==================== design 1
design_1/port_nets.png
Bar = 20 microns.
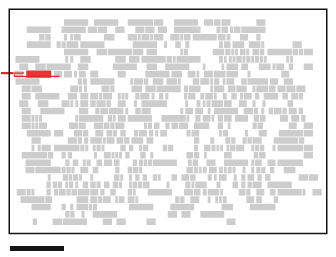

===== config.mk =====
export PLATFORM = sky130hd
export DESIGN_NAME = pacman_motion_ctrl
export DESIGN_NICKNAME = d
export VERILOG_FILES = /design/src/rtl/pacman_motion_ctrl.sv
export SDC_FILE = /design/constraint.sdc
export NUM_CORES = 1
export LEC_CHECK = 0
export CORE_ASPECT_RATIO = 0.7
export CORE_UTILIZATION = 45
export DETAILED_ROUTE_END_ITERATION = 6
export GPL_TIMING_DRIVEN = 0
export MAX_ROUTING_LAYER = met4
export PLACE_DENSITY = 0.66
export SETUP_SLACK_MARGIN = 0.3
export SLEW_MARGIN = 5
export SYNTH_ARGS = -nofsm -noshare
export SYNTH_HDL_FRONTEND = slang
export SYNTH_SLANG_ARGS = --single-unit

===== constraint.sdc =====
create_clock -name clk -period 6.4 [get_ports clk]
set_input_delay 1.6 -clock clk [delete_from_list [all_inputs] [get_ports clk]]
set_output_delay 1.6 -clock clk [all_outputs]
set_load 0.05 [all_outputs]

===== src/rtl/pacman_motion_ctrl.sv =====
// rtl/pacman_motion_ctrl.sv - Pac-Man per-frame motion sequencer with wall-map query handshake.
// Optional horizontal tunnel wrap is enabled by defining PACMAN_TUNNEL_WRAP_EN.
module pacman_motion_ctrl #(
  parameter int START_X      = 104,
  parameter int START_Y      = 208,
  parameter int MAZE_W_TILES = 28,
  parameter int MAZE_H_TILES = 36,
  parameter int SPEED_DIV    = 1,
  parameter int ANIM_DIV     = 4
) (
  input  logic       clk,
  input  logic       rst,
  input  logic       frame_tick,
  input  logic       game_en,
  input  logic       respawn,
  input  logic       btn_up,
  input  logic       btn_down,
  input  logic       btn_left,
  input  logic       btn_right,
  output logic       wall_req,
  output logic [4:0] wall_tx,
  output logic [5:0] wall_ty,
  input  logic       wall_ack,
  input  logic       wall_hit,
  output logic [8:0] x_pac,
  output logic [8:0] y_pac,
  output logic       h_flip,
  output logic       v_flip,
  output logic       mouth_open,
  output logic       moving
);

  typedef enum logic [1:0] {DIR_LEFT, DIR_RIGHT, DIR_UP, DIR_DOWN} dir_t;
  typedef enum logic [1:0] {ST_IDLE, ST_DECIDE, ST_Q_DES, ST_Q_CUR} state_t;

  typedef struct packed {
    logic       oor;
    logic       open_local;
    logic [4:0] tx;
    logic [5:0] ty;
  } nb_t;

  localparam logic [8:0] X_MAX = 9'((MAZE_W_TILES - 1) * 8);
  localparam logic [8:0] Y_MAX = 9'((MAZE_H_TILES - 1) * 8);

  state_t     state, nxt_state;
  dir_t       dir, desired, q_dir, step_dir;
  logic [3:0] frame_cnt, anim_cnt;
  logic       resp_pend;
  logic       step_due, aligned, do_step, do_fail, req_nxt;
  logic [4:0] tx_nxt;
  logic [5:0] ty_nxt;
  nb_t        nb_des, nb_cur;

  function automatic dir_t reverse(input dir_t d);
    case (d)
      DIR_LEFT:  return DIR_RIGHT;
      DIR_RIGHT: return DIR_LEFT;
      DIR_UP:    return DIR_DOWN;
      DIR_DOWN:  return DIR_UP;
    endcase
  endfunction

  // Off-maze neighbours never go to the ROM; only horizontal ones may open up as tunnels.
  function automatic nb_t neighbour(input dir_t d, input logic [8:0] x, input logic [8:0] y);
    int  ntx, nty;
    nb_t r;
    ntx = int'(x[8:3]);
    nty = int'(y[8:3]);
    case (d)
      DIR_LEFT:  ntx = ntx - 1;
      DIR_RIGHT: ntx = ntx + 1;
      DIR_UP:    nty = nty - 1;
      DIR_DOWN:  nty = nty + 1;
    endcase
    r.oor = (ntx < 0) || (ntx >= MAZE_W_TILES) || (nty < 0) || (nty >= MAZE_H_TILES);
`ifdef PACMAN_TUNNEL_WRAP_EN
    r.open_local = r.oor && (nty >= 0) && (nty < MAZE_H_TILES);
`else
    r.open_local = 1'b0;
`endif
    r.tx = ntx[4:0];
    r.ty = nty[5:0];
    return r;
  endfunction

  function automatic logic [8:0] step_x(input dir_t d, input logic [8:0] x);
`ifdef PACMAN_TUNNEL_WRAP_EN
    if (d == DIR_LEFT)  return (x == 9'd0)   ? X_MAX : x - 9'd1;
    if (d == DIR_RIGHT) return (x >= X_MAX)  ? 9'd0  : x + 9'd1;
`else
    if (d == DIR_LEFT)  return (x == 9'd0)   ? 9'd0  : x - 9'd1;
    if (d == DIR_RIGHT) return (x >= X_MAX)  ? X_MAX : x + 9'd1;
`endif
    return x;
  endfunction

  function automatic logic [8:0] step_y(input dir_t d, input logic [8:0] y);
    if (d == DIR_UP)   return (y == 9'd0)  ? 9'd0  : y - 9'd1;
    if (d == DIR_DOWN) return (y >= Y_MAX) ? Y_MAX : y + 9'd1;
    return y;
  endfunction

  assign step_due = frame_tick && game_en && (frame_cnt == 4'(SPEED_DIV - 1));
  assign aligned  = (x_pac[2:0] == 3'd0) && (y_pac[2:0] == 3'd0);
  assign nb_des   = neighbour(desired, x_pac, y_pac);
  assign nb_cur   = neighbour(dir, x_pac, y_pac);

  // The MOVE action is folded into the transition that commits to it, so a step lands
  // on the same edge that resolves the decision or the wall response.
  always_comb begin
    nxt_state = state;
    do_step   = 1'b0;
    do_fail   = 1'b0;
    step_dir  = dir;
    req_nxt   = wall_req;
    tx_nxt    = wall_tx;
    ty_nxt    = wall_ty;
    case (state)
      ST_IDLE: begin
        if (!(respawn || resp_pend) && step_due) nxt_state = ST_DECIDE;
      end
      ST_DECIDE: begin
        if (desired == reverse(dir)) begin
          do_step  = 1'b1;
          step_dir = desired;
        end else if (!aligned) begin
          do_step = 1'b1;
        end else if (desired != dir && !nb_des.oor) begin
          nxt_state = ST_Q_DES;
          req_nxt   = 1'b1;
          tx_nxt    = nb_des.tx;
          ty_nxt    = nb_des.ty;
        end else if (desired != dir && nb_des.open_local) begin
          do_step  = 1'b1;
          step_dir = desired;
        end else begin
          nxt_state = ST_Q_CUR;
          req_nxt   = !nb_cur.oor;
          tx_nxt    = nb_cur.tx;
          ty_nxt    = nb_cur.ty;
        end
      end
      ST_Q_DES: begin
        if (wall_req && wall_ack) begin
          req_nxt = 1'b0;
          if (!wall_hit) begin
            do_step  = 1'b1;
            step_dir = q_dir;
          end else begin
            nxt_state = ST_Q_CUR;
          end
        end
      end
      ST_Q_CUR: begin
        if (wall_req) begin
          if (wall_ack) begin
            req_nxt = 1'b0;
            if (!wall_hit) do_step = 1'b1;
            else           do_fail = 1'b1;
          end
        end else if (nb_cur.oor) begin
          if (nb_cur.open_local) do_step = 1'b1;
          else                   do_fail = 1'b1;
        end else begin
          req_nxt = 1'b1;
          tx_nxt  = nb_cur.tx;
          ty_nxt  = nb_cur.ty;
        end
      end
    endcase
    if (do_step || do_fail) nxt_state = ST_IDLE;
  end

  always_ff @(posedge clk or negedge rst) begin
    if (!rst) begin
      state      <= ST_IDLE;
      dir        <= DIR_LEFT;
      desired    <= DIR_LEFT;
      q_dir      <= DIR_LEFT;
      frame_cnt  <= 4'd0;
      anim_cnt   <= 4'd0;
      resp_pend  <= 1'b0;
      wall_req   <= 1'b0;
      wall_tx    <= 5'd0;
      wall_ty    <= 6'd0;
      x_pac      <= 9'(START_X);
      y_pac      <= 9'(START_Y);
      h_flip     <= 1'b0;
      v_flip     <= 1'b1;
      mouth_open <= 1'b1;
      moving     <= 1'b0;
    end else begin
      state    <= nxt_state;
      wall_req <= req_nxt;
      wall_tx  <= tx_nxt;
      wall_ty  <= ty_nxt;

      if (btn_up)         desired <= DIR_UP;
      else if (btn_down)  desired <= DIR_DOWN;
      else if (btn_left)  desired <= DIR_LEFT;
      else if (btn_right) desired <= DIR_RIGHT;

      if (frame_tick && game_en)
        frame_cnt <= (frame_cnt >= 4'(SPEED_DIV - 1)) ? 4'd0 : frame_cnt + 4'd1;

      if (state == ST_DECIDE && nxt_state == ST_Q_DES) q_dir <= desired;

      if (do_step) begin
        x_pac  <= step_x(step_dir, x_pac);
        y_pac  <= step_y(step_dir, y_pac);
        dir    <= step_dir;
        h_flip <= (step_dir == DIR_RIGHT) || (step_dir == DIR_DOWN);
        v_flip <= (step_dir == DIR_RIGHT) || (step_dir == DIR_LEFT);
        moving <= 1'b1;
        if (anim_cnt >= 4'(ANIM_DIV - 1)) begin
          anim_cnt   <= 4'd0;
          mouth_open <= ~mouth_open;
        end else begin
          anim_cnt <= anim_cnt + 4'd1;
        end
      end

      if (do_fail) begin
        moving     <= 1'b0;
        mouth_open <= 1'b1;
      end

      // A respawn seen mid-sequence waits for IDLE and then beats any step_due.
      if (state == ST_IDLE && (respawn || resp_pend)) begin
        x_pac     <= 9'(START_X);
        y_pac     <= 9'(START_Y);
        dir       <= DIR_LEFT;
        h_flip    <= 1'b0;
        v_flip    <= 1'b1;
        moving    <= 1'b0;
        resp_pend <= 1'b0;
      end else if (respawn) begin
        resp_pend <= 1'b1;
      end
    end
  end

endmodule


==================== design 2
`config.mk`:
```
export PLATFORM = sky130hd
export DESIGN_NAME = mdio_master
export DESIGN_NICKNAME = d
export VERILOG_FILES = /design/src/rtl/mdio_master.sv
export SDC_FILE = /design/constraint.sdc
export NUM_CORES = 1
export LEC_CHECK = 0
export ABC_CLOCK_PERIOD_IN_PS = 7800
export CORE_MARGIN = 1.5
export CORE_UTILIZATION = 60
export CTS_BUF_LIST = sky130_fd_sc_hd__clkbuf_4
export DETAILED_ROUTE_END_ITERATION = 16
export GPL_TIMING_DRIVEN = 0
export PLACE_DENSITY = 0.87
export SLEW_MARGIN = 40
export SYNTH_ARGS = -nofsm -noshare
export SYNTH_HDL_FRONTEND = slang
export SYNTH_SLANG_ARGS = --single-unit
```
`constraint.sdc`:
```
create_clock -name clk -period 7.8 [get_ports clk]
set_input_delay 1.17 -clock clk [delete_from_list [all_inputs] [get_ports clk]]
set_output_delay 1.17 -clock clk [all_outputs]
set_load 0.02 [all_outputs]
```
`src/rtl/mdio_master.sv`:
```
// Clause 22 MDIO management master: one read/write command per frame,
// serialised onto MDC with split o/t/i MDIO signals (t=1 releases the bus).
module mdio_master #(
   parameter int CLK_DIV     = 4,
   parameter bit PREAMBLE_EN = 1'b1
) (
   input  logic        clk,
   input  logic        rst,
   input  logic        cmd_valid,
   output logic        cmd_ready,
   input  logic        cmd_write,
   input  logic [4:0]  cmd_phy_addr,
   input  logic [4:0]  cmd_reg_addr,
   input  logic [15:0] cmd_wdata,
   output logic        rsp_valid,
   output logic [15:0] rsp_rdata,
   output logic        rsp_err,
   output logic        busy,
   output logic        mdio_mdc,
   output logic        mdio_o,
   output logic        mdio_t,
   input  logic        mdio_i
);

   localparam int DW = $clog2(CLK_DIV);
   localparam logic [DW-1:0] DIV_LAST = DW'(CLK_DIV - 1);

   typedef enum logic [2:0] {
      S_IDLE,
      S_PRE,
      S_ST_OP,
      S_ADDR,
      S_TA,
      S_DATA,
      S_END
   } state_t;

   state_t         state, state_nxt;
   logic [DW-1:0]  div_cnt;
   logic           half;
   logic [5:0]     bit_cnt;
   logic [31:0]    sr, sr_nxt;
   logic           wr, wr_nxt;
   logic [15:0]    rd_sr;
   logic           err_s;
   logic           o_nxt, t_nxt;
   logic           accept, tick, rise, bit_end;

   assign accept    = (state == S_IDLE) && cmd_valid;
   assign tick      = (div_cnt == DIV_LAST);
   assign rise      = (state != S_IDLE) && tick && !half;
   assign bit_end   = (state != S_IDLE) && tick && half;
   assign cmd_ready = (state == S_IDLE);
   assign busy      = ~cmd_ready;
   assign rsp_valid = (state == S_END) && bit_end;

   always_ff @(posedge clk or posedge rst) begin
      if (rst) state <= S_IDLE;
      else     state <= state_nxt;
   end

   always_comb begin
      state_nxt = state;
      wr_nxt    = wr;
      sr_nxt    = sr;
      o_nxt     = 1'b1;
      t_nxt     = 1'b1;
      if (accept) begin
         wr_nxt = cmd_write;
         sr_nxt = {2'b01, (cmd_write ? 2'b01 : 2'b10),
                   cmd_phy_addr, cmd_reg_addr, 2'b10, cmd_wdata};
      end else if (bit_end && state != S_PRE) begin
         sr_nxt = {sr[30:0], 1'b0};
      end
      unique case (state)
         S_IDLE:  if (cmd_valid)
                     state_nxt = PREAMBLE_EN ? S_PRE : S_ST_OP;
         S_PRE:   if (bit_end && bit_cnt == 6'd31) state_nxt = S_ST_OP;
         S_ST_OP: if (bit_end && bit_cnt == 6'd35) state_nxt = S_ADDR;
         S_ADDR:  if (bit_end && bit_cnt == 6'd45) state_nxt = S_TA;
         S_TA:    if (bit_end && bit_cnt == 6'd47) state_nxt = S_DATA;
         S_DATA:  if (bit_end && bit_cnt == 6'd63) state_nxt = S_END;
         S_END:   if (bit_end) state_nxt = S_IDLE;
         default: state_nxt = S_IDLE;
      endcase
      // Pin values for the bit whose low phase starts next cycle
      unique case (state_nxt)
         S_PRE: begin
            o_nxt = 1'b1;
            t_nxt = 1'b0;
         end
         S_ST_OP, S_ADDR: begin
            o_nxt = sr_nxt[31];
            t_nxt = 1'b0;
         end
         S_TA, S_DATA: begin
            o_nxt = wr_nxt ? sr_nxt[31] : 1'b1;
            t_nxt = ~wr_nxt;
         end
         default: begin
            o_nxt = 1'b1;
            t_nxt = 1'b1;
         end
      endcase
   end

   always_ff @(posedge clk or posedge rst) begin
      if (rst) begin
         div_cnt   <= '0;
         half      <= 1'b0;
         bit_cnt   <= '0;
         sr        <= '0;
         wr        <= 1'b0;
         rd_sr     <= '0;
         err_s     <= 1'b0;
         mdio_mdc  <= 1'b0;
         mdio_o    <= 1'b1;
         mdio_t    <= 1'b1;
         rsp_rdata <= '0;
         rsp_err   <= 1'b0;
      end else begin
         sr <= sr_nxt;
         wr <= wr_nxt;
         if (accept) begin
            div_cnt  <= '0;
            half     <= 1'b0;
            bit_cnt  <= PREAMBLE_EN ? 6'd0 : 6'd32;
            mdio_mdc <= 1'b0;
            mdio_o   <= o_nxt;
            mdio_t   <= t_nxt;
         end else if (state != S_IDLE) begin
            div_cnt <= tick ? '0 : div_cnt + 1'b1;
            if (tick) half <= ~half;
            if (rise) begin
               // END is an idle bit: keep MDC low through it
               mdio_mdc <= (state != S_END);
               if (state == S_TA && bit_cnt == 6'd47) err_s <= mdio_i;
               if (state == S_DATA) rd_sr <= {rd_sr[14:0], mdio_i};
            end
            if (bit_end) begin
               mdio_mdc <= 1'b0;
               mdio_o   <= o_nxt;
               mdio_t   <= t_nxt;
               if (bit_cnt != 6'd63) bit_cnt <= bit_cnt + 6'd1;
               if (state == S_DATA && bit_cnt == 6'd63) begin
                  rsp_err <= ~wr & err_s;
                  if (!wr) rsp_rdata <= rd_sr;
               end
            end
         end
      end
   end

endmodule

```
==================== design 3
File: src/rtl/paddle_control.sv
// Paddle geometry owner: accumulates rotary motion between frames and commits
// position and length on frame_tick; length changes ramp 2 px per frame, centred.
module paddle_control #(
  parameter int SCREEN_W = 640,
  parameter int PADDLE_Y = 440,
  parameter int LEN_MIN  = 32,
  parameter int LEN_DEF  = 64,
  parameter int LEN_MAX  = 128
) (
  input  logic       clock,
  input  logic       reset,
  input  logic       enable,
  input  logic       frame_tick,
  input  logic       rotary_event,
  input  logic       rotary_right,
  input  logic [3:0] speed,
  input  logic       len_req_valid,
  input  logic [7:0] len_req,
  output logic       len_req_ready,
  output logic [9:0] paddle_x,
  output logic [9:0] paddle_y,
  output logic [7:0] length,
  output logic       at_left,
  output logic       at_right
);

  typedef enum logic {IDLE, RESIZE} state_t;

  localparam logic [9:0]         X_RST = 10'((SCREEN_W - LEN_DEF) / 2);
  localparam logic [7:0]         L_MIN = 8'(LEN_MIN);
  localparam logic [7:0]         L_MAX = 8'(LEN_MAX);
  localparam logic [7:0]         L_DEF = 8'(LEN_DEF);
  localparam logic signed [11:0] W12   = 12'(SCREEN_W);

  state_t             state;
  logic signed [10:0] pend;
  logic [7:0]         target;

  logic [5:0]         step;
  logic signed [5:0]  delta;
  logic signed [11:0] pend_sum;
  logic signed [10:0] pend_acc;
  logic signed [10:0] pend_eff;
  logic [7:0]         new_len;
  logic signed [11:0] adj;
  logic signed [11:0] raw;
  logic signed [11:0] max_x;
  logic [9:0]         new_x;
  logic [7:0]         req_t;

  always_comb begin
    step  = (speed == 4'd0) ? 6'd1 : {2'b00, speed};
    delta = '0;
    if (enable && rotary_event)
      delta = rotary_right ? $signed(step) : -$signed(step);

    pend_sum = {pend[10], pend} + {{6{delta[5]}}, delta};
    if (pend_sum > 12'sd511)
      pend_acc = 11'sd511;
    else if (pend_sum < -12'sd511)
      pend_acc = -11'sd511;
    else
      pend_acc = pend_sum[10:0];
  end

  // Commit path: one length step, half-step centring adjust, then wall clamp.
  always_comb begin
    pend_eff = enable ? pend : '0;
    new_len  = length;
    adj      = '0;
    if (state == RESIZE) begin
      if (target > length) begin
        new_len = length + 8'd2;
        adj     = -12'sd1;
      end else if (target < length) begin
        new_len = length - 8'd2;
        adj     = 12'sd1;
      end
    end
    raw   = $signed({2'b00, paddle_x}) + {pend_eff[10], pend_eff} + adj;
    max_x = W12 - $signed({4'b0000, new_len});
    if (raw[11])
      new_x = '0;
    else if (raw > max_x)
      new_x = max_x[9:0];
    else
      new_x = raw[9:0];
  end

  always_comb begin
    req_t = len_req;
    if (len_req < L_MIN)
      req_t = L_MIN;
    else if (len_req > L_MAX)
      req_t = L_MAX;
    req_t[0] = 1'b0;
  end

  always_ff @(posedge clock or negedge reset) begin
    if (!reset) begin
      state    <= IDLE;
      pend     <= '0;
      target   <= L_DEF;
      paddle_x <= X_RST;
      length   <= L_DEF;
      at_left  <= 1'b0;
      at_right <= 1'b0;
    end else begin
      if (frame_tick) begin
        paddle_x <= new_x;
        length   <= new_len;
        at_left  <= (new_x == '0);
        at_right <= (({1'b0, new_x} + {3'b000, new_len}) == 11'(SCREEN_W));
        // A detent coinciding with the tick seeds the next frame's motion.
        pend     <= {{5{delta[5]}}, delta};
      end else begin
        pend <= enable ? pend_acc : '0;
      end

      case (state)
        IDLE: begin
          if (len_req_valid) begin
            target <= req_t;
            if (req_t != length)
              state <= RESIZE;
          end
        end
        RESIZE: begin
          if (frame_tick && new_len == target)
            state <= IDLE;
        end
        default: state <= IDLE;
      endcase
    end
  end

  assign len_req_ready = (state == IDLE);
  assign paddle_y      = 10'(PADDLE_Y);

endmodule

File: config.mk
export PLATFORM = sky130hd
export DESIGN_NAME = paddle_control
export DESIGN_NICKNAME = d
export VERILOG_FILES = /design/src/rtl/paddle_control.sv
export SDC_FILE = /design/constraint.sdc
export NUM_CORES = 1
export LEC_CHECK = 0
export CAP_MARGIN = 40
export CORE_MARGIN = 10
export CORE_UTILIZATION = 63
export CTS_CLUSTER_DIAMETER = 40
export DETAILED_ROUTE_END_ITERATION = 12
export GPL_ROUTABILITY_DRIVEN = 0
export PLACE_DENSITY = 0.91
export SETUP_SLACK_MARGIN = 0.3
export SYNTH_ARGS = -nofsm -noshare
export SYNTH_HDL_FRONTEND = slang
export SYNTH_SLANG_ARGS = --single-unit
File: constraint.sdc
create_clock -name clock -period 12 [get_ports clock]
set_input_delay 1.8 -clock clock [delete_from_list [all_inputs] [get_ports clock]]
set_output_delay 1.8 -clock clock [all_outputs]
set_load 0.005 [all_outputs]
==================== design 4
`src/rtl/block_plot_datapath.sv`:
```
// Datapath for a moving BLOCK_W x BLOCK_H block: position/direction registers plus a row-major pixel sweep.
// Optional feature: define BLOCK_BOUNCE_EN to bounce off the right edge instead of wrapping to column 0.
module block_plot_datapath #(
    parameter int          BLOCK_W = 4,
    parameter int          BLOCK_H = 4,
    parameter int          X_MAX   = 159,
    parameter int          Y_START = 116,
    parameter logic [2:0]  COLOUR  = 3'b111
) (
    input  logic       clk,
    input  logic       reset,
    input  logic       ld_x,
    input  logic       ld_y,
    input  logic       count_x_enable,
    input  logic       colour_erase_enable,
    input  logic       reset_load,
    output logic [7:0] x,
    output logic [6:0] y,
    output logic [2:0] colour,
    output logic       plot,
    output logic       done_plot
);

    localparam logic [3:0] CX_LAST = 4'(BLOCK_W - 1);
    localparam logic [3:0] CY_LAST = 4'(BLOCK_H - 1);
    localparam logic [7:0] X_EDGE  = 8'(X_MAX - BLOCK_W + 1);
    localparam logic [6:0] Y_RST   = 7'(Y_START);
    localparam logic [6:0] Y_STEP  = 7'(BLOCK_H);

    logic [7:0] x_pos;
    logic [6:0] y_pos;
    logic       dir;
    logic [3:0] cnt_x;
    logic [3:0] cnt_y;
    logic       done_q;

    logic       last_px;
    logic       at_right;
    logic       at_left;
    logic [7:0] x_step;
    logic       dir_step;
    logic [6:0] y_up;
    logic [3:0] cnt_x_nxt;
    logic [3:0] cnt_y_nxt;

    assign last_px  = (cnt_x == CX_LAST) && (cnt_y == CY_LAST);
    assign at_right = !dir && (x_pos == X_EDGE);
    assign at_left  = dir && (x_pos == 8'd0);

    // Horizontal step target, including edge handling.
    always_comb begin
        x_step   = x_pos + 8'd1;
        dir_step = dir;
        if (at_right) begin
`ifdef BLOCK_BOUNCE_EN
            x_step   = x_pos - 8'd1;
            dir_step = 1'b1;
`else
            x_step   = 8'd0;
            dir_step = 1'b0;
`endif
        end else if (at_left) begin
            x_step   = 8'd1;
            dir_step = 1'b0;
        end else if (dir) begin
            x_step   = x_pos - 8'd1;
        end
    end

    // Row step saturates at the top of the screen.
    assign y_up = (y_pos >= Y_STEP) ? (y_pos - Y_STEP) : 7'd0;

    always_comb begin
        cnt_x_nxt = cnt_x + 4'd1;
        cnt_y_nxt = cnt_y;
        if (cnt_x == CX_LAST) begin
            cnt_x_nxt = 4'd0;
            cnt_y_nxt = (cnt_y == CY_LAST) ? 4'd0 : cnt_y + 4'd1;
        end
    end

    always_ff @(posedge clk) begin
        if (reset || !reset_load) begin
            x_pos  <= 8'd0;
            y_pos  <= Y_RST;
            dir    <= 1'b0;
            cnt_x  <= 4'd0;
            cnt_y  <= 4'd0;
            done_q <= 1'b0;
        end else if (ld_x) begin
            x_pos  <= x_step;
            dir    <= dir_step;
            cnt_x  <= 4'd0;
            cnt_y  <= 4'd0;
            done_q <= 1'b0;
        end else if (ld_y) begin
            x_pos  <= 8'd0;
            y_pos  <= y_up;
            dir    <= 1'b0;
            cnt_x  <= 4'd0;
            cnt_y  <= 4'd0;
            done_q <= 1'b0;
        end else begin
            // done_q is a one-cycle pulse; counters already wrapped and hold during it.
            done_q <= 1'b0;
            if (count_x_enable && !done_q) begin
                cnt_x  <= cnt_x_nxt;
                cnt_y  <= cnt_y_nxt;
                done_q <= last_px;
            end
        end
    end

    assign x         = x_pos + {4'd0, cnt_x};
    assign y         = y_pos + {3'd0, cnt_y};
    assign colour    = colour_erase_enable ? 3'b000 : COLOUR;
    assign plot      = count_x_enable && !done_q;
    assign done_plot = done_q;

endmodule
```
`config.mk`:
```
export PLATFORM = sky130hd
export DESIGN_NAME = block_plot_datapath
export DESIGN_NICKNAME = d
export VERILOG_FILES = /design/src/rtl/block_plot_datapath.sv
export SDC_FILE = /design/constraint.sdc
export NUM_CORES = 1
export LEC_CHECK = 0
export CORE_MARGIN = 5
export CORE_UTILIZATION = 36
export DETAILED_ROUTE_END_ITERATION = 8
export GPL_TIMING_DRIVEN = 0
export SETUP_SLACK_MARGIN = 0.02
export SLEW_MARGIN = 40
export SYNTH_ARGS = -nofsm -noshare
export SYNTH_HDL_FRONTEND = slang
export SYNTH_SLANG_ARGS = --single-unit
```
`constraint.sdc`:
```
create_clock -name clk -period 4.6 [get_ports clk]
set_input_delay 0.46 -clock clk [delete_from_list [all_inputs] [get_ports clk]]
set_output_delay 0.46 -clock clk [all_outputs]
set_load 0.03 [all_outputs]
```
==================== design 5
File: src/rtl/uart_tx_engine.sv
// rtl/uart_tx_engine.sv - UART transmit engine pulling bytes from a standard-latency FIFO
module uart_tx_engine #(
    parameter int CLKS_PER_BIT = 868,
    parameter int PARITY       = 0,
    parameter int STOP_BITS    = 1
) (
    input  logic       clk,
    input  logic       rst,
    input  logic [7:0] din,
    input  logic       empty,
    output logic       re,
    output logic       dout,
    output logic       busy,
    output logic       done
);

    localparam int BW = (CLKS_PER_BIT > 1) ? $clog2(CLKS_PER_BIT) : 1;
    localparam logic [BW-1:0] BAUD_LAST = BW'(CLKS_PER_BIT - 1);

    localparam logic [2:0] S_IDLE   = 3'd0;
    localparam logic [2:0] S_FETCH  = 3'd1;
    localparam logic [2:0] S_LOAD   = 3'd2;
    localparam logic [2:0] S_START  = 3'd3;
    localparam logic [2:0] S_DATA   = 3'd4;
    localparam logic [2:0] S_PARITY = 3'd5;
    localparam logic [2:0] S_STOP   = 3'd6;

    logic [2:0]    state;
    logic [BW-1:0] baud;
    logic [2:0]    bit_idx;
    logic [7:0]    shift;
    logic          par_acc;
    logic          bit_end;
    logic          stop_last;

    assign bit_end = (baud == BAUD_LAST);
    // bit_idx wraps to 0 after the eighth data bit, so it doubles as the stop-cell counter
    assign stop_last = (STOP_BITS == 2) ? bit_idx[0] : 1'b1;

    always_ff @(posedge clk or posedge rst) begin
        if (rst) begin
            state   <= S_IDLE;
            baud    <= '0;
            bit_idx <= 3'd0;
            shift   <= 8'h00;
            par_acc <= 1'b0;
        end else begin
            case (state)
                S_IDLE: begin
                    baud <= '0;
                    if (!empty) begin
                        state <= S_FETCH;
                    end
                end
                S_FETCH: begin
                    state <= S_LOAD;
                end
                S_LOAD: begin
                    shift   <= din;
                    par_acc <= 1'b0;
                    baud    <= '0;
                    bit_idx <= 3'd0;
                    state   <= S_START;
                end
                S_START: begin
                    if (bit_end) begin
                        baud    <= '0;
                        bit_idx <= 3'd0;
                        state   <= S_DATA;
                    end else begin
                        baud <= baud + 1'b1;
                    end
                end
                S_DATA: begin
                    if (bit_end) begin
                        baud    <= '0;
                        shift   <= {1'b0, shift[7:1]};
                        par_acc <= par_acc ^ shift[0];
                        bit_idx <= bit_idx + 3'd1;
                        if (bit_idx == 3'd7) begin
                            state <= (PARITY != 0) ? S_PARITY : S_STOP;
                        end
                    end else begin
                        baud <= baud + 1'b1;
                    end
                end
                S_PARITY: begin
                    if (bit_end) begin
                        baud  <= '0;
                        state <= S_STOP;
                    end else begin
                        baud <= baud + 1'b1;
                    end
                end
                S_STOP: begin
                    if (bit_end) begin
                        baud <= '0;
                        if (stop_last) begin
                            bit_idx <= 3'd0;
                            state   <= S_IDLE;
                        end else begin
                            bit_idx <= bit_idx + 3'd1;
                        end
                    end else begin
                        baud <= baud + 1'b1;
                    end
                end
                default: begin
                    state <= S_IDLE;
                end
            endcase
        end
    end

    // Outputs decode straight from state so async reset forces the line idle at once
    always_comb begin
        dout = 1'b1;
        case (state)
            S_START:  dout = 1'b0;
            S_DATA:   dout = shift[0];
            S_PARITY: dout = (PARITY == 2) ? ~par_acc : par_acc;
            default:  dout = 1'b1;
        endcase
    end

    assign re   = (state == S_FETCH) && !empty;
    assign busy = (state != S_IDLE);
    assign done = (state == S_STOP) && bit_end && stop_last;

endmodule
File: config.mk
export PLATFORM = sky130hd
export DESIGN_NAME = uart_tx_engine
export DESIGN_NICKNAME = d
export VERILOG_FILES = /design/src/rtl/uart_tx_engine.sv
export SDC_FILE = /design/constraint.sdc
export NUM_CORES = 1
export LEC_CHECK = 0
export CORE_MARGIN = 5
export CORE_UTILIZATION = 53
export CTS_CLUSTER_DIAMETER = 150
export DETAILED_ROUTE_END_ITERATION = 8
export PLACE_DENSITY = 0.74
export REMOVE_ABC_BUFFERS = 1
export SYNTH_ARGS = -nofsm -noshare
export SYNTH_HDL_FRONTEND = slang
export SYNTH_SLANG_ARGS = --single-unit
File: constraint.sdc
create_clock -name clk -period 4.8 [get_ports clk]
set_clock_uncertainty 0.15 [all_clocks]
set_input_delay 0.48 -clock clk [delete_from_list [all_inputs] [get_ports clk]]
set_output_delay 0.48 -clock clk [all_outputs]
set_load 0.1 [all_outputs]
design_2/met1.png
Supply wires on this layer in gray.
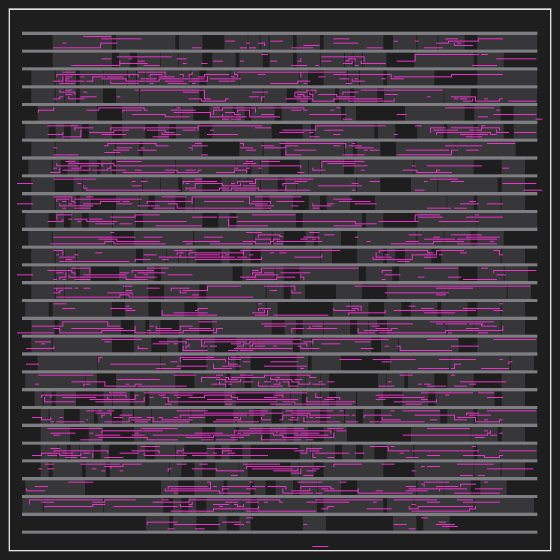
longest straight run: 28.5 microns
share of all routed wire: 47%
main direction: horizontal
nets with wire on the layer: 386
WL final: 7.13 mm
vias: 2692
grt met1 use: 33.3%

==> impl_metrics.ini, design 2 <==
; implementation run metrics
[worst_setup_path]
cp_cell_sequence = buf_2, buf_6, nor2_1, nand2_1, inv_1, clkdlybuf4s50_1
worstPathBufferInverterCount = 4
cpPeakStageDelay_ns = 0.62
worst-path-stages = 6
r2r-end = err_s$_DFFE_PP0P_
endpoint = cmd_ready
worstSetupPathType = reg -> out

[logic_synthesis]
ys_seq_elements = 82
ys_sh_xor_pct = 1.16
synth_top_cell_by_count = dfrtp_1
synth.yosys.chip_area_sq_um = 3790
yosys.area_share.aoi_pct = 9.22

[sta]
tns_ns = 0
fin_crit_ns = 3.47
worst_slew_pin_slew_ns = 0.773
drv_slew = 0
skew_ns = 0.00861

[cells_and_area]
post-route-util_pct = 76.6
final_common_cell = dfrtp_1
fin_area_sq_um = 4590

[hold_path]
hold_depth = 1
min_to = rsp_rdata[15]$_DFFE_PP0P_

[placed_design]
port_buffers = 53
place_hpwl_mm = 5.21

[routing]
met2_length_mm = 3.40

[grt]
met2_usage_pct = 36.7

[status]
status = completed

[clock_network]
postCtsSetupBuffers = 0
cts_resized = 0

[floorplanning]
core_sq_um = 5990
## design 2: registers in the layout, summed over array words and instances (netlist names)
| signal | count |
|---|---|
| sr | 32 |
| state | 3 |
| mdio_o | 1 |
| wr | 1 |
| rsp_rdata | 16 |
| div_cnt | 2 |
| bit_cnt | 6 |
| err_s | 1 |
| rsp_err | 1 |
| mdio_mdc | 1 |
| mdio_t | 1 |
| half | 1 |
| rd_sr | 16 |
## design 2: final cells by class
class | count | area share [%]
multi-input combinational | 224 | 34.7
clock inverter | 6 | 1.77
tap | 75 | 2.04
inverter | 7 | 0.681
sequential | 82 | 44.7
timing repair buffer | 54 | 12.0
buffer | 20 | 2.45
clock buffer | 10 | 1.63
## design 2: worst register-to-register path, stage by stage, from the launching register on
cell     delay [ns]
dfrtp_1        0.38
ha_1           0.30
nor2b_1        0.19
and2_1         0.17
or4b_1         0.44
nor3_1         0.22
mux2_2         0.37
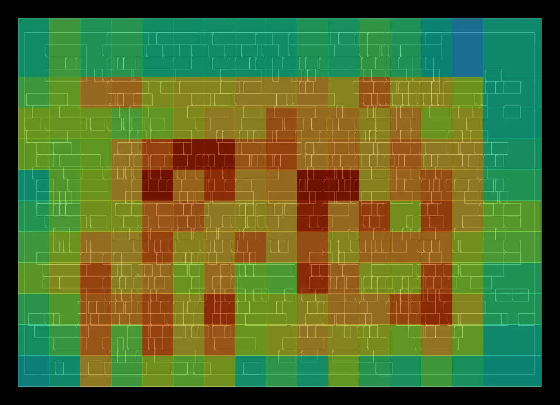
design_1/final_congestion.png
GR Layer Usage met3: 4.16%
Final Util: 56.4%

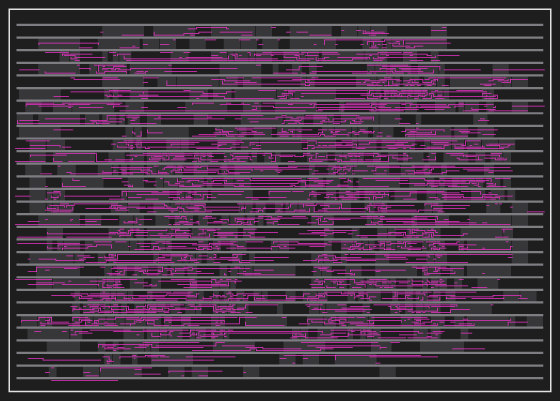
design_1/met1.png
Supply wires on this layer in gray.
wire length on this layer: 6050 microns
longest straight run: 40.0 microns
nets with wire on the layer: 529
share of all routed wire: 50%

Notes on design_1/port_nets.png above:
legend:
  h_flip:
    color: red
    bits: 1
    direction: output
    end_cells: 1
    buffers: 1
    wire: 21.8 microns

==> impl_metrics.ini, design 1 <==
; implementation run metrics
[cells_and_area]
clkCellAreaFrac_pct = 3.13
seq_area_sq_um = 1190
layout-drive-gt1-share_pct = 10.1
buf_share_pct = 13.1

[sta]
grt_setup_unrepaired = false
skew_ns = 0.00854
tns_ns = 0

[worst_setup_path]
start_kind = primary input
endpoint_kind = register
arrival_ns = 4.21

[grt]
grt_pass1_wl_mm = 19.0

[status]
status = completed

[logic_synthesis]
synth_adder_area_share_pct = 5.16
ys_sh_xor_pct = 6.79
top_cells_by_count = nand2_1, dfrtp_1, nor2_1
ys_cells = 499
synth_top_cell_by_count = nand2_1

[routing]
ant_nets = 0

[floorplanning]
die_x_microns = 116
rows = 28
[design 1: worst reg2reg max path, cell delays in order (launching register included)]
cell and delay (ns):
dfstp_2 0.61, clkbuf_1 0.39, inv_1 0.22, ha_1 0.34, o21bai_1 0.18, a31oi_1 0.24
nor3_1 0.09, o32a_1 0.36, a211oi_2 0.33, o21ai_2 0.15, a2111oi_4 0.42, mux2_1 0.36
[design 1: layout by cell type, fill, tap and decap left out, types with 6 or more instances in the layout]
cell type / count
clkbuf_1: 18
nor4_1: 6
nor3_1: 15
buf_2: 14
and3_1: 8
xor2_1: 11
dfrtp_1: 39
clkdlybuf4s50_1: 43
a31oi_1: 9
nand2b_1: 6
o22ai_1: 8
xnor2_1: 21
mux2i_1: 14
ha_1: 17
dfstp_2: 8
nand4_1: 8
mux2_1: 12
nand3_1: 17
and2_1: 7
inv_1: 19
nor2_1: 38
a21oi_1: 29
nand2_1: 50
o21ai_0: 33
[design 1: sequential cells by signal, indices dropped and copies added, names as in the netlist, 2 cells and up]
register,cells
dir,2
anim_cnt,4
wall_tx,5
wall_ty,6
q_dir,2
x_pac,9
desired,2
y_pac,9
state,2
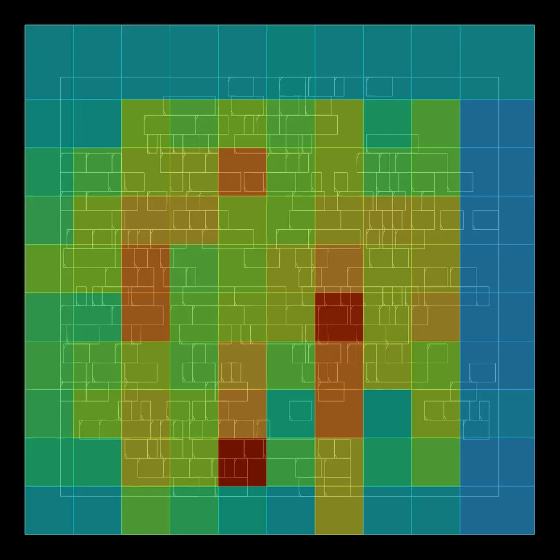
design_4/final_congestion.png
grt met1 use: 15.0%
GR Layer Usage met3: 3.58%
met2 usage: 21.3%
GRT Total Usage: 12.5%
GRT busiest layer: met2

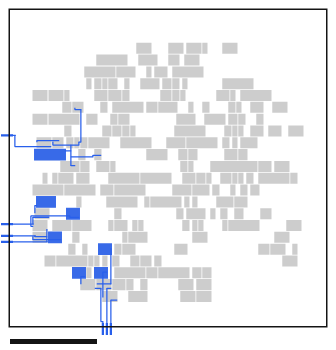
design_4/port_nets.png
Bar = 20 microns.
legend:
  y:
    color: blue
    bits: 7
    direction: output
    end_cells: 7
    buffers: 8
    wire: 148 microns

==> impl_metrics.ini, design 4 <==
; implementation run metrics
[status]
status = completed

[cells_and_area]
nNonClkBuffers = 34
clkCellAreaFrac_pct = 3.94
n_fill_cell = 398
diodes = 0

[worst_setup_path]
r2r-start = x_pos[1]$_SDFFE_PP0P_
worstSetupPathType = reg -> out
reg2regPathDepth = 7

[grt]
grt_overflow = 0

[placed_design]
dpl_cell_area_sq_um = 1740

[hold_path]
hp-start = cnt_y[0]$_SDFFE_PP0P_
hold_depth = 2

[sta]
tns_ns = 0

[routing]
drtIter0Drc = 54

[logic_synthesis]
syn-cell-area_sq_um = 1420
design 4: metal layers:
layer  GRT usage [%]  share of wire (%)  wire (microns)  up-vias
met2            21.3                 49            1530       25
met5               0                  0               0        -
met4            4.30                1.5              48        0
met3            3.58                4.4             136        6
met1            15.0                 45            1410      573
li1                -                  -               -      648
design 4: metrics by stage:
stage | setup slack (ns) | cells | hold slack [ns]
2_1_floorplan | 2.27 | 170 | 0.474
3_5_place_dp | 1.78 | 244 | 0.512
3_3_place_gp | 1.81 | 244 | 0.494
6_report | 1.50 | 248 | 0.522
4_1_cts | 1.49 | 248 | 0.527
5_1_grt | 1.32 | 248 | 0.570
design 4: Yosys cell counts, types with 4 or more instances:
library cell,n
dfxtp_1,22
nor2_1,17
a21oi_1,15
ha_1,13
inv_1,12
nand2_1,10
o21ai_0,9
xnor2_1,9
xor2_1,8
a31oi_1,5
nor3_1,5
nand3_1,4
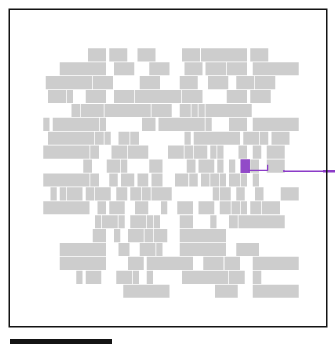
design_5/port_nets.png
Bar = 20 microns.
legend:
  busy:
    color: purple
    bits: 1
    direction: output
    end_cells: 1
    buffers: 1
    wire: 12.5 microns

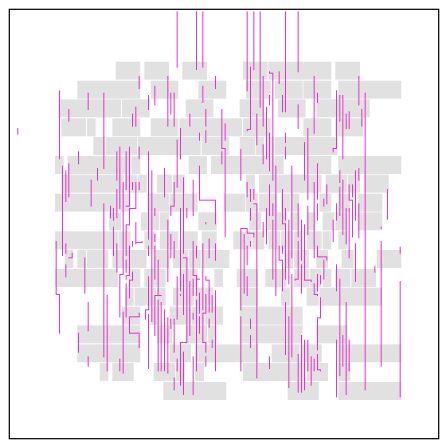
design_5/met2.png
wire length on this layer: 1310 microns
nets with wire on the layer: 146
longest straight run: 42.8 microns
main direction: vertical

==> impl_metrics.ini, design 5 <==
; implementation run metrics
[status]
status = completed

[cells_and_area]
final_cell_mix = dfrtp_1, mux2_2, clkdlybuf4s50_1, nor2_1, nand3_1
buf_share_pct = 8.81

[job]
cap_viol_max_count = 0

[grt]
grt_pass1_vias = 1117

[sta]
max_freq_mhz = 268
fin_crit_ns = 3.73
worst_slew_pin_slew_ns = 0.966

[clock_network]
cts-root-buf = clkbuf_4
ctsLongestPathBuffers = 2

[logic_synthesis]
ys_sh_simple_pct = 18.5
edf_count = 0
ys_seq_elements = 25

[floorplanning]
rows = 18

[worst_setup_path]
slowest_stage = clkdlybuf4s50_1

[placed_design]
pre_cts_slack_ns = 1.42

[routing]
ant_nets = 0
[design 5: final timing paths]
check / to / slack, ns / start / cells after the start
max: done / 1.07 / baud[0]$_DFFE_PP0P_ / 6
min: shift[6]$_DFFE_PP0P_ / 0.37 / shift[6]$_DFFE_PP0P_ / 1
max reg2reg: shift[6]$_DFFE_PP0P_ / 2.40 / state[0]$_DFFE_PP0P_ / 4
min reg2reg: shift[6]$_DFFE_PP0P_ / 0.37 / shift[6]$_DFFE_PP0P_ / 1
max in group asynchronous: shift[7]$_DFFE_PP0P_ / 3.42 / rst / 2
min in group asynchronous: shift[4]$_DFFE_PP0P_ / 0.51 / rst / 2
[design 5: routing by layer]
metal,part of all wire [%],track usage [%],vias up
met2,47,27.7,21
met1,48,22.6,521
met3,3.7,3.10,4
li1,-,-,552
met5,0,0,-
met4,1.2,5.76,0
[design 5: state kept, by name, summed over array words and instances (netlist names)]
register,cells
baud,10
par_acc,1
bit_idx,3
state,3
shift,8
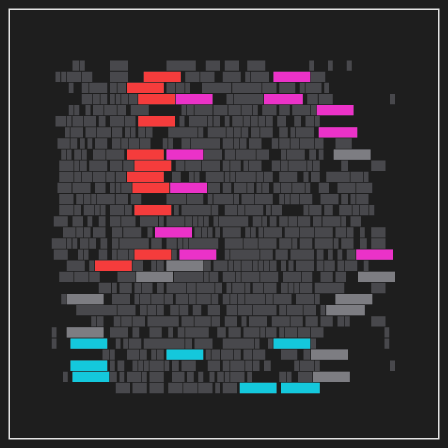
design_3/registers.png
legend:
  pend:
    color: red
    sequential_cells: 11
  paddle_x:
    color: magenta
    sequential_cells: 10
  target:
    color: cyan
    sequential_cells: 7
not colored: 10

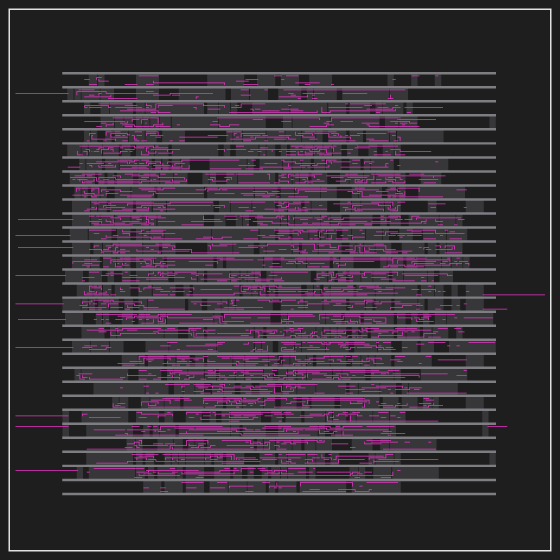
design_3/met1.png
Supply wires on this layer in gray.
share of all routed wire: 42%
main direction: horizontal
longest straight run: 29.4 microns
wire length on this layer: 4720 microns

==> impl_metrics.ini, design 3 <==
; implementation run metrics
[sta]
worst_slew_pin_slew_ns = 0.827
fin_crit_ns = 8.24
timing.final.crit_share_pct = 68.6
setup_slack_ns = 3.76
setup_viol = 0

[cells_and_area]
syn_to_final_growth_pct = 11.3
logic_area_sq_um = 3260
comb_cells = 434

[routing]
vias = 4152
dr.pass1.iters = 5
ant_nets = 0

[grt]
grt_util_met3_pct = 3.19

[logic_synthesis]
yosys.area_share.aoi_pct = 21.7
yosys.area.top_type_share_pct = 18.8
ys_seq_elements = 38

[clock_network]
cts_resized = 0

[placed_design]
placed_cells = 661
place_hpwl_mm = 9.07

[floorplanning]
chipArea_sq_um = 11000
core_sq_um = 6870
rows = 30

[status]
status = completed
## design 3: synthesized netlist by cell type, types with 3 or more instances
| master | n |
|---|---|
| o2bb2ai_1 | 3 |
| a21o_1 | 12 |
| mux2i_1 | 5 |
| nand4_1 | 4 |
| nor3b_1 | 3 |
| dfrtp_1 | 34 |
| nand2_1 | 48 |
| o211ai_1 | 6 |
| nor2_1 | 37 |
| o21ai_0 | 31 |
| inv_1 | 51 |
| or3_1 | 4 |
| ha_1 | 49 |
| mux2_2 | 9 |
| nor3_1 | 12 |
| clkbuf_1 | 13 |
| nand3_1 | 14 |
| o21bai_1 | 7 |
| xor2_1 | 7 |
| or4_1 | 6 |
| buf_4 | 12 |
| nor4_1 | 3 |
| and2_1 | 5 |
| dfstp_2 | 4 |
| nand2b_1 | 8 |
| a32o_1 | 3 |
| o22ai_1 | 4 |
| a211oi_1 | 6 |
| fa_1 | 13 |
| xnor2_1 | 32 |
| a21oi_2 | 3 |
| a21oi_1 | 37 |
| nor2b_1 | 6 |
| o21a_1 | 3 |

==================== design 6
design_6/met2.png
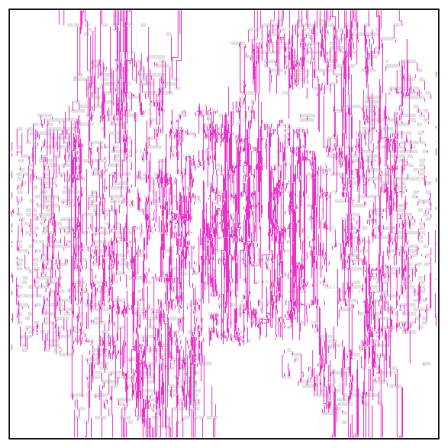

===== src/rtl/aes_pkg.sv =====
// ---------------------------------------------------------------------------
// aes_pkg
//   Shared AES definitions for the decryption datapath.
//   - aes_byte_t / aes_col_t : 8-bit state byte and 32-bit state column
//   - AES_POLY              : low byte of the reduction polynomial x^8+x^4+x^3+x+1
//   - INV_C_*               : InvMixColumns matrix coefficients 0E/0B/0D/09
//   - xtime                 : multiply-by-x in GF(2^8)
//   - gf_mul_small          : multiply by a coefficient below 0x10 using only
//                             chained xtime and XOR
//   - imc_state_t           : control states of the column-serial engine
// ---------------------------------------------------------------------------
package aes_pkg;

  typedef logic [7:0]  aes_byte_t;
  typedef logic [31:0] aes_col_t;

  localparam aes_byte_t AES_POLY = 8'h1B;

  localparam aes_byte_t INV_C_E = 8'h0E;
  localparam aes_byte_t INV_C_B = 8'h0B;
  localparam aes_byte_t INV_C_D = 8'h0D;
  localparam aes_byte_t INV_C_9 = 8'h09;

  typedef enum logic [1:0] {
    IDLE = 2'd0,
    CALC = 2'd1,
    DONE = 2'd2
  } imc_state_t;

  function automatic aes_byte_t xtime(input aes_byte_t a);
    return {a[6:0], 1'b0} ^ (a[7] ? AES_POLY : 8'h00);
  endfunction

  // Coefficients are at most 0x0F, so x, 2x, 4x and 8x cover every term.
  function automatic aes_byte_t gf_mul_small(input aes_byte_t a, input aes_byte_t c);
    aes_byte_t x2;
    aes_byte_t x4;
    aes_byte_t x8;
    x2 = xtime(a);
    x4 = xtime(x2);
    x8 = xtime(x4);
    return (c[0] ? a  : 8'h00) ^
           (c[1] ? x2 : 8'h00) ^
           (c[2] ? x4 : 8'h00) ^
           (c[3] ? x8 : 8'h00);
  endfunction

endpackage


===== src/rtl/inv_mix_single_column.sv =====
// ---------------------------------------------------------------------------
// inv_mix_single_column
//   Purely combinational InvMixColumns for one 32-bit column.
//   Ports:
//     col_in  [31:0] : column a0..a3, a0 in the most significant byte
//     col_out [31:0] : column b0..b3, same byte order
// ---------------------------------------------------------------------------
module inv_mix_single_column
  import aes_pkg::*;
(
  input  logic [31:0] col_in,
  output logic [31:0] col_out
);

  aes_byte_t a0, a1, a2, a3;
  aes_byte_t b0, b1, b2, b3;

  assign a0 = col_in[31:24];
  assign a1 = col_in[23:16];
  assign a2 = col_in[15:8];
  assign a3 = col_in[7:0];

  always_comb begin
    b0 = gf_mul_small(a0, INV_C_E) ^ gf_mul_small(a1, INV_C_B) ^
         gf_mul_small(a2, INV_C_D) ^ gf_mul_small(a3, INV_C_9);
    b1 = gf_mul_small(a0, INV_C_9) ^ gf_mul_small(a1, INV_C_E) ^
         gf_mul_small(a2, INV_C_B) ^ gf_mul_small(a3, INV_C_D);
    b2 = gf_mul_small(a0, INV_C_D) ^ gf_mul_small(a1, INV_C_9) ^
         gf_mul_small(a2, INV_C_E) ^ gf_mul_small(a3, INV_C_B);
    b3 = gf_mul_small(a0, INV_C_B) ^ gf_mul_small(a1, INV_C_D) ^
         gf_mul_small(a2, INV_C_9) ^ gf_mul_small(a3, INV_C_E);
  end

  assign col_out = {b0, b1, b2, b3};

endmodule


===== src/rtl/inv_mix_columns_seq.sv =====
// ---------------------------------------------------------------------------
// inv_mix_columns_seq
//   Column-serial AES InvMixColumns with valid/ready on both sides.
//   COLS_PER_CYCLE columns (1, 2 or 4) are transformed per clock, so a block
//   takes N_ITER = 4/COLS_PER_CYCLE compute cycles.
//   Ports:
//     clk, rst_n      : clock, asynchronous active-low reset
//     in_state [127:0], in_valid, in_ready    : input handshake
//     out_state[127:0], out_valid, out_ready  : output handshake
//   Byte k of a state is state[127-8k -: 8]; column c holds bytes 4c..4c+3.
// ---------------------------------------------------------------------------
module inv_mix_columns_seq
  import aes_pkg::*;
#(
  parameter int COLS_PER_CYCLE = 1
) (
  input  logic         clk,
  input  logic         rst_n,
  input  logic [127:0] in_state,
  input  logic         in_valid,
  output logic         in_ready,
  output logic [127:0] out_state,
  output logic         out_valid,
  input  logic         out_ready
);

  localparam int N_ITER = 4 / COLS_PER_CYCLE;
  localparam int SHIFT  = (COLS_PER_CYCLE == 4) ? 2 : (COLS_PER_CYCLE == 2) ? 1 : 0;
  localparam logic [1:0] LAST_CNT = 2'(N_ITER - 1);

  if (!(COLS_PER_CYCLE == 1 || COLS_PER_CYCLE == 2 || COLS_PER_CYCLE == 4)) begin : g_bad_cols
    $error("inv_mix_columns_seq: COLS_PER_CYCLE must be 1, 2 or 4");
  end

  imc_state_t   state_q, state_d;
  logic [1:0]   col_cnt_q, col_cnt_d;
  logic [127:0] src_q, src_d;
  logic [127:0] dst_q, dst_d;
  logic         out_valid_q, out_valid_d;

  // First column handled this cycle; the shift is col_cnt * COLS_PER_CYCLE.
  logic [1:0] col_base;
  assign col_base = col_cnt_q << SHIFT;

  logic [COLS_PER_CYCLE-1:0][31:0] col_src;
  logic [COLS_PER_CYCLE-1:0][31:0] col_res;

  // Pick the source columns for this iteration out of src_q.
  always_comb begin
    col_src = '0;
    for (int i = 0; i < COLS_PER_CYCLE; i++) begin
      for (int c = 0; c < 4; c++) begin
        if ((col_base + 2'(i)) == 2'(c)) begin
          col_src[i] = src_q[127-32*c -: 32];
        end
      end
    end
  end

  for (genvar g = 0; g < COLS_PER_CYCLE; g++) begin : g_col
    inv_mix_single_column u_col (
      .col_in  (col_src[g]),
      .col_out (col_res[g])
    );
  end

  // In DONE the input side follows out_ready so a new block can enter in
  // the same cycle the finished one leaves.
  always_comb begin
    case (state_q)
      IDLE:    in_ready = 1'b1;
      DONE:    in_ready = out_ready;
      default: in_ready = 1'b0;
    endcase
  end

  always_comb begin
    state_d     = state_q;
    col_cnt_d   = col_cnt_q;
    src_d       = src_q;
    dst_d       = dst_q;
    out_valid_d = out_valid_q;
    case (state_q)
      IDLE: begin
        if (in_valid) begin
          src_d     = in_state;
          col_cnt_d = 2'd0;
          state_d   = CALC;
        end
      end
      CALC: begin
        for (int i = 0; i < COLS_PER_CYCLE; i++) begin
          for (int c = 0; c < 4; c++) begin
            if ((col_base + 2'(i)) == 2'(c)) begin
              dst_d[127-32*c -: 32] = col_res[i];
            end
          end
        end
        col_cnt_d = col_cnt_q + 2'd1;
        if (col_cnt_q == LAST_CNT) begin
          state_d     = DONE;
          out_valid_d = 1'b1;
        end
      end
      DONE: begin
        if (out_ready) begin
          out_valid_d = 1'b0;
          if (in_valid) begin
            src_d     = in_state;
            col_cnt_d = 2'd0;
            state_d   = CALC;
          end else begin
            state_d = IDLE;
          end
        end
      end
      default: begin
        state_d     = IDLE;
        out_valid_d = 1'b0;
      end
    endcase
  end

  always_ff @(posedge clk or negedge rst_n) begin
    if (!rst_n) begin
      state_q     <= IDLE;
      col_cnt_q   <= 2'd0;
      src_q       <= '0;
      dst_q       <= '0;
      out_valid_q <= 1'b0;
    end else begin
      state_q     <= state_d;
      col_cnt_q   <= col_cnt_d;
      src_q       <= src_d;
      dst_q       <= dst_d;
      out_valid_q <= out_valid_d;
    end
  end

  assign out_state = dst_q;
  assign out_valid = out_valid_q;

endmodule


===== config.mk =====
export PLATFORM = sky130hd
export DESIGN_NAME = inv_mix_columns_seq
export DESIGN_NICKNAME = d
export VERILOG_FILES = /design/src/rtl/aes_pkg.sv /design/src/rtl/inv_mix_single_column.sv /design/src/rtl/inv_mix_columns_seq.sv
export SDC_FILE = /design/constraint.sdc
export NUM_CORES = 1
export LEC_CHECK = 0
export ABC_AREA = 1
export CORE_MARGIN = 4
export CORE_UTILIZATION = 25
export CTS_CLUSTER_SIZE = 12
export DETAILED_ROUTE_END_ITERATION = 6
export PLACE_DENSITY_LB_ADDON = 0.2
export SYNTH_ARGS = -nofsm -noshare
export SYNTH_HDL_FRONTEND = slang
export SYNTH_SLANG_ARGS = --single-unit

===== constraint.sdc =====
create_clock -name clk -period 6.05 [get_ports clk]
set_clock_uncertainty 0.15 [all_clocks]
set_input_delay 1.21 -clock clk [delete_from_list [all_inputs] [get_ports clk]]
set_output_delay 1.21 -clock clk [all_outputs]
set_load 0.02 [all_outputs]

==================== design 7
`src/rtl/fwd_source_pkg.sv`:
```
// rtl/fwd_source_pkg.sv - shared types and defaults for the EX/MEM forwarding producer
package fwd_source_pkg;

    // Common core defaults
    localparam int NREG_DEF  = 32;
    localparam int WORD_W    = 32;

    // Pipe defaults
    localparam int REG_AW    = 5;
    localparam int CNT_W_DEF = 2;

    typedef logic [WORD_W-1:0]    word_t;
    typedef logic [REG_AW-1:0]    creg_addr_t;
    typedef logic [CNT_W_DEF-1:0] sb_cnt_t;

    // One forwarding bus: a result heading for register dst
    typedef struct packed {
        logic       valid;
        creg_addr_t dst;
        word_t      data;
    } fwd_data_t;

    // True when a bus currently carries a usable value for register r
    function automatic logic bus_hit(input fwd_data_t bus, input creg_addr_t r);
        return bus.valid && (bus.dst == r);
    endfunction

endpackage

```
`src/rtl/fwd_source_if.sv`:
```
// rtl/fwd_source_if.sv - decode-side operand request and forwarding bus bundle
interface fwd_source_if;
    import fwd_source_pkg::*;

    // Decode operand request
    logic       id_valid;
    creg_addr_t id_rs1;
    creg_addr_t id_rs2;
    logic       id_use_rs2;

    // Forwarding buses and the decode hold
    fwd_data_t  ex_fwd;
    fwd_data_t  mem_fwd;
    logic       stall_id;

    // Producer side (fwd_source)
    modport master (
        input  id_valid, id_rs1, id_rs2, id_use_rs2,
        output ex_fwd, mem_fwd, stall_id
    );

    // Consumer side (decode operand mux)
    modport slave (
        output id_valid, id_rs1, id_rs2, id_use_rs2,
        input  ex_fwd, mem_fwd, stall_id
    );

endinterface

```
`src/rtl/fwd_source_scoreboard.sv`:
```
// rtl/fwd_source_scoreboard.sv - per-register pending-write counters and pending vector
module fwd_scoreboard
    import fwd_source_pkg::*;
#(
    parameter int NREG  = NREG_DEF,
    parameter int CNT_W = CNT_W_DEF
) (
    input  logic            clk,
    input  logic            reset,
    input  logic            inc_en,
    input  creg_addr_t      inc_dst,
    input  logic            wb_dec,
    input  creg_addr_t      wb_dst,
    input  logic            fl_dec,
    input  creg_addr_t      fl_dst,
    output logic [NREG-1:0] pending
);

    localparam int CMAX = (1 << CNT_W) - 1;

    logic [CNT_W-1:0] cnt     [NREG];
    logic [CNT_W-1:0] cnt_nxt [NREG];
    logic [NREG-1:0]  sat_err;

    // Net change per register: all three sources summed, then clamped to the counter range
    always_comb begin
        int delta;
        int sum;
        delta   = 0;
        sum     = 0;
        sat_err = '0;
        for (int r = 0; r < NREG; r++) begin
            delta = 0;
            if (r != 0) begin
                if (inc_en && inc_dst == creg_addr_t'(r)) delta = delta + 1;
                if (wb_dec && wb_dst  == creg_addr_t'(r)) delta = delta - 1;
                if (fl_dec && fl_dst  == creg_addr_t'(r)) delta = delta - 1;
            end
            sum = int'(cnt[r]) + delta;
            if (sum < 0) begin
                cnt_nxt[r] = '0;
                sat_err[r] = 1'b1;
            end else if (sum > CMAX) begin
                cnt_nxt[r] = cnt[r];
                sat_err[r] = 1'b1;
            end else begin
                cnt_nxt[r] = CNT_W'(sum);
            end
        end
    end

    // Counter array; x0 never moves because its delta is always zero
    always_ff @(posedge clk or posedge reset) begin
        if (reset) begin
            for (int r = 0; r < NREG; r++) cnt[r] <= '0;
        end else begin
            for (int r = 0; r < NREG; r++) cnt[r] <= cnt_nxt[r];
        end
    end

    // Pending bit per register: some writer is still in flight
    always_comb begin
        pending = '0;
        for (int r = 0; r < NREG; r++) pending[r] = (cnt[r] != '0);
    end

    // A counter under- or overflow means the pipeline lost track of a writer
    always @(posedge clk) begin
        if (!reset) assert (sat_err == '0);
    end

endmodule

```
`src/rtl/fwd_source.sv`:
```
// rtl/fwd_source.sv - EX/MEM forwarding bus producer with decode stall generation
module fwd_source
    import fwd_source_pkg::*;
#(
    parameter int NREG  = NREG_DEF,
    parameter int CNT_W = CNT_W_DEF
) (
    input  logic             clk,
    input  logic             reset,
    fwd_source_if.master     fwd,
    input  logic             id_fire,
    input  logic             id_wen,
    input  creg_addr_t       id_dst,
    input  fwd_data_t        ex_res,
    input  logic             ex_is_load,
    input  logic             ex_busy,
    input  fwd_data_t        mem_res,
    input  logic             wb_valid,
    input  creg_addr_t       wb_dst,
    input  logic             flush,
    input  logic             flush_ex_wen,
    input  creg_addr_t       flush_ex_dst,
    output logic [NREG-1:0]  pending
);

    fwd_data_t ex_bus;
    fwd_data_t mem_bus;
    logic      cov_rs1;
    logic      cov_rs2;
    logic      hit_a;
    logic      hit_b;
    logic      hit_c;
    logic      stall_raw;
    logic      stall;
    logic      inc_en;
    logic      wb_dec;
    logic      fl_dec;

    // Bus values: EX hides loads and x0; MEM yields to a younger EX write of the same register
    always_comb begin
        ex_bus        = ex_res;
        ex_bus.valid  = ex_res.valid && !ex_is_load && (ex_res.dst != '0);
        mem_bus       = mem_res;
        mem_bus.valid = mem_res.valid && (mem_res.dst != '0)
                        && !(ex_res.valid && (ex_res.dst == mem_res.dst));
    end

    // Operand coverage: x0, either bus, or the write-first register file port
    always_comb begin
        cov_rs1 = (fwd.id_rs1 == '0) || bus_hit(ex_bus, fwd.id_rs1)
                  || bus_hit(mem_bus, fwd.id_rs1) || (wb_valid && wb_dst == fwd.id_rs1);
        cov_rs2 = (fwd.id_rs2 == '0) || bus_hit(ex_bus, fwd.id_rs2)
                  || bus_hit(mem_bus, fwd.id_rs2) || (wb_valid && wb_dst == fwd.id_rs2);
    end

    // Stall terms; a load in EX always costs a cycle even if MEM could have served it
    always_comb begin
        hit_a     = pending[fwd.id_rs1] && !cov_rs1;
        hit_b     = fwd.id_use_rs2 && pending[fwd.id_rs2] && !cov_rs2;
        hit_c     = ex_is_load && (ex_res.dst != '0)
                    && ((ex_res.dst == fwd.id_rs1)
                        || (fwd.id_use_rs2 && ex_res.dst == fwd.id_rs2));
        stall_raw = fwd.id_valid && (ex_busy || hit_a || hit_b || hit_c);
        stall     = stall_raw && !flush;
    end

    // Scoreboard events: issue only when decode really advances and nothing is being squashed
    always_comb begin
        inc_en = id_fire && id_wen && (id_dst != '0) && !stall && !flush;
        wb_dec = wb_valid && (wb_dst != '0);
        fl_dec = flush && flush_ex_wen && (flush_ex_dst != '0);
    end

    fwd_scoreboard #(
        .NREG  (NREG),
        .CNT_W (CNT_W)
    ) u_scoreboard (
        .clk     (clk),
        .reset   (reset),
        .inc_en  (inc_en),
        .inc_dst (id_dst),
        .wb_dec  (wb_dec),
        .wb_dst  (wb_dst),
        .fl_dec  (fl_dec),
        .fl_dst  (flush_ex_dst),
        .pending (pending)
    );

    // Outputs are quiet while reset is held so consumers see a clean state immediately
    always_comb begin
        fwd.ex_fwd   = reset ? '0   : ex_bus;
        fwd.mem_fwd  = reset ? '0   : mem_bus;
        fwd.stall_id = reset ? 1'b0 : stall;
    end

endmodule

```
`src/flat_wrapper.sv`:
```
// flat-port wrapper written by rule: the top's interface ports become plain ports
module fwd_source_flat import fwd_source_pkg::*;
#(
    parameter int NREG  = NREG_DEF,
    parameter int CNT_W = CNT_W_DEF
)
  (clk, reset, id_fire, id_wen, id_dst, ex_res, ex_is_load, ex_busy, mem_res, wb_valid, wb_dst, flush, flush_ex_wen, flush_ex_dst, pending, fwd_id_valid, fwd_id_rs1, fwd_id_rs2, fwd_id_use_rs2, fwd_ex_fwd, fwd_mem_fwd, fwd_stall_id);
  fwd_source_if fwd_i ();
  input  logic clk;
  input  logic reset;
  input  logic id_fire;
  input  logic id_wen;
  input  creg_addr_t id_dst;
  input  fwd_data_t ex_res;
  input  logic ex_is_load;
  input  logic ex_busy;
  input  fwd_data_t mem_res;
  input  logic wb_valid;
  input  creg_addr_t wb_dst;
  input  logic flush;
  input  logic flush_ex_wen;
  input  creg_addr_t flush_ex_dst;
  output logic [NREG-1:0] pending;
  input wire logic [$bits(fwd_i.id_valid)-1:0] fwd_id_valid;
  input wire logic [$bits(fwd_i.id_rs1)-1:0] fwd_id_rs1;
  input wire logic [$bits(fwd_i.id_rs2)-1:0] fwd_id_rs2;
  input wire logic [$bits(fwd_i.id_use_rs2)-1:0] fwd_id_use_rs2;
  output wire logic [$bits(fwd_i.ex_fwd)-1:0] fwd_ex_fwd;
  output wire logic [$bits(fwd_i.mem_fwd)-1:0] fwd_mem_fwd;
  output wire logic [$bits(fwd_i.stall_id)-1:0] fwd_stall_id;
  assign fwd_i.id_valid = fwd_id_valid;
  assign fwd_i.id_rs1 = fwd_id_rs1;
  assign fwd_i.id_rs2 = fwd_id_rs2;
  assign fwd_i.id_use_rs2 = fwd_id_use_rs2;
  assign fwd_ex_fwd = fwd_i.ex_fwd;
  assign fwd_mem_fwd = fwd_i.mem_fwd;
  assign fwd_stall_id = fwd_i.stall_id;
  fwd_source #(.NREG(NREG), .CNT_W(CNT_W)) u_core (.clk(clk), .reset(reset), .fwd(fwd_i), .id_fire(id_fire), .id_wen(id_wen), .id_dst(id_dst), .ex_res(ex_res), .ex_is_load(ex_is_load), .ex_busy(ex_busy), .mem_res(mem_res), .wb_valid(wb_valid), .wb_dst(wb_dst), .flush(flush), .flush_ex_wen(flush_ex_wen), .flush_ex_dst(flush_ex_dst), .pending(pending));
endmodule
```
`config.mk`:
```
export PLATFORM = sky130hd
export DESIGN_NAME = fwd_source_flat
export DESIGN_NICKNAME = d
export VERILOG_FILES = /design/src/rtl/fwd_source_pkg.sv /design/src/rtl/fwd_source_if.sv /design/src/rtl/fwd_source_scoreboard.sv /design/src/rtl/fwd_source.sv /design/src/flat_wrapper.sv
export SDC_FILE = /design/constraint.sdc
export NUM_CORES = 1
export LEC_CHECK = 0
export CAP_MARGIN = 20
export CORE_ASPECT_RATIO = 1.75
export CORE_MARGIN = 10
export CORE_UTILIZATION = 60
export CTS_BUF_LIST = sky130_fd_sc_hd__clkbuf_8 sky130_fd_sc_hd__clkbuf_16
export DETAILED_ROUTE_END_ITERATION = 12
export HOLD_SLACK_MARGIN = 0.15
export PLACE_DENSITY = 0.84
export SETUP_SLACK_MARGIN = 0.5
export SKIP_LAST_GASP = 1
export SLEW_MARGIN = 20
export SYNTH_ARGS = -nofsm -noshare
export SYNTH_HDL_FRONTEND = slang
export SYNTH_SLANG_ARGS = --single-unit
```
`constraint.sdc`:
```
create_clock -name clk -period 16 [get_ports clk]
set_input_delay 4.8 -clock clk [delete_from_list [all_inputs] [get_ports clk]]
set_output_delay 4.8 -clock clk [all_outputs]
set_load 0.05 [all_outputs]
```

==> layout pictures side by side <==
Metal 1.
Supply wires on this layer in gray.
panel A
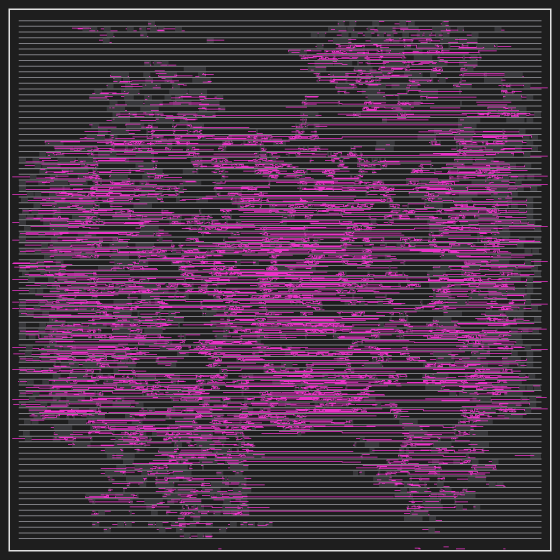
panel B
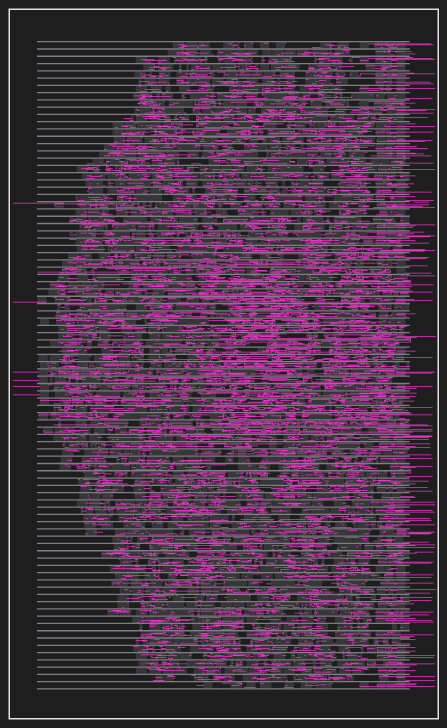
| picture | from |
|---|---|
| panel B | design 7 |
| panel A | design 6 |

design_6/registers.png
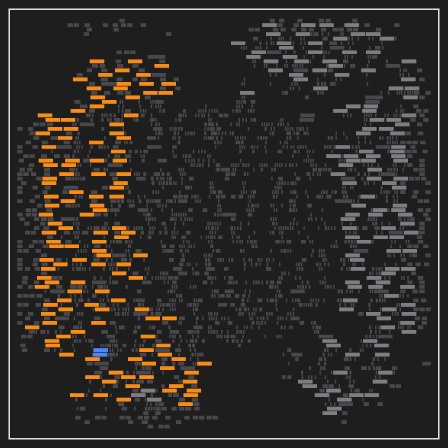
legend:
  src_q:
    color: orange
    sequential_cells: 128
  col_base:
    color: blue
    sequential_cells: 2
not colored: 131
sequential share of cell area: 32.3%
Final Util: 32.7%
Reg area: 6530 sq um

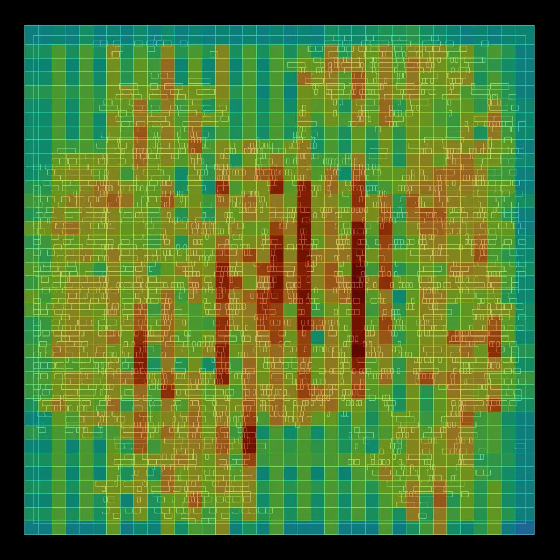
design_6/final_congestion.png
met2 usage: 28.1%
GRT busiest layer: met2
drt wl/cell: 19.2 microns

## Picture notes: design_6/met2.png
main direction: vertical
share of all routed wire: 45%
longest straight run: 110 microns

==> impl_metrics.ini, design 6 <==
; implementation run metrics
[placed_design]
gp_congestion = 0.957
port_buffers = 261

[logic_synthesis]
yosys.area.top_type_share_pct = 41.8
synth.yosys.chip_area_sq_um = 15600
flop_cell = dfrtp_1

[sta]
worst_slew_pin_slew_ns = 0.921
setup_viol = 0
drv_slew = 0

[floorplanning]
die_h_microns = 258
die_x_microns = 258

[worst_setup_path]
start_kind = primary input
crit_start = out_ready

[routing]
met1Wirelength_mm = 28.5
drtIter0Drc = 836
highest-signal-layer = met5

[cells_and_area]
inv_count = 117

[status]
status = completed

[hold_path]
hp-start = out_state[111]$_DFFE_PN0P_
-- design 6: cells by family after synthesis --
logic type               count (synthesis)  share of synthesized area, %
AND-OR/OR-AND                           83                          3.66
XOR/XNOR                                86                          5.25
adder cells (fa/ha/maj)                  4                         0.320
buffers and inverters                  181                          5.20
flip-flops                             261                          41.8
multiplexers                           112                          8.07
AND/OR/NAND/NOR                       1323                          35.7
-- design 6: state kept, by name, indices dropped and copies added, names as in the netlist --
| name | flops |
|---|---|
| out_state | 128 |
| out_valid | 1 |
| src_q | 128 |
| state_q | 2 |
| col_base | 2 |
-- design 6: cells in the final DEF (no fill, tap or decap), drive strengths merged --
cell type	Yosys	routed
a21oi	66	66
dfrtp	261	261
xor2	63	63
clkinv	2	8
clkbuf	40	48
o211ai	1	1
o21bai	1	1
a21boi	5	5
nand3b	10	10
or2	7	7
xnor2	23	23
nand3	201	201
mux2	112	112
nand2	1013	1013
bufinv	0	3
buf	24	17
o21ai	10	10
nor2	84	84
clkinvlp	0	2
inv	115	116
clkdlybuf4s50	0	260
ha	4	4
nand4	8	8
-- design 6: worst max-delay path: stages --
cell             delay (ns)
clkdlybuf4s50_1        0.48
inv_1                  0.05
a21oi_1                0.26
clkdlybuf4s50_1        0.66
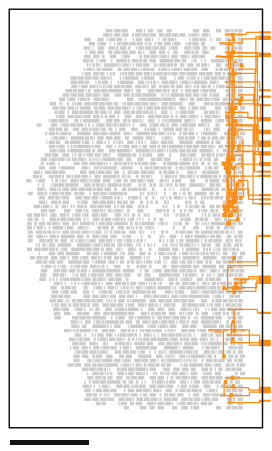
design_7/port_nets.png
Bar = 50 microns.
legend:
  mem_res:
    color: orange
    bits: 38
    direction: input
    end_cells: 54
    buffers: 38
    wire: 1940 microns
Top Ports: 221
PortBufs: 219

==> impl_metrics.ini, design 7 <==
; implementation run metrics
[status]
status = completed

[cells_and_area]
final_nets = 3480
final_common_cell = ha_1
final_cell_mix = ha_1, inv_1, clkdlybuf4s50_1, nor2_1
comb_share_pct = 73.2
layout-drive-gt1-share_pct = 2.83
seq_share_pct = 6.64

[logic_synthesis]
ys_cells = 2356
synthDistinctLibCells = 76
syn-cell-area_sq_um = 20600
top_cells_by_count = ha_1, inv_1, nor2_1

[clock_network]
postCtsSetupBuffers = 0
cts-root-buf = clkbuf_16
htreeDepth = 3
numCtsBuffers = 9

[sta]
whs_ns = 0.554
tns_ns = 0
drv_slew = 0
setup_viol = 0
max_freq_mhz = 72.3
finalHoldViolCount = 0

[job]
cap_viol_max_count = 0
tool_warnings = 458

[floorplanning]
die_x_microns = 160
die_h_microns = 265
core_sq_um = 33700

[hold_path]
hp-class = reg -> reg
min_to = u_core.u_scoreboard.cnt[2]$_DFFE_PP0P_

[worst_setup_path]
critical-path-top-delay-family = buffers and inverters
cpPeakStageDelay_ns = 1.10
crit_start = fwd_id_rs2[1]

[grt]
grt_util_met1_pct = 23.6
grt_antenna_before_repair = 7
met2_usage_pct = 47.5

[routing]
highest-signal-layer = met5
ant_nets = 0
==> design 7: cell families (layout without fill, tap and decap cells) <==
family	count (synthesis)	after routing	synth area share (%)
buffers and inverters	471	658	9.39
AND-OR/OR-AND	145	145	4.79
flip-flops	62	62	7.55
XOR/XNOR	97	97	4.13
AND/OR/NAND/NOR	710	710	20.1
multiplexers	40	40	2.39
other	1	2	0.0182
adder cells (fa/ha/maj)	830	830	51.7
==> design 7: per-stage QoR <==
stage,cell area (sq um),setup WS [ns],instances
after floorplan,20600,4.30,2356
after global placement,23000,2.12,2982
after detailed placement,23000,2.27,2982
after CTS,23400,2.19,2998
after global routing,23400,1.99,2998
final,23400,2.17,2999

==================== design 8
design_8/met2.png
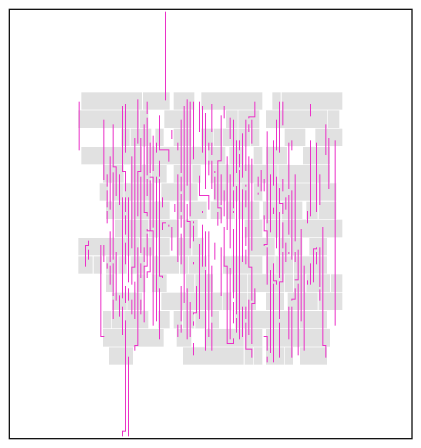

**config.mk**
```make
export PLATFORM = sky130hd
export DESIGN_NAME = prbs_err_window
export DESIGN_NICKNAME = d
export VERILOG_FILES = /design/src/rtl/prbs_err_window.sv
export SDC_FILE = /design/constraint.sdc
export NUM_CORES = 1
export LEC_CHECK = 0
export CAP_MARGIN = 20
export CORE_ASPECT_RATIO = 1.1
export CORE_MARGIN = 10
export CORE_UTILIZATION = 54
export CTS_BUF_LIST = sky130_fd_sc_hd__clkbuf_4
export DETAILED_ROUTE_END_ITERATION = 16
export GPL_TIMING_DRIVEN = 0
export PLACE_DENSITY_LB_ADDON = 0.15
export SYNTH_ARGS = -nofsm -noshare
export SYNTH_HDL_FRONTEND = slang
export SYNTH_SLANG_ARGS = --single-unit
```
**constraint.sdc**
```tcl
create_clock -name clk_i -period 1.85 [get_ports clk_i]
set_clock_uncertainty 0.15 [all_clocks]
set_input_delay 0.2775 -clock clk_i [delete_from_list [all_inputs] [get_ports clk_i]]
set_output_delay 0.2775 -clock clk_i [all_outputs]
set_load 0.005 [all_outputs]
```
**src/rtl/prbs_err_window.sv**
```systemverilog
// rtl/prbs_err_window.sv - non-sliding error window and loss-of-lock detect
module prbs_err_window #(
    parameter int WINDOW      = 64,
    parameter int LOSS_THRESH = 8
) (
    input  logic clk_i,
    input  logic rst_ni,
    input  logic restart_i,
    input  logic step_i,
    input  logic err_i,
    output logic loss_o
);

    localparam int CW = (WINDOW > 1) ? $clog2(WINDOW) : 1;
    localparam int EW = $clog2(WINDOW + 1);

    logic [CW-1:0] win_cnt_q;
    logic [EW-1:0] win_err_q;
    logic [EW-1:0] win_err_inc;

    assign win_err_inc = win_err_q + EW'(1);

    // The error that brings the window total up to the threshold trips loss of lock
    assign loss_o = step_i & err_i & (win_err_inc == EW'(LOSS_THRESH));

    // Window position and error tally; both restart at lock entry and on each wrap
    always_ff @(posedge clk_i or negedge rst_ni) begin
        if (!rst_ni) begin
            win_cnt_q <= '0;
            win_err_q <= '0;
        end else if (restart_i) begin
            win_cnt_q <= '0;
            win_err_q <= '0;
        end else if (step_i) begin
            if (loss_o || (win_cnt_q == CW'(WINDOW - 1))) begin
                win_cnt_q <= '0;
                win_err_q <= '0;
            end else begin
                win_cnt_q <= win_cnt_q + CW'(1);
                if (err_i) begin
                    win_err_q <= win_err_inc;
                end
            end
        end
    end

endmodule

```
==================== design 9
### src/rtl/vector_pkg.sv
// Shared vector-unit definitions: opcodes, the memory-class ALU selector and
// the memory sequencer state encoding.
package vector_pkg;

    typedef enum logic [4:0] {
        G3_VADD = 5'b10000,
        G3_VSUB = 5'b10001,
        G3_VMUL = 5'b10010,
        G3_VLDR = 5'b10100,
        G3_VSTR = 5'b10101
    } vec_opcode_e;

    localparam logic [1:0] ALU_VEC_MEM = 2'b11;

    typedef enum logic [1:0] {
        S_IDLE  = 2'b00,
        S_ISSUE = 2'b01,
        S_DONE  = 2'b10,
        S_ERR   = 2'b11
    } vms_state_e;

    // A launch is legal only for the memory ALU class with exactly one direction flag.
    function automatic logic vms_start_legal(input logic [1:0] alu_sel,
                                             input logic       rd_flag,
                                             input logic       wr_flag);
        return (alu_sel == ALU_VEC_MEM) && (rd_flag ^ wr_flag);
    endfunction

endpackage

### src/rtl/vms_addr_gen.sv
// Lane counter and per-lane byte address generator for the vector memory
// sequencer; the address wraps modulo 2^ADDR_W.
module vms_addr_gen #(
    parameter int LANES  = 4,
    parameter int DATA_W = 32,
    parameter int ADDR_W = 32
) (
    input  logic                       clk,
    input  logic                       rst,
    input  logic                       i_load,
    input  logic                       i_advance,
    input  logic [ADDR_W-1:0]          i_base,
    output logic [$clog2(LANES)-1:0]   o_lane,
    output logic [ADDR_W-1:0]          o_addr,
    output logic                       o_last
);
    localparam int LW     = $clog2(LANES);
    localparam int STRIDE = DATA_W / 8;

    logic [LW-1:0]     r_lane;
    logic [ADDR_W-1:0] r_base;
    logic [ADDR_W-1:0] w_offset;

    // Latch base and restart at lane 0 on launch, step one lane per accepted ack
    always_ff @(posedge clk) begin
        if (rst) begin
            r_lane <= '0;
            r_base <= '0;
        end else if (i_load) begin
            r_lane <= '0;
            r_base <= i_base;
        end else if (i_advance) begin
            r_lane <= r_lane + LW'(1);
        end
    end

    assign w_offset = ADDR_W'(r_lane) * ADDR_W'(STRIDE);
    assign o_addr   = r_base + w_offset;
    assign o_lane   = r_lane;
    assign o_last   = (r_lane == LW'(LANES - 1));

endmodule

### src/rtl/vector_mem_sequencer.sv
// Splits a vector load/store into LANES scalar req/ack memory transactions.
// Optional ack-wait timeout is enabled by defining VMS_TIMEOUT_EN.
module vector_mem_sequencer
    import vector_pkg::*;
#(
    parameter int LANES       = 4,
    parameter int DATA_W      = 32,
    parameter int ADDR_W      = 32,
    parameter int TIMEOUT_CYC = 64
) (
    input  logic                      clk,
    input  logic                      rst,
    input  logic                      start,
    input  logic [1:0]                ALU_Vectorial,
    input  logic                      Vector_Read,
    input  logic                      MemWrite_vector,
    input  logic [ADDR_W-1:0]         base_addr,
    input  logic [LANES*DATA_W-1:0]   store_data,
    output logic                      mem_req,
    output logic                      mem_we,
    output logic [ADDR_W-1:0]         mem_addr,
    output logic [DATA_W-1:0]         mem_wdata,
    input  logic                      mem_ack,
    input  logic [DATA_W-1:0]         mem_rdata,
    output logic [LANES*DATA_W-1:0]   load_data,
    output logic                      vrf_we,
    output logic                      busy,
    output logic                      done,
    output logic                      err
);
    localparam int LW = $clog2(LANES);

    vms_state_e               r_state;
    vms_state_e               w_next_state;
    logic                     r_is_load;
    logic [LANES*DATA_W-1:0]  r_store_data;
    logic [LANES*DATA_W-1:0]  r_load_data;
    logic                     w_accept;
    logic                     w_advance;
    logic                     w_capture;
    logic                     w_timeout;
    logic                     w_last;
    logic [LW-1:0]            w_lane;
    logic [ADDR_W-1:0]        w_addr;

    assign w_accept  = (r_state == S_IDLE) && start &&
                       vms_start_legal(ALU_Vectorial, Vector_Read, MemWrite_vector);
    assign w_advance = (r_state == S_ISSUE) && mem_ack && !w_last;
    assign w_capture = (r_state == S_ISSUE) && mem_ack && r_is_load;

    vms_addr_gen #(
        .LANES  (LANES),
        .DATA_W (DATA_W),
        .ADDR_W (ADDR_W)
    ) u_addr_gen (
        .clk       (clk),
        .rst       (rst),
        .i_load    (w_accept),
        .i_advance (w_advance),
        .i_base    (base_addr),
        .o_lane    (w_lane),
        .o_addr    (w_addr),
        .o_last    (w_last)
    );

`ifdef VMS_TIMEOUT_EN
    localparam int TO_W = $clog2(TIMEOUT_CYC + 1);
    logic [TO_W-1:0] r_to_cnt;

    // Counts consecutive ISSUE cycles without an acknowledge; idle states hold it at zero
    always_ff @(posedge clk) begin
        if (rst) begin
            r_to_cnt <= '0;
        end else if ((r_state != S_ISSUE) || mem_ack) begin
            r_to_cnt <= '0;
        end else begin
            r_to_cnt <= r_to_cnt + TO_W'(1);
        end
    end

    assign w_timeout = (r_state == S_ISSUE) && !mem_ack &&
                       (r_to_cnt == TO_W'(TIMEOUT_CYC - 1));
`else
    logic [31:0] w_unused_timeout;
    assign w_unused_timeout = 32'(TIMEOUT_CYC);
    assign w_timeout        = 1'b0;
`endif

    // State register plus latched operation context and assembled load vector
    always_ff @(posedge clk) begin
        if (rst) begin
            r_state      <= S_IDLE;
            r_is_load    <= 1'b0;
            r_store_data <= '0;
            r_load_data  <= '0;
        end else begin
            r_state <= w_next_state;
            if (w_accept) begin
                r_is_load    <= Vector_Read;
                r_store_data <= store_data;
            end
            if (w_capture) begin
                r_load_data[w_lane*DATA_W +: DATA_W] <= mem_rdata;
            end
        end
    end

    // Next-state logic; a start outside IDLE never reaches this decision
    always_comb begin
        w_next_state = r_state;
        case (r_state)
            S_IDLE: begin
                if (start) begin
                    w_next_state = w_accept ? S_ISSUE : S_ERR;
                end else begin
                    w_next_state = S_IDLE;
                end
            end
            S_ISSUE: begin
                if (mem_ack && w_last) begin
                    w_next_state = S_DONE;
                end else if (w_timeout) begin
                    w_next_state = S_ERR;
                end else begin
                    w_next_state = S_ISSUE;
                end
            end
            S_DONE:  w_next_state = S_IDLE;
            S_ERR:   w_next_state = S_IDLE;
            default: w_next_state = S_IDLE;
        endcase
    end

    // All outputs decode from registered state/context, so they stay stable until ack
    assign mem_req   = (r_state == S_ISSUE);
    assign mem_we    = (r_state == S_ISSUE) && !r_is_load;
    assign mem_addr  = w_addr;
    assign mem_wdata = r_store_data[w_lane*DATA_W +: DATA_W];
    assign load_data = r_load_data;
    assign busy      = (r_state == S_ISSUE) || (r_state == S_DONE);
    assign done      = (r_state == S_DONE);
    assign vrf_we    = (r_state == S_DONE) && r_is_load;
    assign err       = (r_state == S_ERR);

endmodule

### config.mk
export PLATFORM = sky130hd
export DESIGN_NAME = vector_mem_sequencer
export DESIGN_NICKNAME = d
export VERILOG_FILES = /design/src/rtl/vector_pkg.sv /design/src/rtl/vms_addr_gen.sv /design/src/rtl/vector_mem_sequencer.sv
export SDC_FILE = /design/constraint.sdc
export NUM_CORES = 1
export LEC_CHECK = 0
export CAP_MARGIN = 20
export CORE_MARGIN = 4
export CORE_UTILIZATION = 45
export CTS_BUF_LIST = sky130_fd_sc_hd__clkbuf_16
export DETAILED_ROUTE_END_ITERATION = 8
export GPL_TIMING_DRIVEN = 0
export PLACE_DENSITY = 0.79
export SETUP_SLACK_MARGIN = 0.3
export SLEW_MARGIN = 20
export SYNTH_ARGS = -nofsm -noshare
export SYNTH_HDL_FRONTEND = slang
export SYNTH_SLANG_ARGS = --single-unit
### constraint.sdc
create_clock -name clk -period 3 [get_ports clk]
set_input_delay 0.75 -clock clk [delete_from_list [all_inputs] [get_ports clk]]
set_output_delay 0.75 -clock clk [all_outputs]
set_load 0.02 [all_outputs]
==================== design 10
[config.mk]
export PLATFORM = sky130hd
export DESIGN_NAME = mat_seq_ctrl
export DESIGN_NICKNAME = d
export VERILOG_FILES = /design/src/rtl/mat_seq_ctrl.sv
export SDC_FILE = /design/constraint.sdc
export NUM_CORES = 1
export LEC_CHECK = 0
export ABC_CLOCK_PERIOD_IN_PS = 4000
export CAP_MARGIN = 0
export CORE_ASPECT_RATIO = 1.25
export CORE_MARGIN = 4
export CORE_UTILIZATION = 32
export DETAILED_ROUTE_END_ITERATION = 7
export GPL_ROUTABILITY_DRIVEN = 0
export GPL_TIMING_DRIVEN = 0
export PLACE_DENSITY_LB_ADDON = 0.05
export RECOVER_POWER = 50
export SYNTH_ARGS = -nofsm -noshare
export SYNTH_HDL_FRONTEND = slang
export SYNTH_SLANG_ARGS = --single-unit
[constraint.sdc]
create_clock -name clk -period 4 [get_ports clk]
set_input_delay 0.8 -clock clk [delete_from_list [all_inputs] [get_ports clk]]
set_output_delay 0.8 -clock clk [all_outputs]
set_load 0.01 [all_outputs]
[src/rtl/mat_seq_ctrl.sv]
// Sequencing controller for the 8-bit signed element ALU of the matrix coprocessor.
// Walks an NxN operation element by element: read A/B, drive the ALU, write C row-major.
module mat_seq_ctrl #(
  parameter int DW   = 8,
  parameter int MAXN = 5,
  parameter int AW   = 5
) (
  input  logic          clk,
  input  logic          rst_n,
  input  logic          start,
  input  logic [2:0]    op,
  input  logic [2:0]    size,
  input  logic [DW-1:0] scalar,
  output logic          busy,
  output logic          done,
  output logic          err,
  output logic [AW-1:0] a_addr,
  output logic [AW-1:0] b_addr,
  output logic          a_rd,
  output logic          b_rd,
  input  logic [DW-1:0] a_rdata,
  input  logic [DW-1:0] b_rdata,
  output logic [AW-1:0] c_addr,
  output logic          c_we,
  output logic [DW-1:0] c_wdata,
  output logic [2:0]    alu_op,
  output logic [DW-1:0] alu_a,
  output logic [DW-1:0] alu_b,
  input  logic [DW-1:0] alu_res
);

  typedef enum logic [2:0] {
    S_IDLE, S_RD, S_EX, S_WR, S_DONE, S_ERR
  } state_e;

  typedef enum logic [2:0] {
    OP_ADD = 3'b000, OP_SUB = 3'b001, OP_MUL = 3'b010, OP_SCL = 3'b011,
    OP_DET = 3'b100, OP_TRN = 3'b101, OP_OPP = 3'b110, OP_CLR = 3'b111
  } op_e;

  state_e        state_q, state_d;
  op_e           op_q, op_d;
  logic [2:0]    n_q, n_d;
  logic [DW-1:0] scalar_q, scalar_d;
  logic [2:0]    i_q, i_d, j_q, j_d, k_q, k_d;
  logic [DW-1:0] acc_q, acc_d;

  function automatic logic [AW-1:0] elem_addr(input logic [2:0] r, input logic [2:0] c);
    return AW'(r) * AW'(MAXN) + AW'(c);
  endfunction

  always_ff @(posedge clk or negedge rst_n) begin
    if (!rst_n) begin
      state_q  <= S_IDLE;
      op_q     <= OP_ADD;
      n_q      <= '0;
      scalar_q <= '0;
      i_q      <= '0;
      j_q      <= '0;
      k_q      <= '0;
      acc_q    <= '0;
    end else begin
      state_q  <= state_d;
      op_q     <= op_d;
      n_q      <= n_d;
      scalar_q <= scalar_d;
      i_q      <= i_d;
      j_q      <= j_d;
      k_q      <= k_d;
      acc_q    <= acc_d;
    end
  end

  always_comb begin
    state_d  = state_q;
    op_d     = op_q;
    n_d      = n_q;
    scalar_d = scalar_q;
    i_d      = i_q;
    j_d      = j_q;
    k_d      = k_q;
    acc_d    = acc_q;
    busy     = 1'b0;
    done     = 1'b0;
    err      = 1'b0;
    a_addr   = '0;
    b_addr   = '0;
    a_rd     = 1'b0;
    b_rd     = 1'b0;
    c_addr   = '0;
    c_we     = 1'b0;
    c_wdata  = '0;
    alu_op   = '0;
    alu_a    = '0;
    alu_b    = '0;

    case (state_q)
      S_IDLE: begin
        if (start) begin
          op_d     = op_e'(op);
          n_d      = size;
          scalar_d = scalar;
          i_d      = '0;
          j_d      = '0;
          k_d      = '0;
          acc_d    = '0;
          if (size == 3'd0 || size > 3'(MAXN) || op_e'(op) == OP_DET) state_d = S_ERR;
          else                                                         state_d = S_RD;
        end
      end

      S_ERR: begin
        err     = 1'b1;
        state_d = S_IDLE;
      end

      S_RD: begin
        busy = 1'b1;
        a_rd = 1'b1;
        case (op_q)
          OP_TRN:  a_addr = elem_addr(j_q, i_q);
          OP_MUL:  a_addr = elem_addr(i_q, k_q);
          default: a_addr = elem_addr(i_q, j_q);
        endcase
        b_rd    = (op_q == OP_ADD) || (op_q == OP_SUB) || (op_q == OP_MUL);
        b_addr  = (op_q == OP_MUL) ? elem_addr(k_q, j_q) : elem_addr(i_q, j_q);
        state_d = S_EX;
      end

      S_EX: begin
        busy   = 1'b1;
        alu_op = op_q;
        alu_a  = a_rdata;
        case (op_q)
          OP_ADD, OP_SUB, OP_MUL: alu_b = b_rdata;
          OP_SCL:                 alu_b = scalar_q;
          OP_TRN:                 alu_b = DW'(1);
          OP_OPP:                 alu_b = '1;
          OP_CLR: begin
            alu_a = '0;
            alu_b = '0;
          end
          default:                alu_b = '0;
        endcase
        // Multiply loops RD/EX over k, summing products before a single write.
        if (op_q == OP_MUL) begin
          acc_d = acc_q + alu_res;
          if (k_q == n_q - 3'd1) begin
            state_d = S_WR;
          end else begin
            k_d     = k_q + 3'd1;
            state_d = S_RD;
          end
        end else begin
          acc_d   = (op_q == OP_CLR) ? '0 : alu_res;
          state_d = S_WR;
        end
      end

      S_WR: begin
        busy    = 1'b1;
        c_we    = 1'b1;
        c_addr  = elem_addr(i_q, j_q);
        c_wdata = acc_q;
        k_d     = '0;
        acc_d   = '0;
        if (j_q < n_q - 3'd1) begin
          j_d     = j_q + 3'd1;
          state_d = S_RD;
        end else if (i_q < n_q - 3'd1) begin
          j_d     = '0;
          i_d     = i_q + 3'd1;
          state_d = S_RD;
        end else begin
          state_d = S_DONE;
        end
      end

      S_DONE: begin
        done    = 1'b1;
        state_d = S_IDLE;
      end

      default: state_d = S_IDLE;
    endcase
  end

endmodule

==================== design 11
$ cat config.mk
export PLATFORM = sky130hd
export DESIGN_NAME = vsetvl_unit_flat
export DESIGN_NICKNAME = d
export VERILOG_FILES = /design/src/rtl/vsetvl_unit_pkg.sv /design/src/rtl/vsetvl_unit_if.sv /design/src/rtl/vsetvl_unit_vlmax_calc.sv /design/src/rtl/vsetvl_unit.sv /design/src/flat_wrapper.sv
export SDC_FILE = /design/constraint.sdc
export NUM_CORES = 1
export LEC_CHECK = 0
export CAP_MARGIN = 0
export CORE_ASPECT_RATIO = 0.8
export CORE_MARGIN = 5
export CORE_UTILIZATION = 45
export CTS_CLUSTER_DIAMETER = 120
export DETAILED_ROUTE_END_ITERATION = 7
export HOLD_SLACK_MARGIN = 0.12
export PLACE_DENSITY_LB_ADDON = 0.05
export RECOVER_POWER = 25
export SLEW_MARGIN = 5
export SYNTH_ARGS = -nofsm -noshare
export SYNTH_HDL_FRONTEND = slang
export SYNTH_SLANG_ARGS = --single-unit
$ cat constraint.sdc
create_clock -name clk -period 11.66 [get_ports clk]
set_clock_uncertainty 0.2 [all_clocks]
set_input_delay 2.332 -clock clk [delete_from_list [all_inputs] [get_ports clk]]
set_output_delay 2.332 -clock clk [all_outputs]
set_load 0.02 [all_outputs]
$ cat src/rtl/vsetvl_unit_pkg.sv
// Shared types and encodings for the vector configuration unit.
package v_pkg;

  // vtype immediate as carried in zimm; vsew/vlmul occupy the low six bits
  typedef struct packed {
    logic [2:0] rsvd;
    logic       vma;
    logic       vta;
    logic [2:0] vsew;
    logic [2:0] vlmul;
  } vtype_t;

  localparam logic [2:0] LMUL_RSVD  = 3'b100;
  localparam logic [6:0] OPCODE_OP_V = 7'b1010111;
  localparam logic [2:0] FUNCT3_CFG  = 3'b111;

  typedef enum logic [1:0] {
    IDLE  = 2'd0,
    CALC  = 2'd1,
    WRITE = 2'd2
  } state_t;

endpackage

$ cat src/rtl/vsetvl_unit_if.sv
// Decode-side handshake plus vcsr write port of the configuration unit.
interface vsetvl_unit_if;
  logic        instr_valid_i;
  logic        instr_ready_o;
  logic [31:0] instr_i;
  logic [31:0] rs1_data_i;
  logic [31:0] rs2_data_i;
  logic [31:0] cur_vl_i;
  logic        vconfig_wr_en;
  logic [31:0] vl_in;
  logic [31:0] vtype_in;
  logic        rd_we_o;
  logic [4:0]  rd_addr_o;
  logic [31:0] rd_wdata_o;
  logic        vill_o;

  modport slave (
    input  instr_valid_i, instr_i, rs1_data_i, rs2_data_i, cur_vl_i,
    output instr_ready_o, vconfig_wr_en, vl_in, vtype_in,
           rd_we_o, rd_addr_o, rd_wdata_o, vill_o
  );

  modport master (
    output instr_valid_i, instr_i, rs1_data_i, rs2_data_i, cur_vl_i,
    input  instr_ready_o, vconfig_wr_en, vl_in, vtype_in,
           rd_we_o, rd_addr_o, rd_wdata_o, vill_o
  );
endinterface

$ cat src/rtl/vsetvl_unit_vlmax_calc.sv
// Combinational VLMAX from vsew/vlmul, flagging unsupported vtype settings.
module vlmax_calc
  import v_pkg::*;
#(
  parameter int VLEN = 128,
  parameter int ELEN = 32
) (
  input  logic [2:0]  vsew,
  input  logic [2:0]  vlmul,
  output logic [31:0] vlmax,
  output logic        illegal
);

  localparam int LOG2_VLEN = $clog2(VLEN);
  localparam int MAX_VSEW  = $clog2(ELEN / 8);

  logic signed [7:0] lmul_log2;
  logic signed [7:0] vlmax_log2;

  always_comb begin
    lmul_log2  = signed'({{5{vlmul[2]}}, vlmul});
    vlmax_log2 = signed'(8'(LOG2_VLEN)) + lmul_log2
                 - signed'({5'b0, vsew}) - 8'sd3;
    // negative log2 means fewer than one element per group
    illegal    = (vlmul == LMUL_RSVD) || (int'(vsew) > MAX_VSEW) || vlmax_log2[7];
    vlmax      = illegal ? 32'd0 : (32'd1 << unsigned'(vlmax_log2));
  end

endmodule

$ cat src/rtl/vsetvl_unit.sv
// vsetvli/vsetivli/vsetvl executor feeding the vcsr write port.
// Optional VSETVL_BALANCE_EN: split AVL evenly when VLMAX < AVL < 2*VLMAX.
module vsetvl_unit
  import v_pkg::*;
#(
  parameter int VLEN = 128,
  parameter int ELEN = 32
) (
  input  logic         clk,
  input  logic         rst,
  vsetvl_unit_if.slave bus
);

  state_t      state;
  logic [31:0] instr_q;
  logic [31:0] rs1_q;
  logic [10:0] rs2_q;
  logic [31:0] vl_q;
  logic [31:0] vtype_q;
  logic        vill_q;

  logic        ready_r;
  logic        wr_en_r;
  logic [31:0] vl_r;
  logic [31:0] vtype_r;
  logic        vill_r;

  logic        is_vsetvli, is_vsetivli, is_vsetvl, enc_ok;
  logic [4:0]  rs1_idx, rd_idx;
  vtype_t      zimm;
  logic [31:0] avl;
  logic [31:0] vlmax;
  logic        calc_illegal, illegal, balance;
  logic [31:0] vl_c;

  vlmax_calc #(.VLEN(VLEN), .ELEN(ELEN)) u_vlmax (
    .vsew    (zimm.vsew),
    .vlmul   (zimm.vlmul),
    .vlmax   (vlmax),
    .illegal (calc_illegal)
  );

  always_comb begin
    is_vsetvli  = ~instr_q[31];
    is_vsetivli = (instr_q[31:30] == 2'b11);
    is_vsetvl   = (instr_q[31:25] == 7'b1000000);
    enc_ok      = (instr_q[6:0] == OPCODE_OP_V) && (instr_q[14:12] == FUNCT3_CFG)
                  && (is_vsetvli || is_vsetivli || is_vsetvl);
    rs1_idx     = instr_q[19:15];
    rd_idx      = instr_q[11:7];

    zimm = vtype_t'(11'd0);
    if (is_vsetvli)       zimm = vtype_t'(instr_q[30:20]);
    else if (is_vsetivli) zimm = vtype_t'({1'b0, instr_q[29:20]});
    else if (is_vsetvl)   zimm = vtype_t'(rs2_q);

    // rs1=x0 selects max-AVL (rd!=x0) or keep-current-vl (rd=x0)
    if (is_vsetivli)        avl = {27'd0, rs1_idx};
    else if (rs1_idx != '0) avl = rs1_q;
    else if (rd_idx != '0)  avl = 32'hFFFF_FFFF;
    else                    avl = bus.cur_vl_i;

    illegal = ~enc_ok | calc_illegal | (is_vsetvl & (|zimm.rsvd));

`ifdef VSETVL_BALANCE_EN
    balance = (avl > vlmax) && ({1'b0, avl} < {vlmax, 1'b0});
`else
    balance = 1'b0;
`endif

    if (illegal)      vl_c = 32'd0;
    else if (balance) vl_c = (avl >> 1) + {31'd0, avl[0]};
    else if (avl < vlmax) vl_c = avl;
    else              vl_c = vlmax;
  end

  always_ff @(posedge clk or posedge rst) begin
    if (rst) begin
      state   <= IDLE;
      instr_q <= '0;
      rs1_q   <= '0;
      rs2_q   <= '0;
      vl_q    <= '0;
      vtype_q <= '0;
      vill_q  <= 1'b0;
      ready_r <= 1'b1;
      wr_en_r <= 1'b0;
      vl_r    <= '0;
      vtype_r <= '0;
      vill_r  <= 1'b0;
    end else begin
      wr_en_r <= 1'b0;
      vill_r  <= 1'b0;
      case (state)
        IDLE: begin
          if (bus.instr_valid_i && ready_r) begin
            instr_q <= bus.instr_i;
            rs1_q   <= bus.rs1_data_i;
            rs2_q   <= bus.rs2_data_i[10:0];
            ready_r <= 1'b0;
            state   <= CALC;
          end
        end
        CALC: begin
          vl_q    <= vl_c;
          vtype_q <= illegal ? 32'd0 : {1'b0, zimm, 20'd0};
          vill_q  <= illegal;
          state   <= WRITE;
        end
        WRITE: begin
          wr_en_r <= 1'b1;
          vl_r    <= vl_q;
          vtype_r <= vtype_q;
          vill_r  <= vill_q;
          ready_r <= 1'b1;
          state   <= IDLE;
        end
        default: begin
          ready_r <= 1'b1;
          state   <= IDLE;
        end
      endcase
    end
  end

  assign bus.instr_ready_o = ready_r;
  assign bus.vconfig_wr_en = wr_en_r;
  assign bus.rd_we_o       = wr_en_r;
  assign bus.vl_in         = vl_r;
  assign bus.rd_wdata_o    = vl_r;
  assign bus.vtype_in      = vtype_r;
  assign bus.vill_o        = vill_r;
  assign bus.rd_addr_o     = instr_q[11:7];

endmodule

$ cat src/flat_wrapper.sv
// flat-port wrapper written by rule: the top's interface ports become plain ports
module vsetvl_unit_flat import v_pkg::*;
#(
  parameter int VLEN = 128,
  parameter int ELEN = 32
)
  (clk, rst, bus_instr_valid_i, bus_instr_i, bus_rs1_data_i, bus_rs2_data_i, bus_cur_vl_i, bus_instr_ready_o, bus_vconfig_wr_en, bus_vl_in, bus_vtype_in, bus_rd_we_o, bus_rd_addr_o, bus_rd_wdata_o, bus_vill_o);
  vsetvl_unit_if bus_i ();
  input  logic clk;
  input  logic rst;
  input wire logic [$bits(bus_i.instr_valid_i)-1:0] bus_instr_valid_i;
  input wire logic [$bits(bus_i.instr_i)-1:0] bus_instr_i;
  input wire logic [$bits(bus_i.rs1_data_i)-1:0] bus_rs1_data_i;
  input wire logic [$bits(bus_i.rs2_data_i)-1:0] bus_rs2_data_i;
  input wire logic [$bits(bus_i.cur_vl_i)-1:0] bus_cur_vl_i;
  output wire logic [$bits(bus_i.instr_ready_o)-1:0] bus_instr_ready_o;
  output wire logic [$bits(bus_i.vconfig_wr_en)-1:0] bus_vconfig_wr_en;
  output wire logic [$bits(bus_i.vl_in)-1:0] bus_vl_in;
  output wire logic [$bits(bus_i.vtype_in)-1:0] bus_vtype_in;
  output wire logic [$bits(bus_i.rd_we_o)-1:0] bus_rd_we_o;
  output wire logic [$bits(bus_i.rd_addr_o)-1:0] bus_rd_addr_o;
  output wire logic [$bits(bus_i.rd_wdata_o)-1:0] bus_rd_wdata_o;
  output wire logic [$bits(bus_i.vill_o)-1:0] bus_vill_o;
  assign bus_i.instr_valid_i = bus_instr_valid_i;
  assign bus_i.instr_i = bus_instr_i;
  assign bus_i.rs1_data_i = bus_rs1_data_i;
  assign bus_i.rs2_data_i = bus_rs2_data_i;
  assign bus_i.cur_vl_i = bus_cur_vl_i;
  assign bus_instr_ready_o = bus_i.instr_ready_o;
  assign bus_vconfig_wr_en = bus_i.vconfig_wr_en;
  assign bus_vl_in = bus_i.vl_in;
  assign bus_vtype_in = bus_i.vtype_in;
  assign bus_rd_we_o = bus_i.rd_we_o;
  assign bus_rd_addr_o = bus_i.rd_addr_o;
  assign bus_rd_wdata_o = bus_i.rd_wdata_o;
  assign bus_vill_o = bus_i.vill_o;
  vsetvl_unit #(.VLEN(VLEN), .ELEN(ELEN)) u_core (.clk(clk), .rst(rst), .bus(bus_i));
endmodule

## Gallery

Signal wires on met2.
image #1
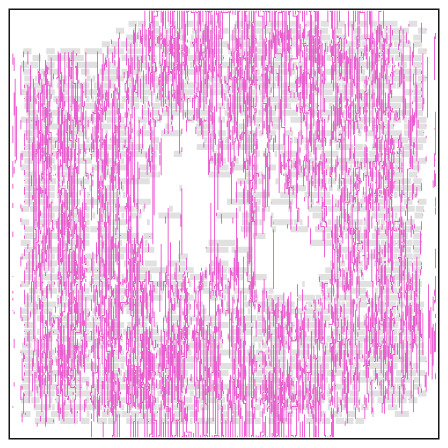
image #2
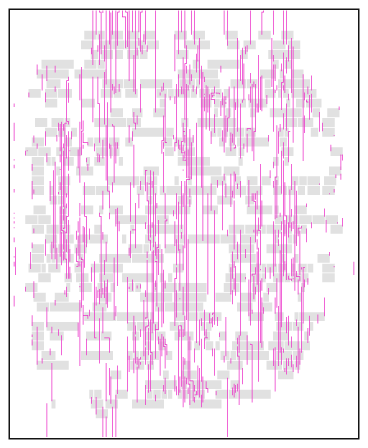
image #3
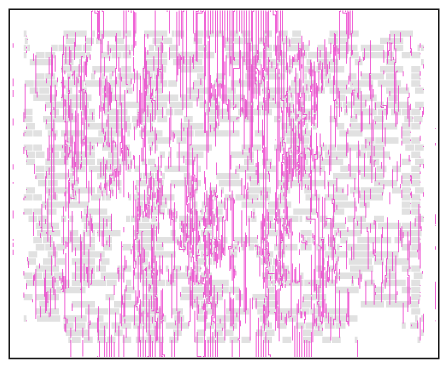
| picture | from |
|---|---|
| image #2 | design 10 |
| image #3 | design 11 |
| image #1 | design 9 |

Key to image #1:
main direction: vertical
share of all routed wire: 50%
nets with wire on the layer: 1806
longest straight run: 57.7 microns

design_9/port_nets.png
Bar = 50 microns.
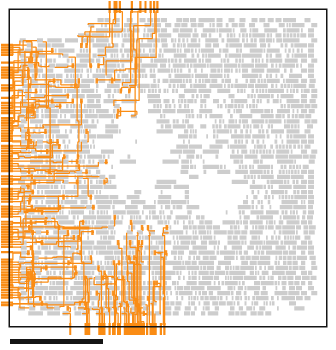
legend:
  store_data:
    color: orange
    bits: 128
    direction: input
    end_cells: 128
    buffers: 128
    wire: 4400 microns

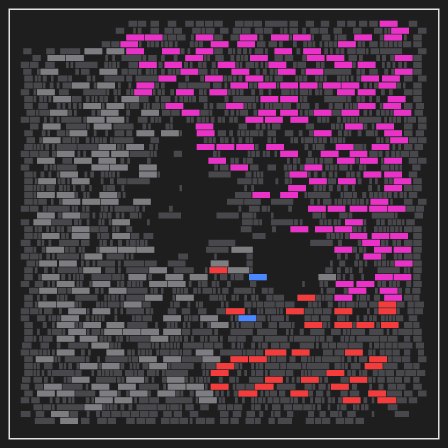
design_9/registers.png
legend:
  load_data:
    color: magenta
    sequential_cells: 128
  r_state:
    color: blue
    sequential_cells: 2
  u_addr_gen.r_base:
    color: red
    sequential_cells: 32
not colored: 131
Reg area: 5880 sq um
sequential share of cell area: 32.7%
sequential power: 3.98 mW
Final Util: 69.4%

==> impl_metrics.ini, design 9 <==
; implementation run metrics
[clock_network]
clkTransAtPathRegs_ns = 0.06
holdBufCountCts = 0

[power]
p_total_mw = 8.51
switching_share_pct = 23.1
p_per_area_nw_per_um2 = 473

[logic_synthesis]
synth_area_leader_cell = dfxtp_1
top_cells_by_count = nand2_1, dfxtp_1, a21oi_1
synthDistinctLibCells = 36
yosys_warnings = 0
flop_cell = dfxtp_1
synth_adder_area_share_pct = 1.44
ys_sh_xor_pct = 2.22
yosys.area_share.aoi_pct = 12.5
ys_top_cells_by_area = dfxtp_1, nand2_1, a21oi_1
seq_area_frac_synth_pct = 49.6
mux_share_pct = 6.18
synth.avg_cell_area_sq_um = 8.20
edf_count = 0

[placed_design]
gp_congestion = 0.912
dpl_cell_area_sq_um = 16200
place_hpwl_mm = 32.9
port_buffers = 396
placed_cells = 2172

[sta]
tns_ns = -2.20
whs_ns = 0.450
max_freq_mhz = 311
finalHoldViolCount = 0
setup_slack_ns = -0.212
setup_viol = 24

[worst_setup_path]
slowest_stage = dfxtp_4
reg2regPathDepth = 9
critical-path-top-delay-family = buffers and inverters

[floorplanning]
io_pins = 398

[grt]
grt_antenna_before_repair = 2
grt_pass1_vias = 12100
grt_max_degree = 15

[status]
status = complete, but fails checks
violations = negative setup slack

[cells_and_area]
syn_to_final_growth_pct = 52.2

[routing]
drtIter0Drc = 872
==> design 9: layout make-up <==
class                   count  area share, %
inverters                   6          0.125
repair buffers            444           24.4
multi-input cells        1023           31.7
flip-flops and latches    293           32.7
well taps                 335           2.33
clock inverters            25           1.16
clock buffers              31           4.31
plain buffers             119           3.28
==> design 9: worst paths after layout <==
check,start,end,slack [ns]
worst min register to register,load_data[36]$_SDFFE_PP0P_,load_data[36]$_SDFFE_PP0P_,0.45
worst max-delay path,u_addr_gen.o_lane[0]$_SDFFE_PP0P_,mem_addr[29],-0.21
worst min-delay path,load_data[36]$_SDFFE_PP0P_,load_data[36]$_SDFFE_PP0P_,0.45
worst max register to register,u_addr_gen.o_lane[1]$_SDFFE_PP0P_,load_data[87]$_SDFFE_PP0P_,0.42
==> design 9: timing repair <==
| action | CTS | global route |
|---|---|---|
| pin swaps | 15 | 16 |
| setup endpoints to repair | 193 | 172 |
| endpoints found under the hold margin | 0 | 0 |
| gates resized | 402 | 71 |
| buffers inserted | 31 | 17 |
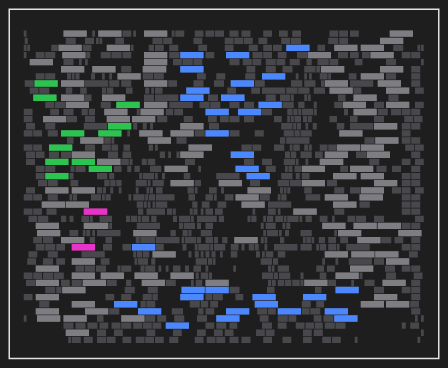
design_11/registers.png
legend:
  u_core.state:
    color: magenta
    sequential_cells: 2
  u_core.rs2_q:
    color: green
    sequential_cells: 11
  u_core.rs1_q:
    color: blue
    sequential_cells: 32
not colored: 122
sequential share of cell area: 38.5%
Final Util: 59.2%
Reg area: 4180 sq um
sequential power: 0.831 mW

==> impl_metrics.ini, design 11 <==
; implementation run metrics
[worst_setup_path]
endpoint_kind = register
arrival_ns = 7.51
r2r-start = u_core.instr_q[30]$_DFFE_PP0P_

[sta]
fin_crit_ns = 7.44
drv_slew = 191
max_freq_mhz = 134
setup_slack_ns = 4.22

[clock_network]
clkTransAtPathRegs_ns = 0.07

[cells_and_area]
finalNonFillerCells = 1140
final_nets = 1044

[grt]
grt_max_degree = 100
grt_antenna_before_repair = 0

[status]
violations = max-capacitance violations, max-slew violations
status = complete, but fails checks

[job]
tool_warnings = 47
cap_viol_max_count = 3

[logic_synthesis]
synth.avg_cell_area_sq_um = 11.7

[floorplanning]
rows = 44

[placed_design]
placed_cells = 1108

[hold_path]
hp-class = reg -> reg
-- design 11: cell type report --
type                       instances  area, sq um  share of cell area, %
timing repair buffer             198         1970                   18.1
clock inverter                    15          135                   1.24
multi-input combinational        465         3740                   34.4
sequential                       167         4180                   38.5
clock buffer                      17          425                   3.92
inverter                          25         95.1                  0.876
tap                              253          317                   2.92
-- design 11: logic make-up after synthesis --
group                    after synthesis  synth area share (%)
flip-flops                           167                  49.3
AND-OR/OR-AND                        127                  11.8
adder cells (fa/ha/maj)               39                  5.93
AND/OR/NAND/NOR                      143                  8.81
buffers and inverters                125                  8.36
other                                  2                0.0885
multiplexers                         117                  15.5
XOR/XNOR                               2                 0.207
-- design 11: power breakdown --
| group | switching [mW] | internal [mW] |
|---|---|---|
| Combinational | 0.706 | 0.562 |
| Sequential | 0.103 | 0.728 |
| Clock | 0.256 | 0.281 |
-- design 11: routing by layer --
layer | wire length, microns | vias up | GRT usage (%)
met2 | 10300 | 172 | 31.9
met1 | 9250 | 3078 | 26.2
met4 | 165 | 0 | 3.91
li1 | - | 2867 | -
met3 | 1230 | 19 | 5.16
met5 | 0 | - | 0
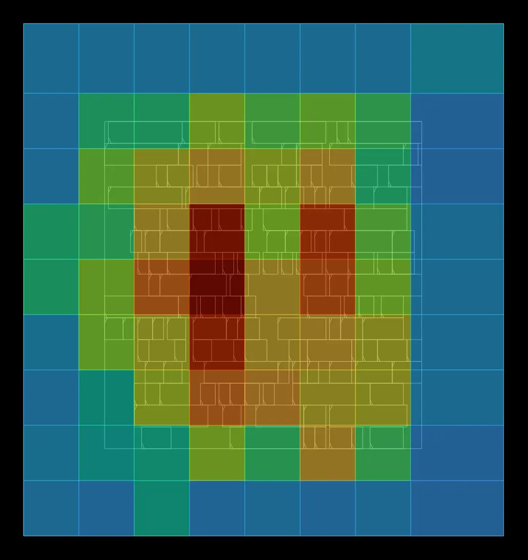
design_8/final_congestion.png
grt met1 use: 17.4%
drt wl/cell: 17.6 microns

About design_8/met2.png:
wire length on this layer: 1310 microns
share of all routed wire: 51%
nets with wire on the layer: 116
main direction: vertical

==> impl_metrics.ini, design 8 <==
; implementation run metrics
[power]
p_clk_share_pct = 33.9
switching_share_pct = 26.0

[worst_setup_path]
path_max_fanout = 5
rrSetupSlack_ns = -0.36
r2r-end = win_err_q[5]$_DFFE_PN0P_

[logic_synthesis]
synthDistinctLibCells = 38
top_cells_by_count = nand2_1, dfrtp_1, nand3_1
async_flop_share_pct = 100
synth_adder_area_share_pct = 3.97

[job]
tool_warnings = 29

[cells_and_area]
final_nets = 139
post-route-util_pct = 75.7
layout-drive-gt1-share_pct = 32.3

[status]
violations = negative setup slack
status = complete, but fails checks

[sta]
setup_viol = 14
setup_slack_ns = -0.374
timing.final.crit_share_pct = 120

[routing]
vias = 939

[clock_network]
cts_tree = built

[floorplanning]
rows = 15

[grt]
grt_pass1_vias = 903
## design 8: metal layers
metal | vias up | GRT usage, % | part of all wire, %
met3 | 9 | 2.17 | 4.6
met4 | 0 | 4.21 | 1.9
li1 | 448 | - | -
met2 | 34 | 21.9 | 51
met1 | 448 | 17.4 | 43
met5 | - | 0 | 0
## design 8: what timing repair did
action / 4_1_cts / 5_1_grt
gates cloned: 0 / 0
gates resized: 12 / 12
hold buffers: 0 / 0
endpoints found under the setup margin: 14 / 14
pin swaps: 5 / 11
setup buffers: 6 / 5
## design 8: sequential cells by signal, summed over array words and instances, names as in the netlist
| name | cells |
|---|---|
| win_cnt_q | 6 |
| win_err_q | 7 |
## design 8: worst max-delay path: stages (launching register included)
cell and delay, ns:
dfrtp_2 0.44, buf_6 0.14, and4_4 0.19, a2111oi_4 0.36, o211ai_4 0.14, buf_6 0.14, inv_2 0.04, buf_6 0.08
## design 8: kinds of logic after synthesis
family	after synthesis
buffers and inverters	12
and+or+nand+nor	55
xor gates and xnor gates	2
adders and majority gates	3
DFF	13
muxes	3
AOI/OAI and AO/OA	22
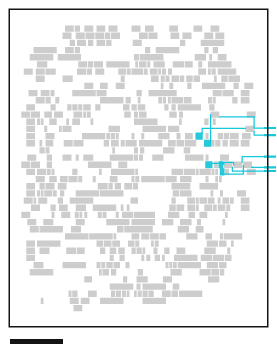
design_10/port_nets.png
Bar = 20 microns.
legend:
  b_addr:
    color: cyan
    bits: 5
    direction: output
    end_cells: 5
    buffers: 5
    wire: 113 microns
Top Ports: 89
PortBufs: 88

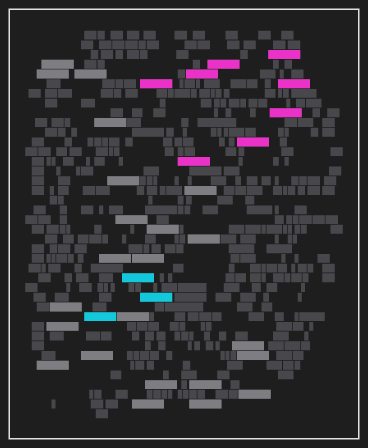
design_10/registers.png
legend:
  acc_q:
    color: magenta
    sequential_cells: 8
  n_q:
    color: cyan
    sequential_cells: 3
not colored: 23
sequential share of cell area: 19.3%
Final Util: 45.3%
sequential power: 0.608 mW
Reg area: 851 sq um

==> impl_metrics.ini, design 10 <==
; implementation run metrics
[status]
status = complete, but fails checks
violations = max-capacitance violations, max-slew violations

[power]
switching_share_pct = 42.3
p_per_area_nw_per_um2 = 640
p_sw_mw = 1.19
p_clk_share_pct = 18.3

[cells_and_area]
top_regs = acc_q: 8 flops, scalar_q: 8 flops
nClkBuffers = 5
finalNonFillerCells = 579
logic_area_sq_um = 2190

[logic_synthesis]
edf_count = 0
yosys.area_share.aoi_pct = 19.3
ys_sh_xor_pct = 6.71
async_flop_share_pct = 100

[sta]
timing.final.crit_share_pct = 94.0
drv_slew = 35

[job]
cap_viol_max_count = 1

[clock_network]
clkTransAtPathRegs_ns = 0.06
numCtsBuffers = 5
htreeDepth = 2

[routing]
drtIter0Drc = 133
post_drt_wl_per_cell_microns = 15.1
met2_length_mm = 4.25
ant_nets = 0

[floorplanning]
rows = 40

[placed_design]
place_hpwl_mm = 6.96
pre_cts_slack_ns = 0.498

[worst_setup_path]
critical-path-top-delay-family = adder cells
worstSetupPathType = reg -> out
start_kind = register
## design 10: power by group through the flow
stage / clock network (mW) / registers, mW / logic [mW]
floorplan: 0 / 0.570 / 1.17
global placement: 0 / 0.616 / 1.73
global route: 0.539 / 0.631 / 1.91
CTS: 0.527 / 0.613 / 1.75
detailed placement: 0 / 0.619 / 1.74
finish: 0.516 / 0.608 / 1.69
## design 10: layout by cell type, fill, tap and decap left out, types with 3 or more instances in the layout
cell,netlist,final
clkbuf_16,0,5
a21oi_1,27,28
dfrtp_1,34,34
nor3_1,6,6
a31oi_1,4,5
a32oi_1,3,3
xnor2_1,15,15
o22a_1,7,7
mux2_1,11,11
xor2_1,7,7
clkbuf_1,9,11
nand2_1,28,28
o21ai_1,17,10
inv_1,11,11
a21o_1,10,10
and2_1,26,25
fa_1,5,5
mux2i_1,11,11
buf_2,7,6
a211oi_1,3,3
nor2b_1,10,10
o21ai_0,6,13
ha_1,34,34
or3b_1,3,3
nor3b_1,3,3
nor2_1,19,19
nand3_1,5,5
o31ai_1,2,3
a22oi_1,3,3
clkdlybuf4s50_1,0,85


==> notes/layouts.md <==
Pictures saved along the way, in no particular order.

Metal 1.
Supply wires on this layer in gray.
shot_01.png
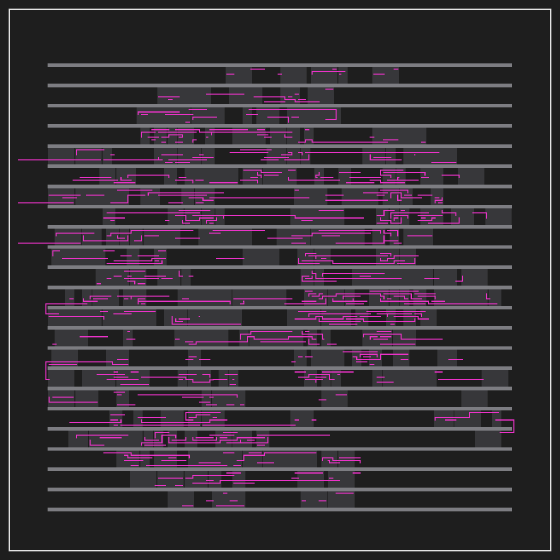
shot_02.png
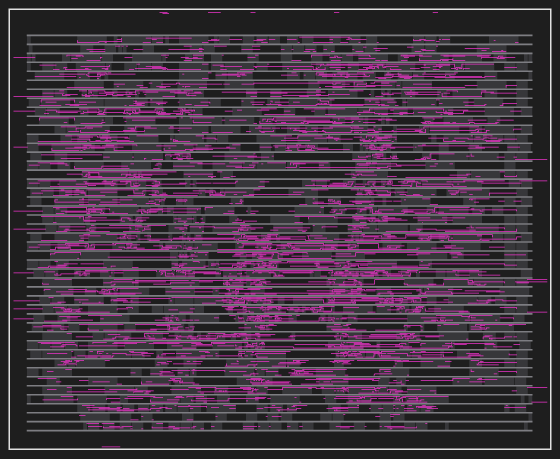
shot_03.png
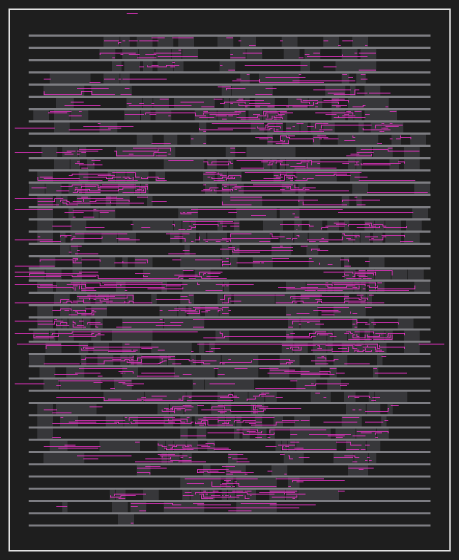
shot_04.png
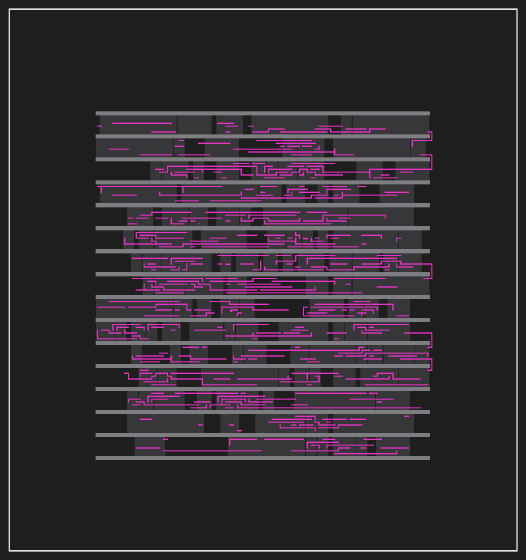
shot_05.png
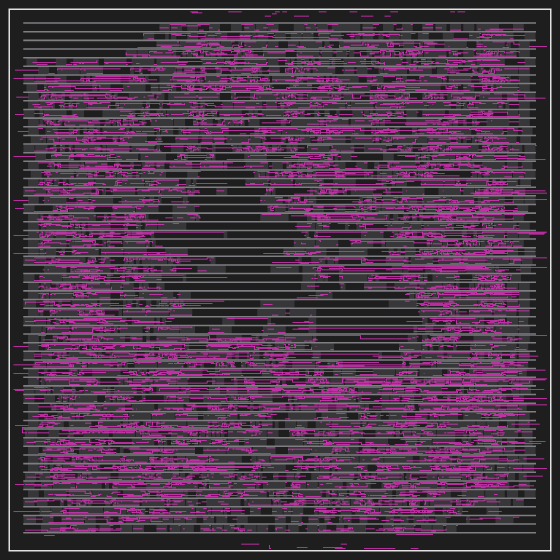
shot_06.png
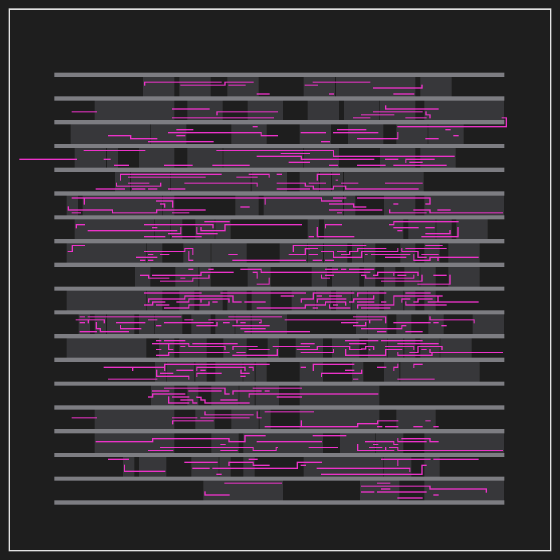
| picture | from |
|---|---|
| shot_04.png | design 8 |
| shot_01.png | design 4 |
| shot_05.png | design 9 |
| shot_06.png | design 5 |
| shot_03.png | design 10 |
| shot_02.png | design 11 |


==> layout pictures side by side <==
Routing congestion map.
(a)
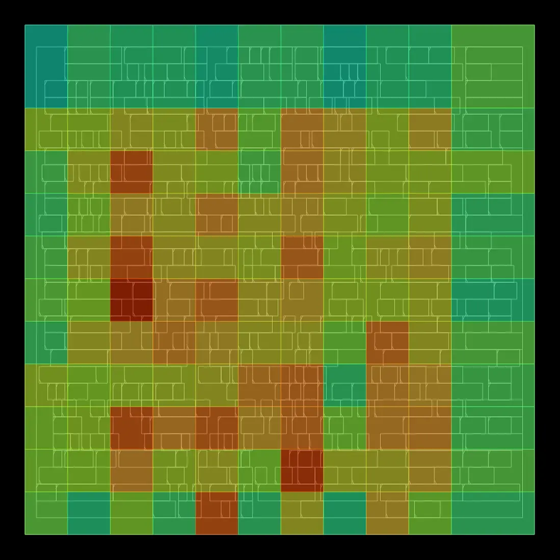
(b)
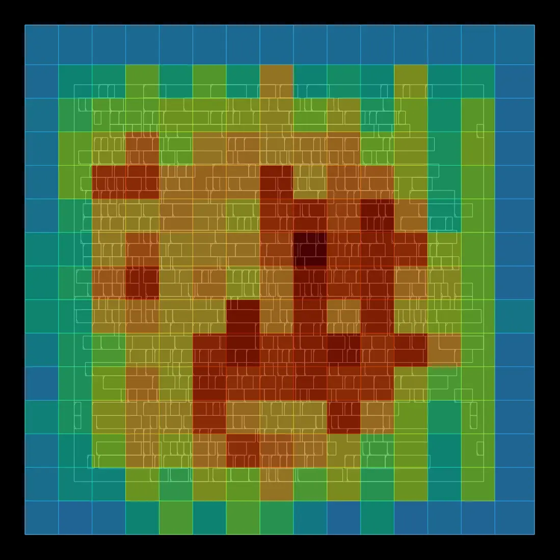
(c)
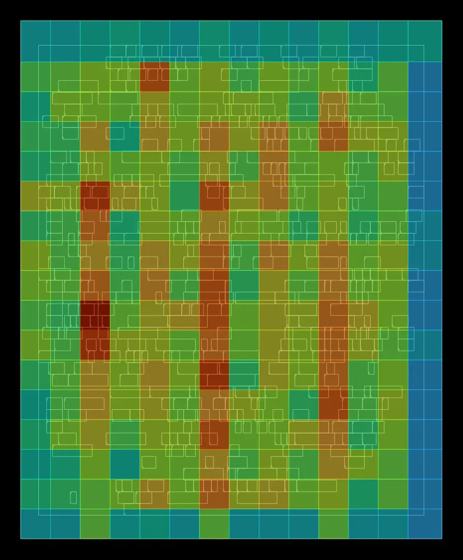
(d)
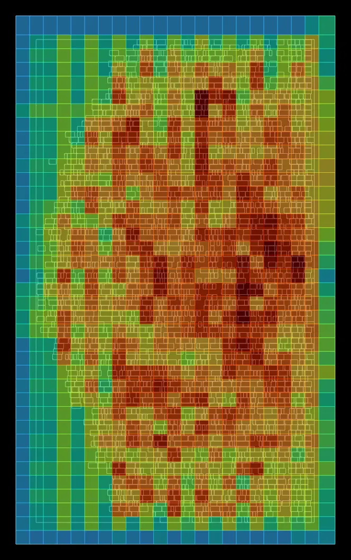
(e)
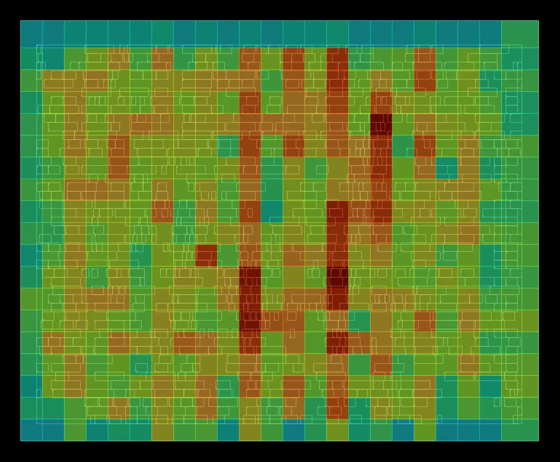
(f)
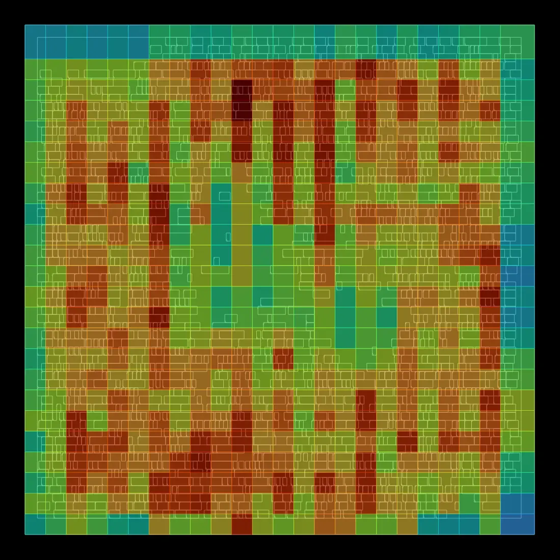
Design 10 is (c).
Design 2 is (a).
Design 9 is (f).
Design 3 is (b).
Design 11 is (e).
Design 7 is (d).
Of these, lowest utilization: (c)
Of these, highest track usage: (f)

Power figures rest on the tool's default switching activity, not on a simulated workload.
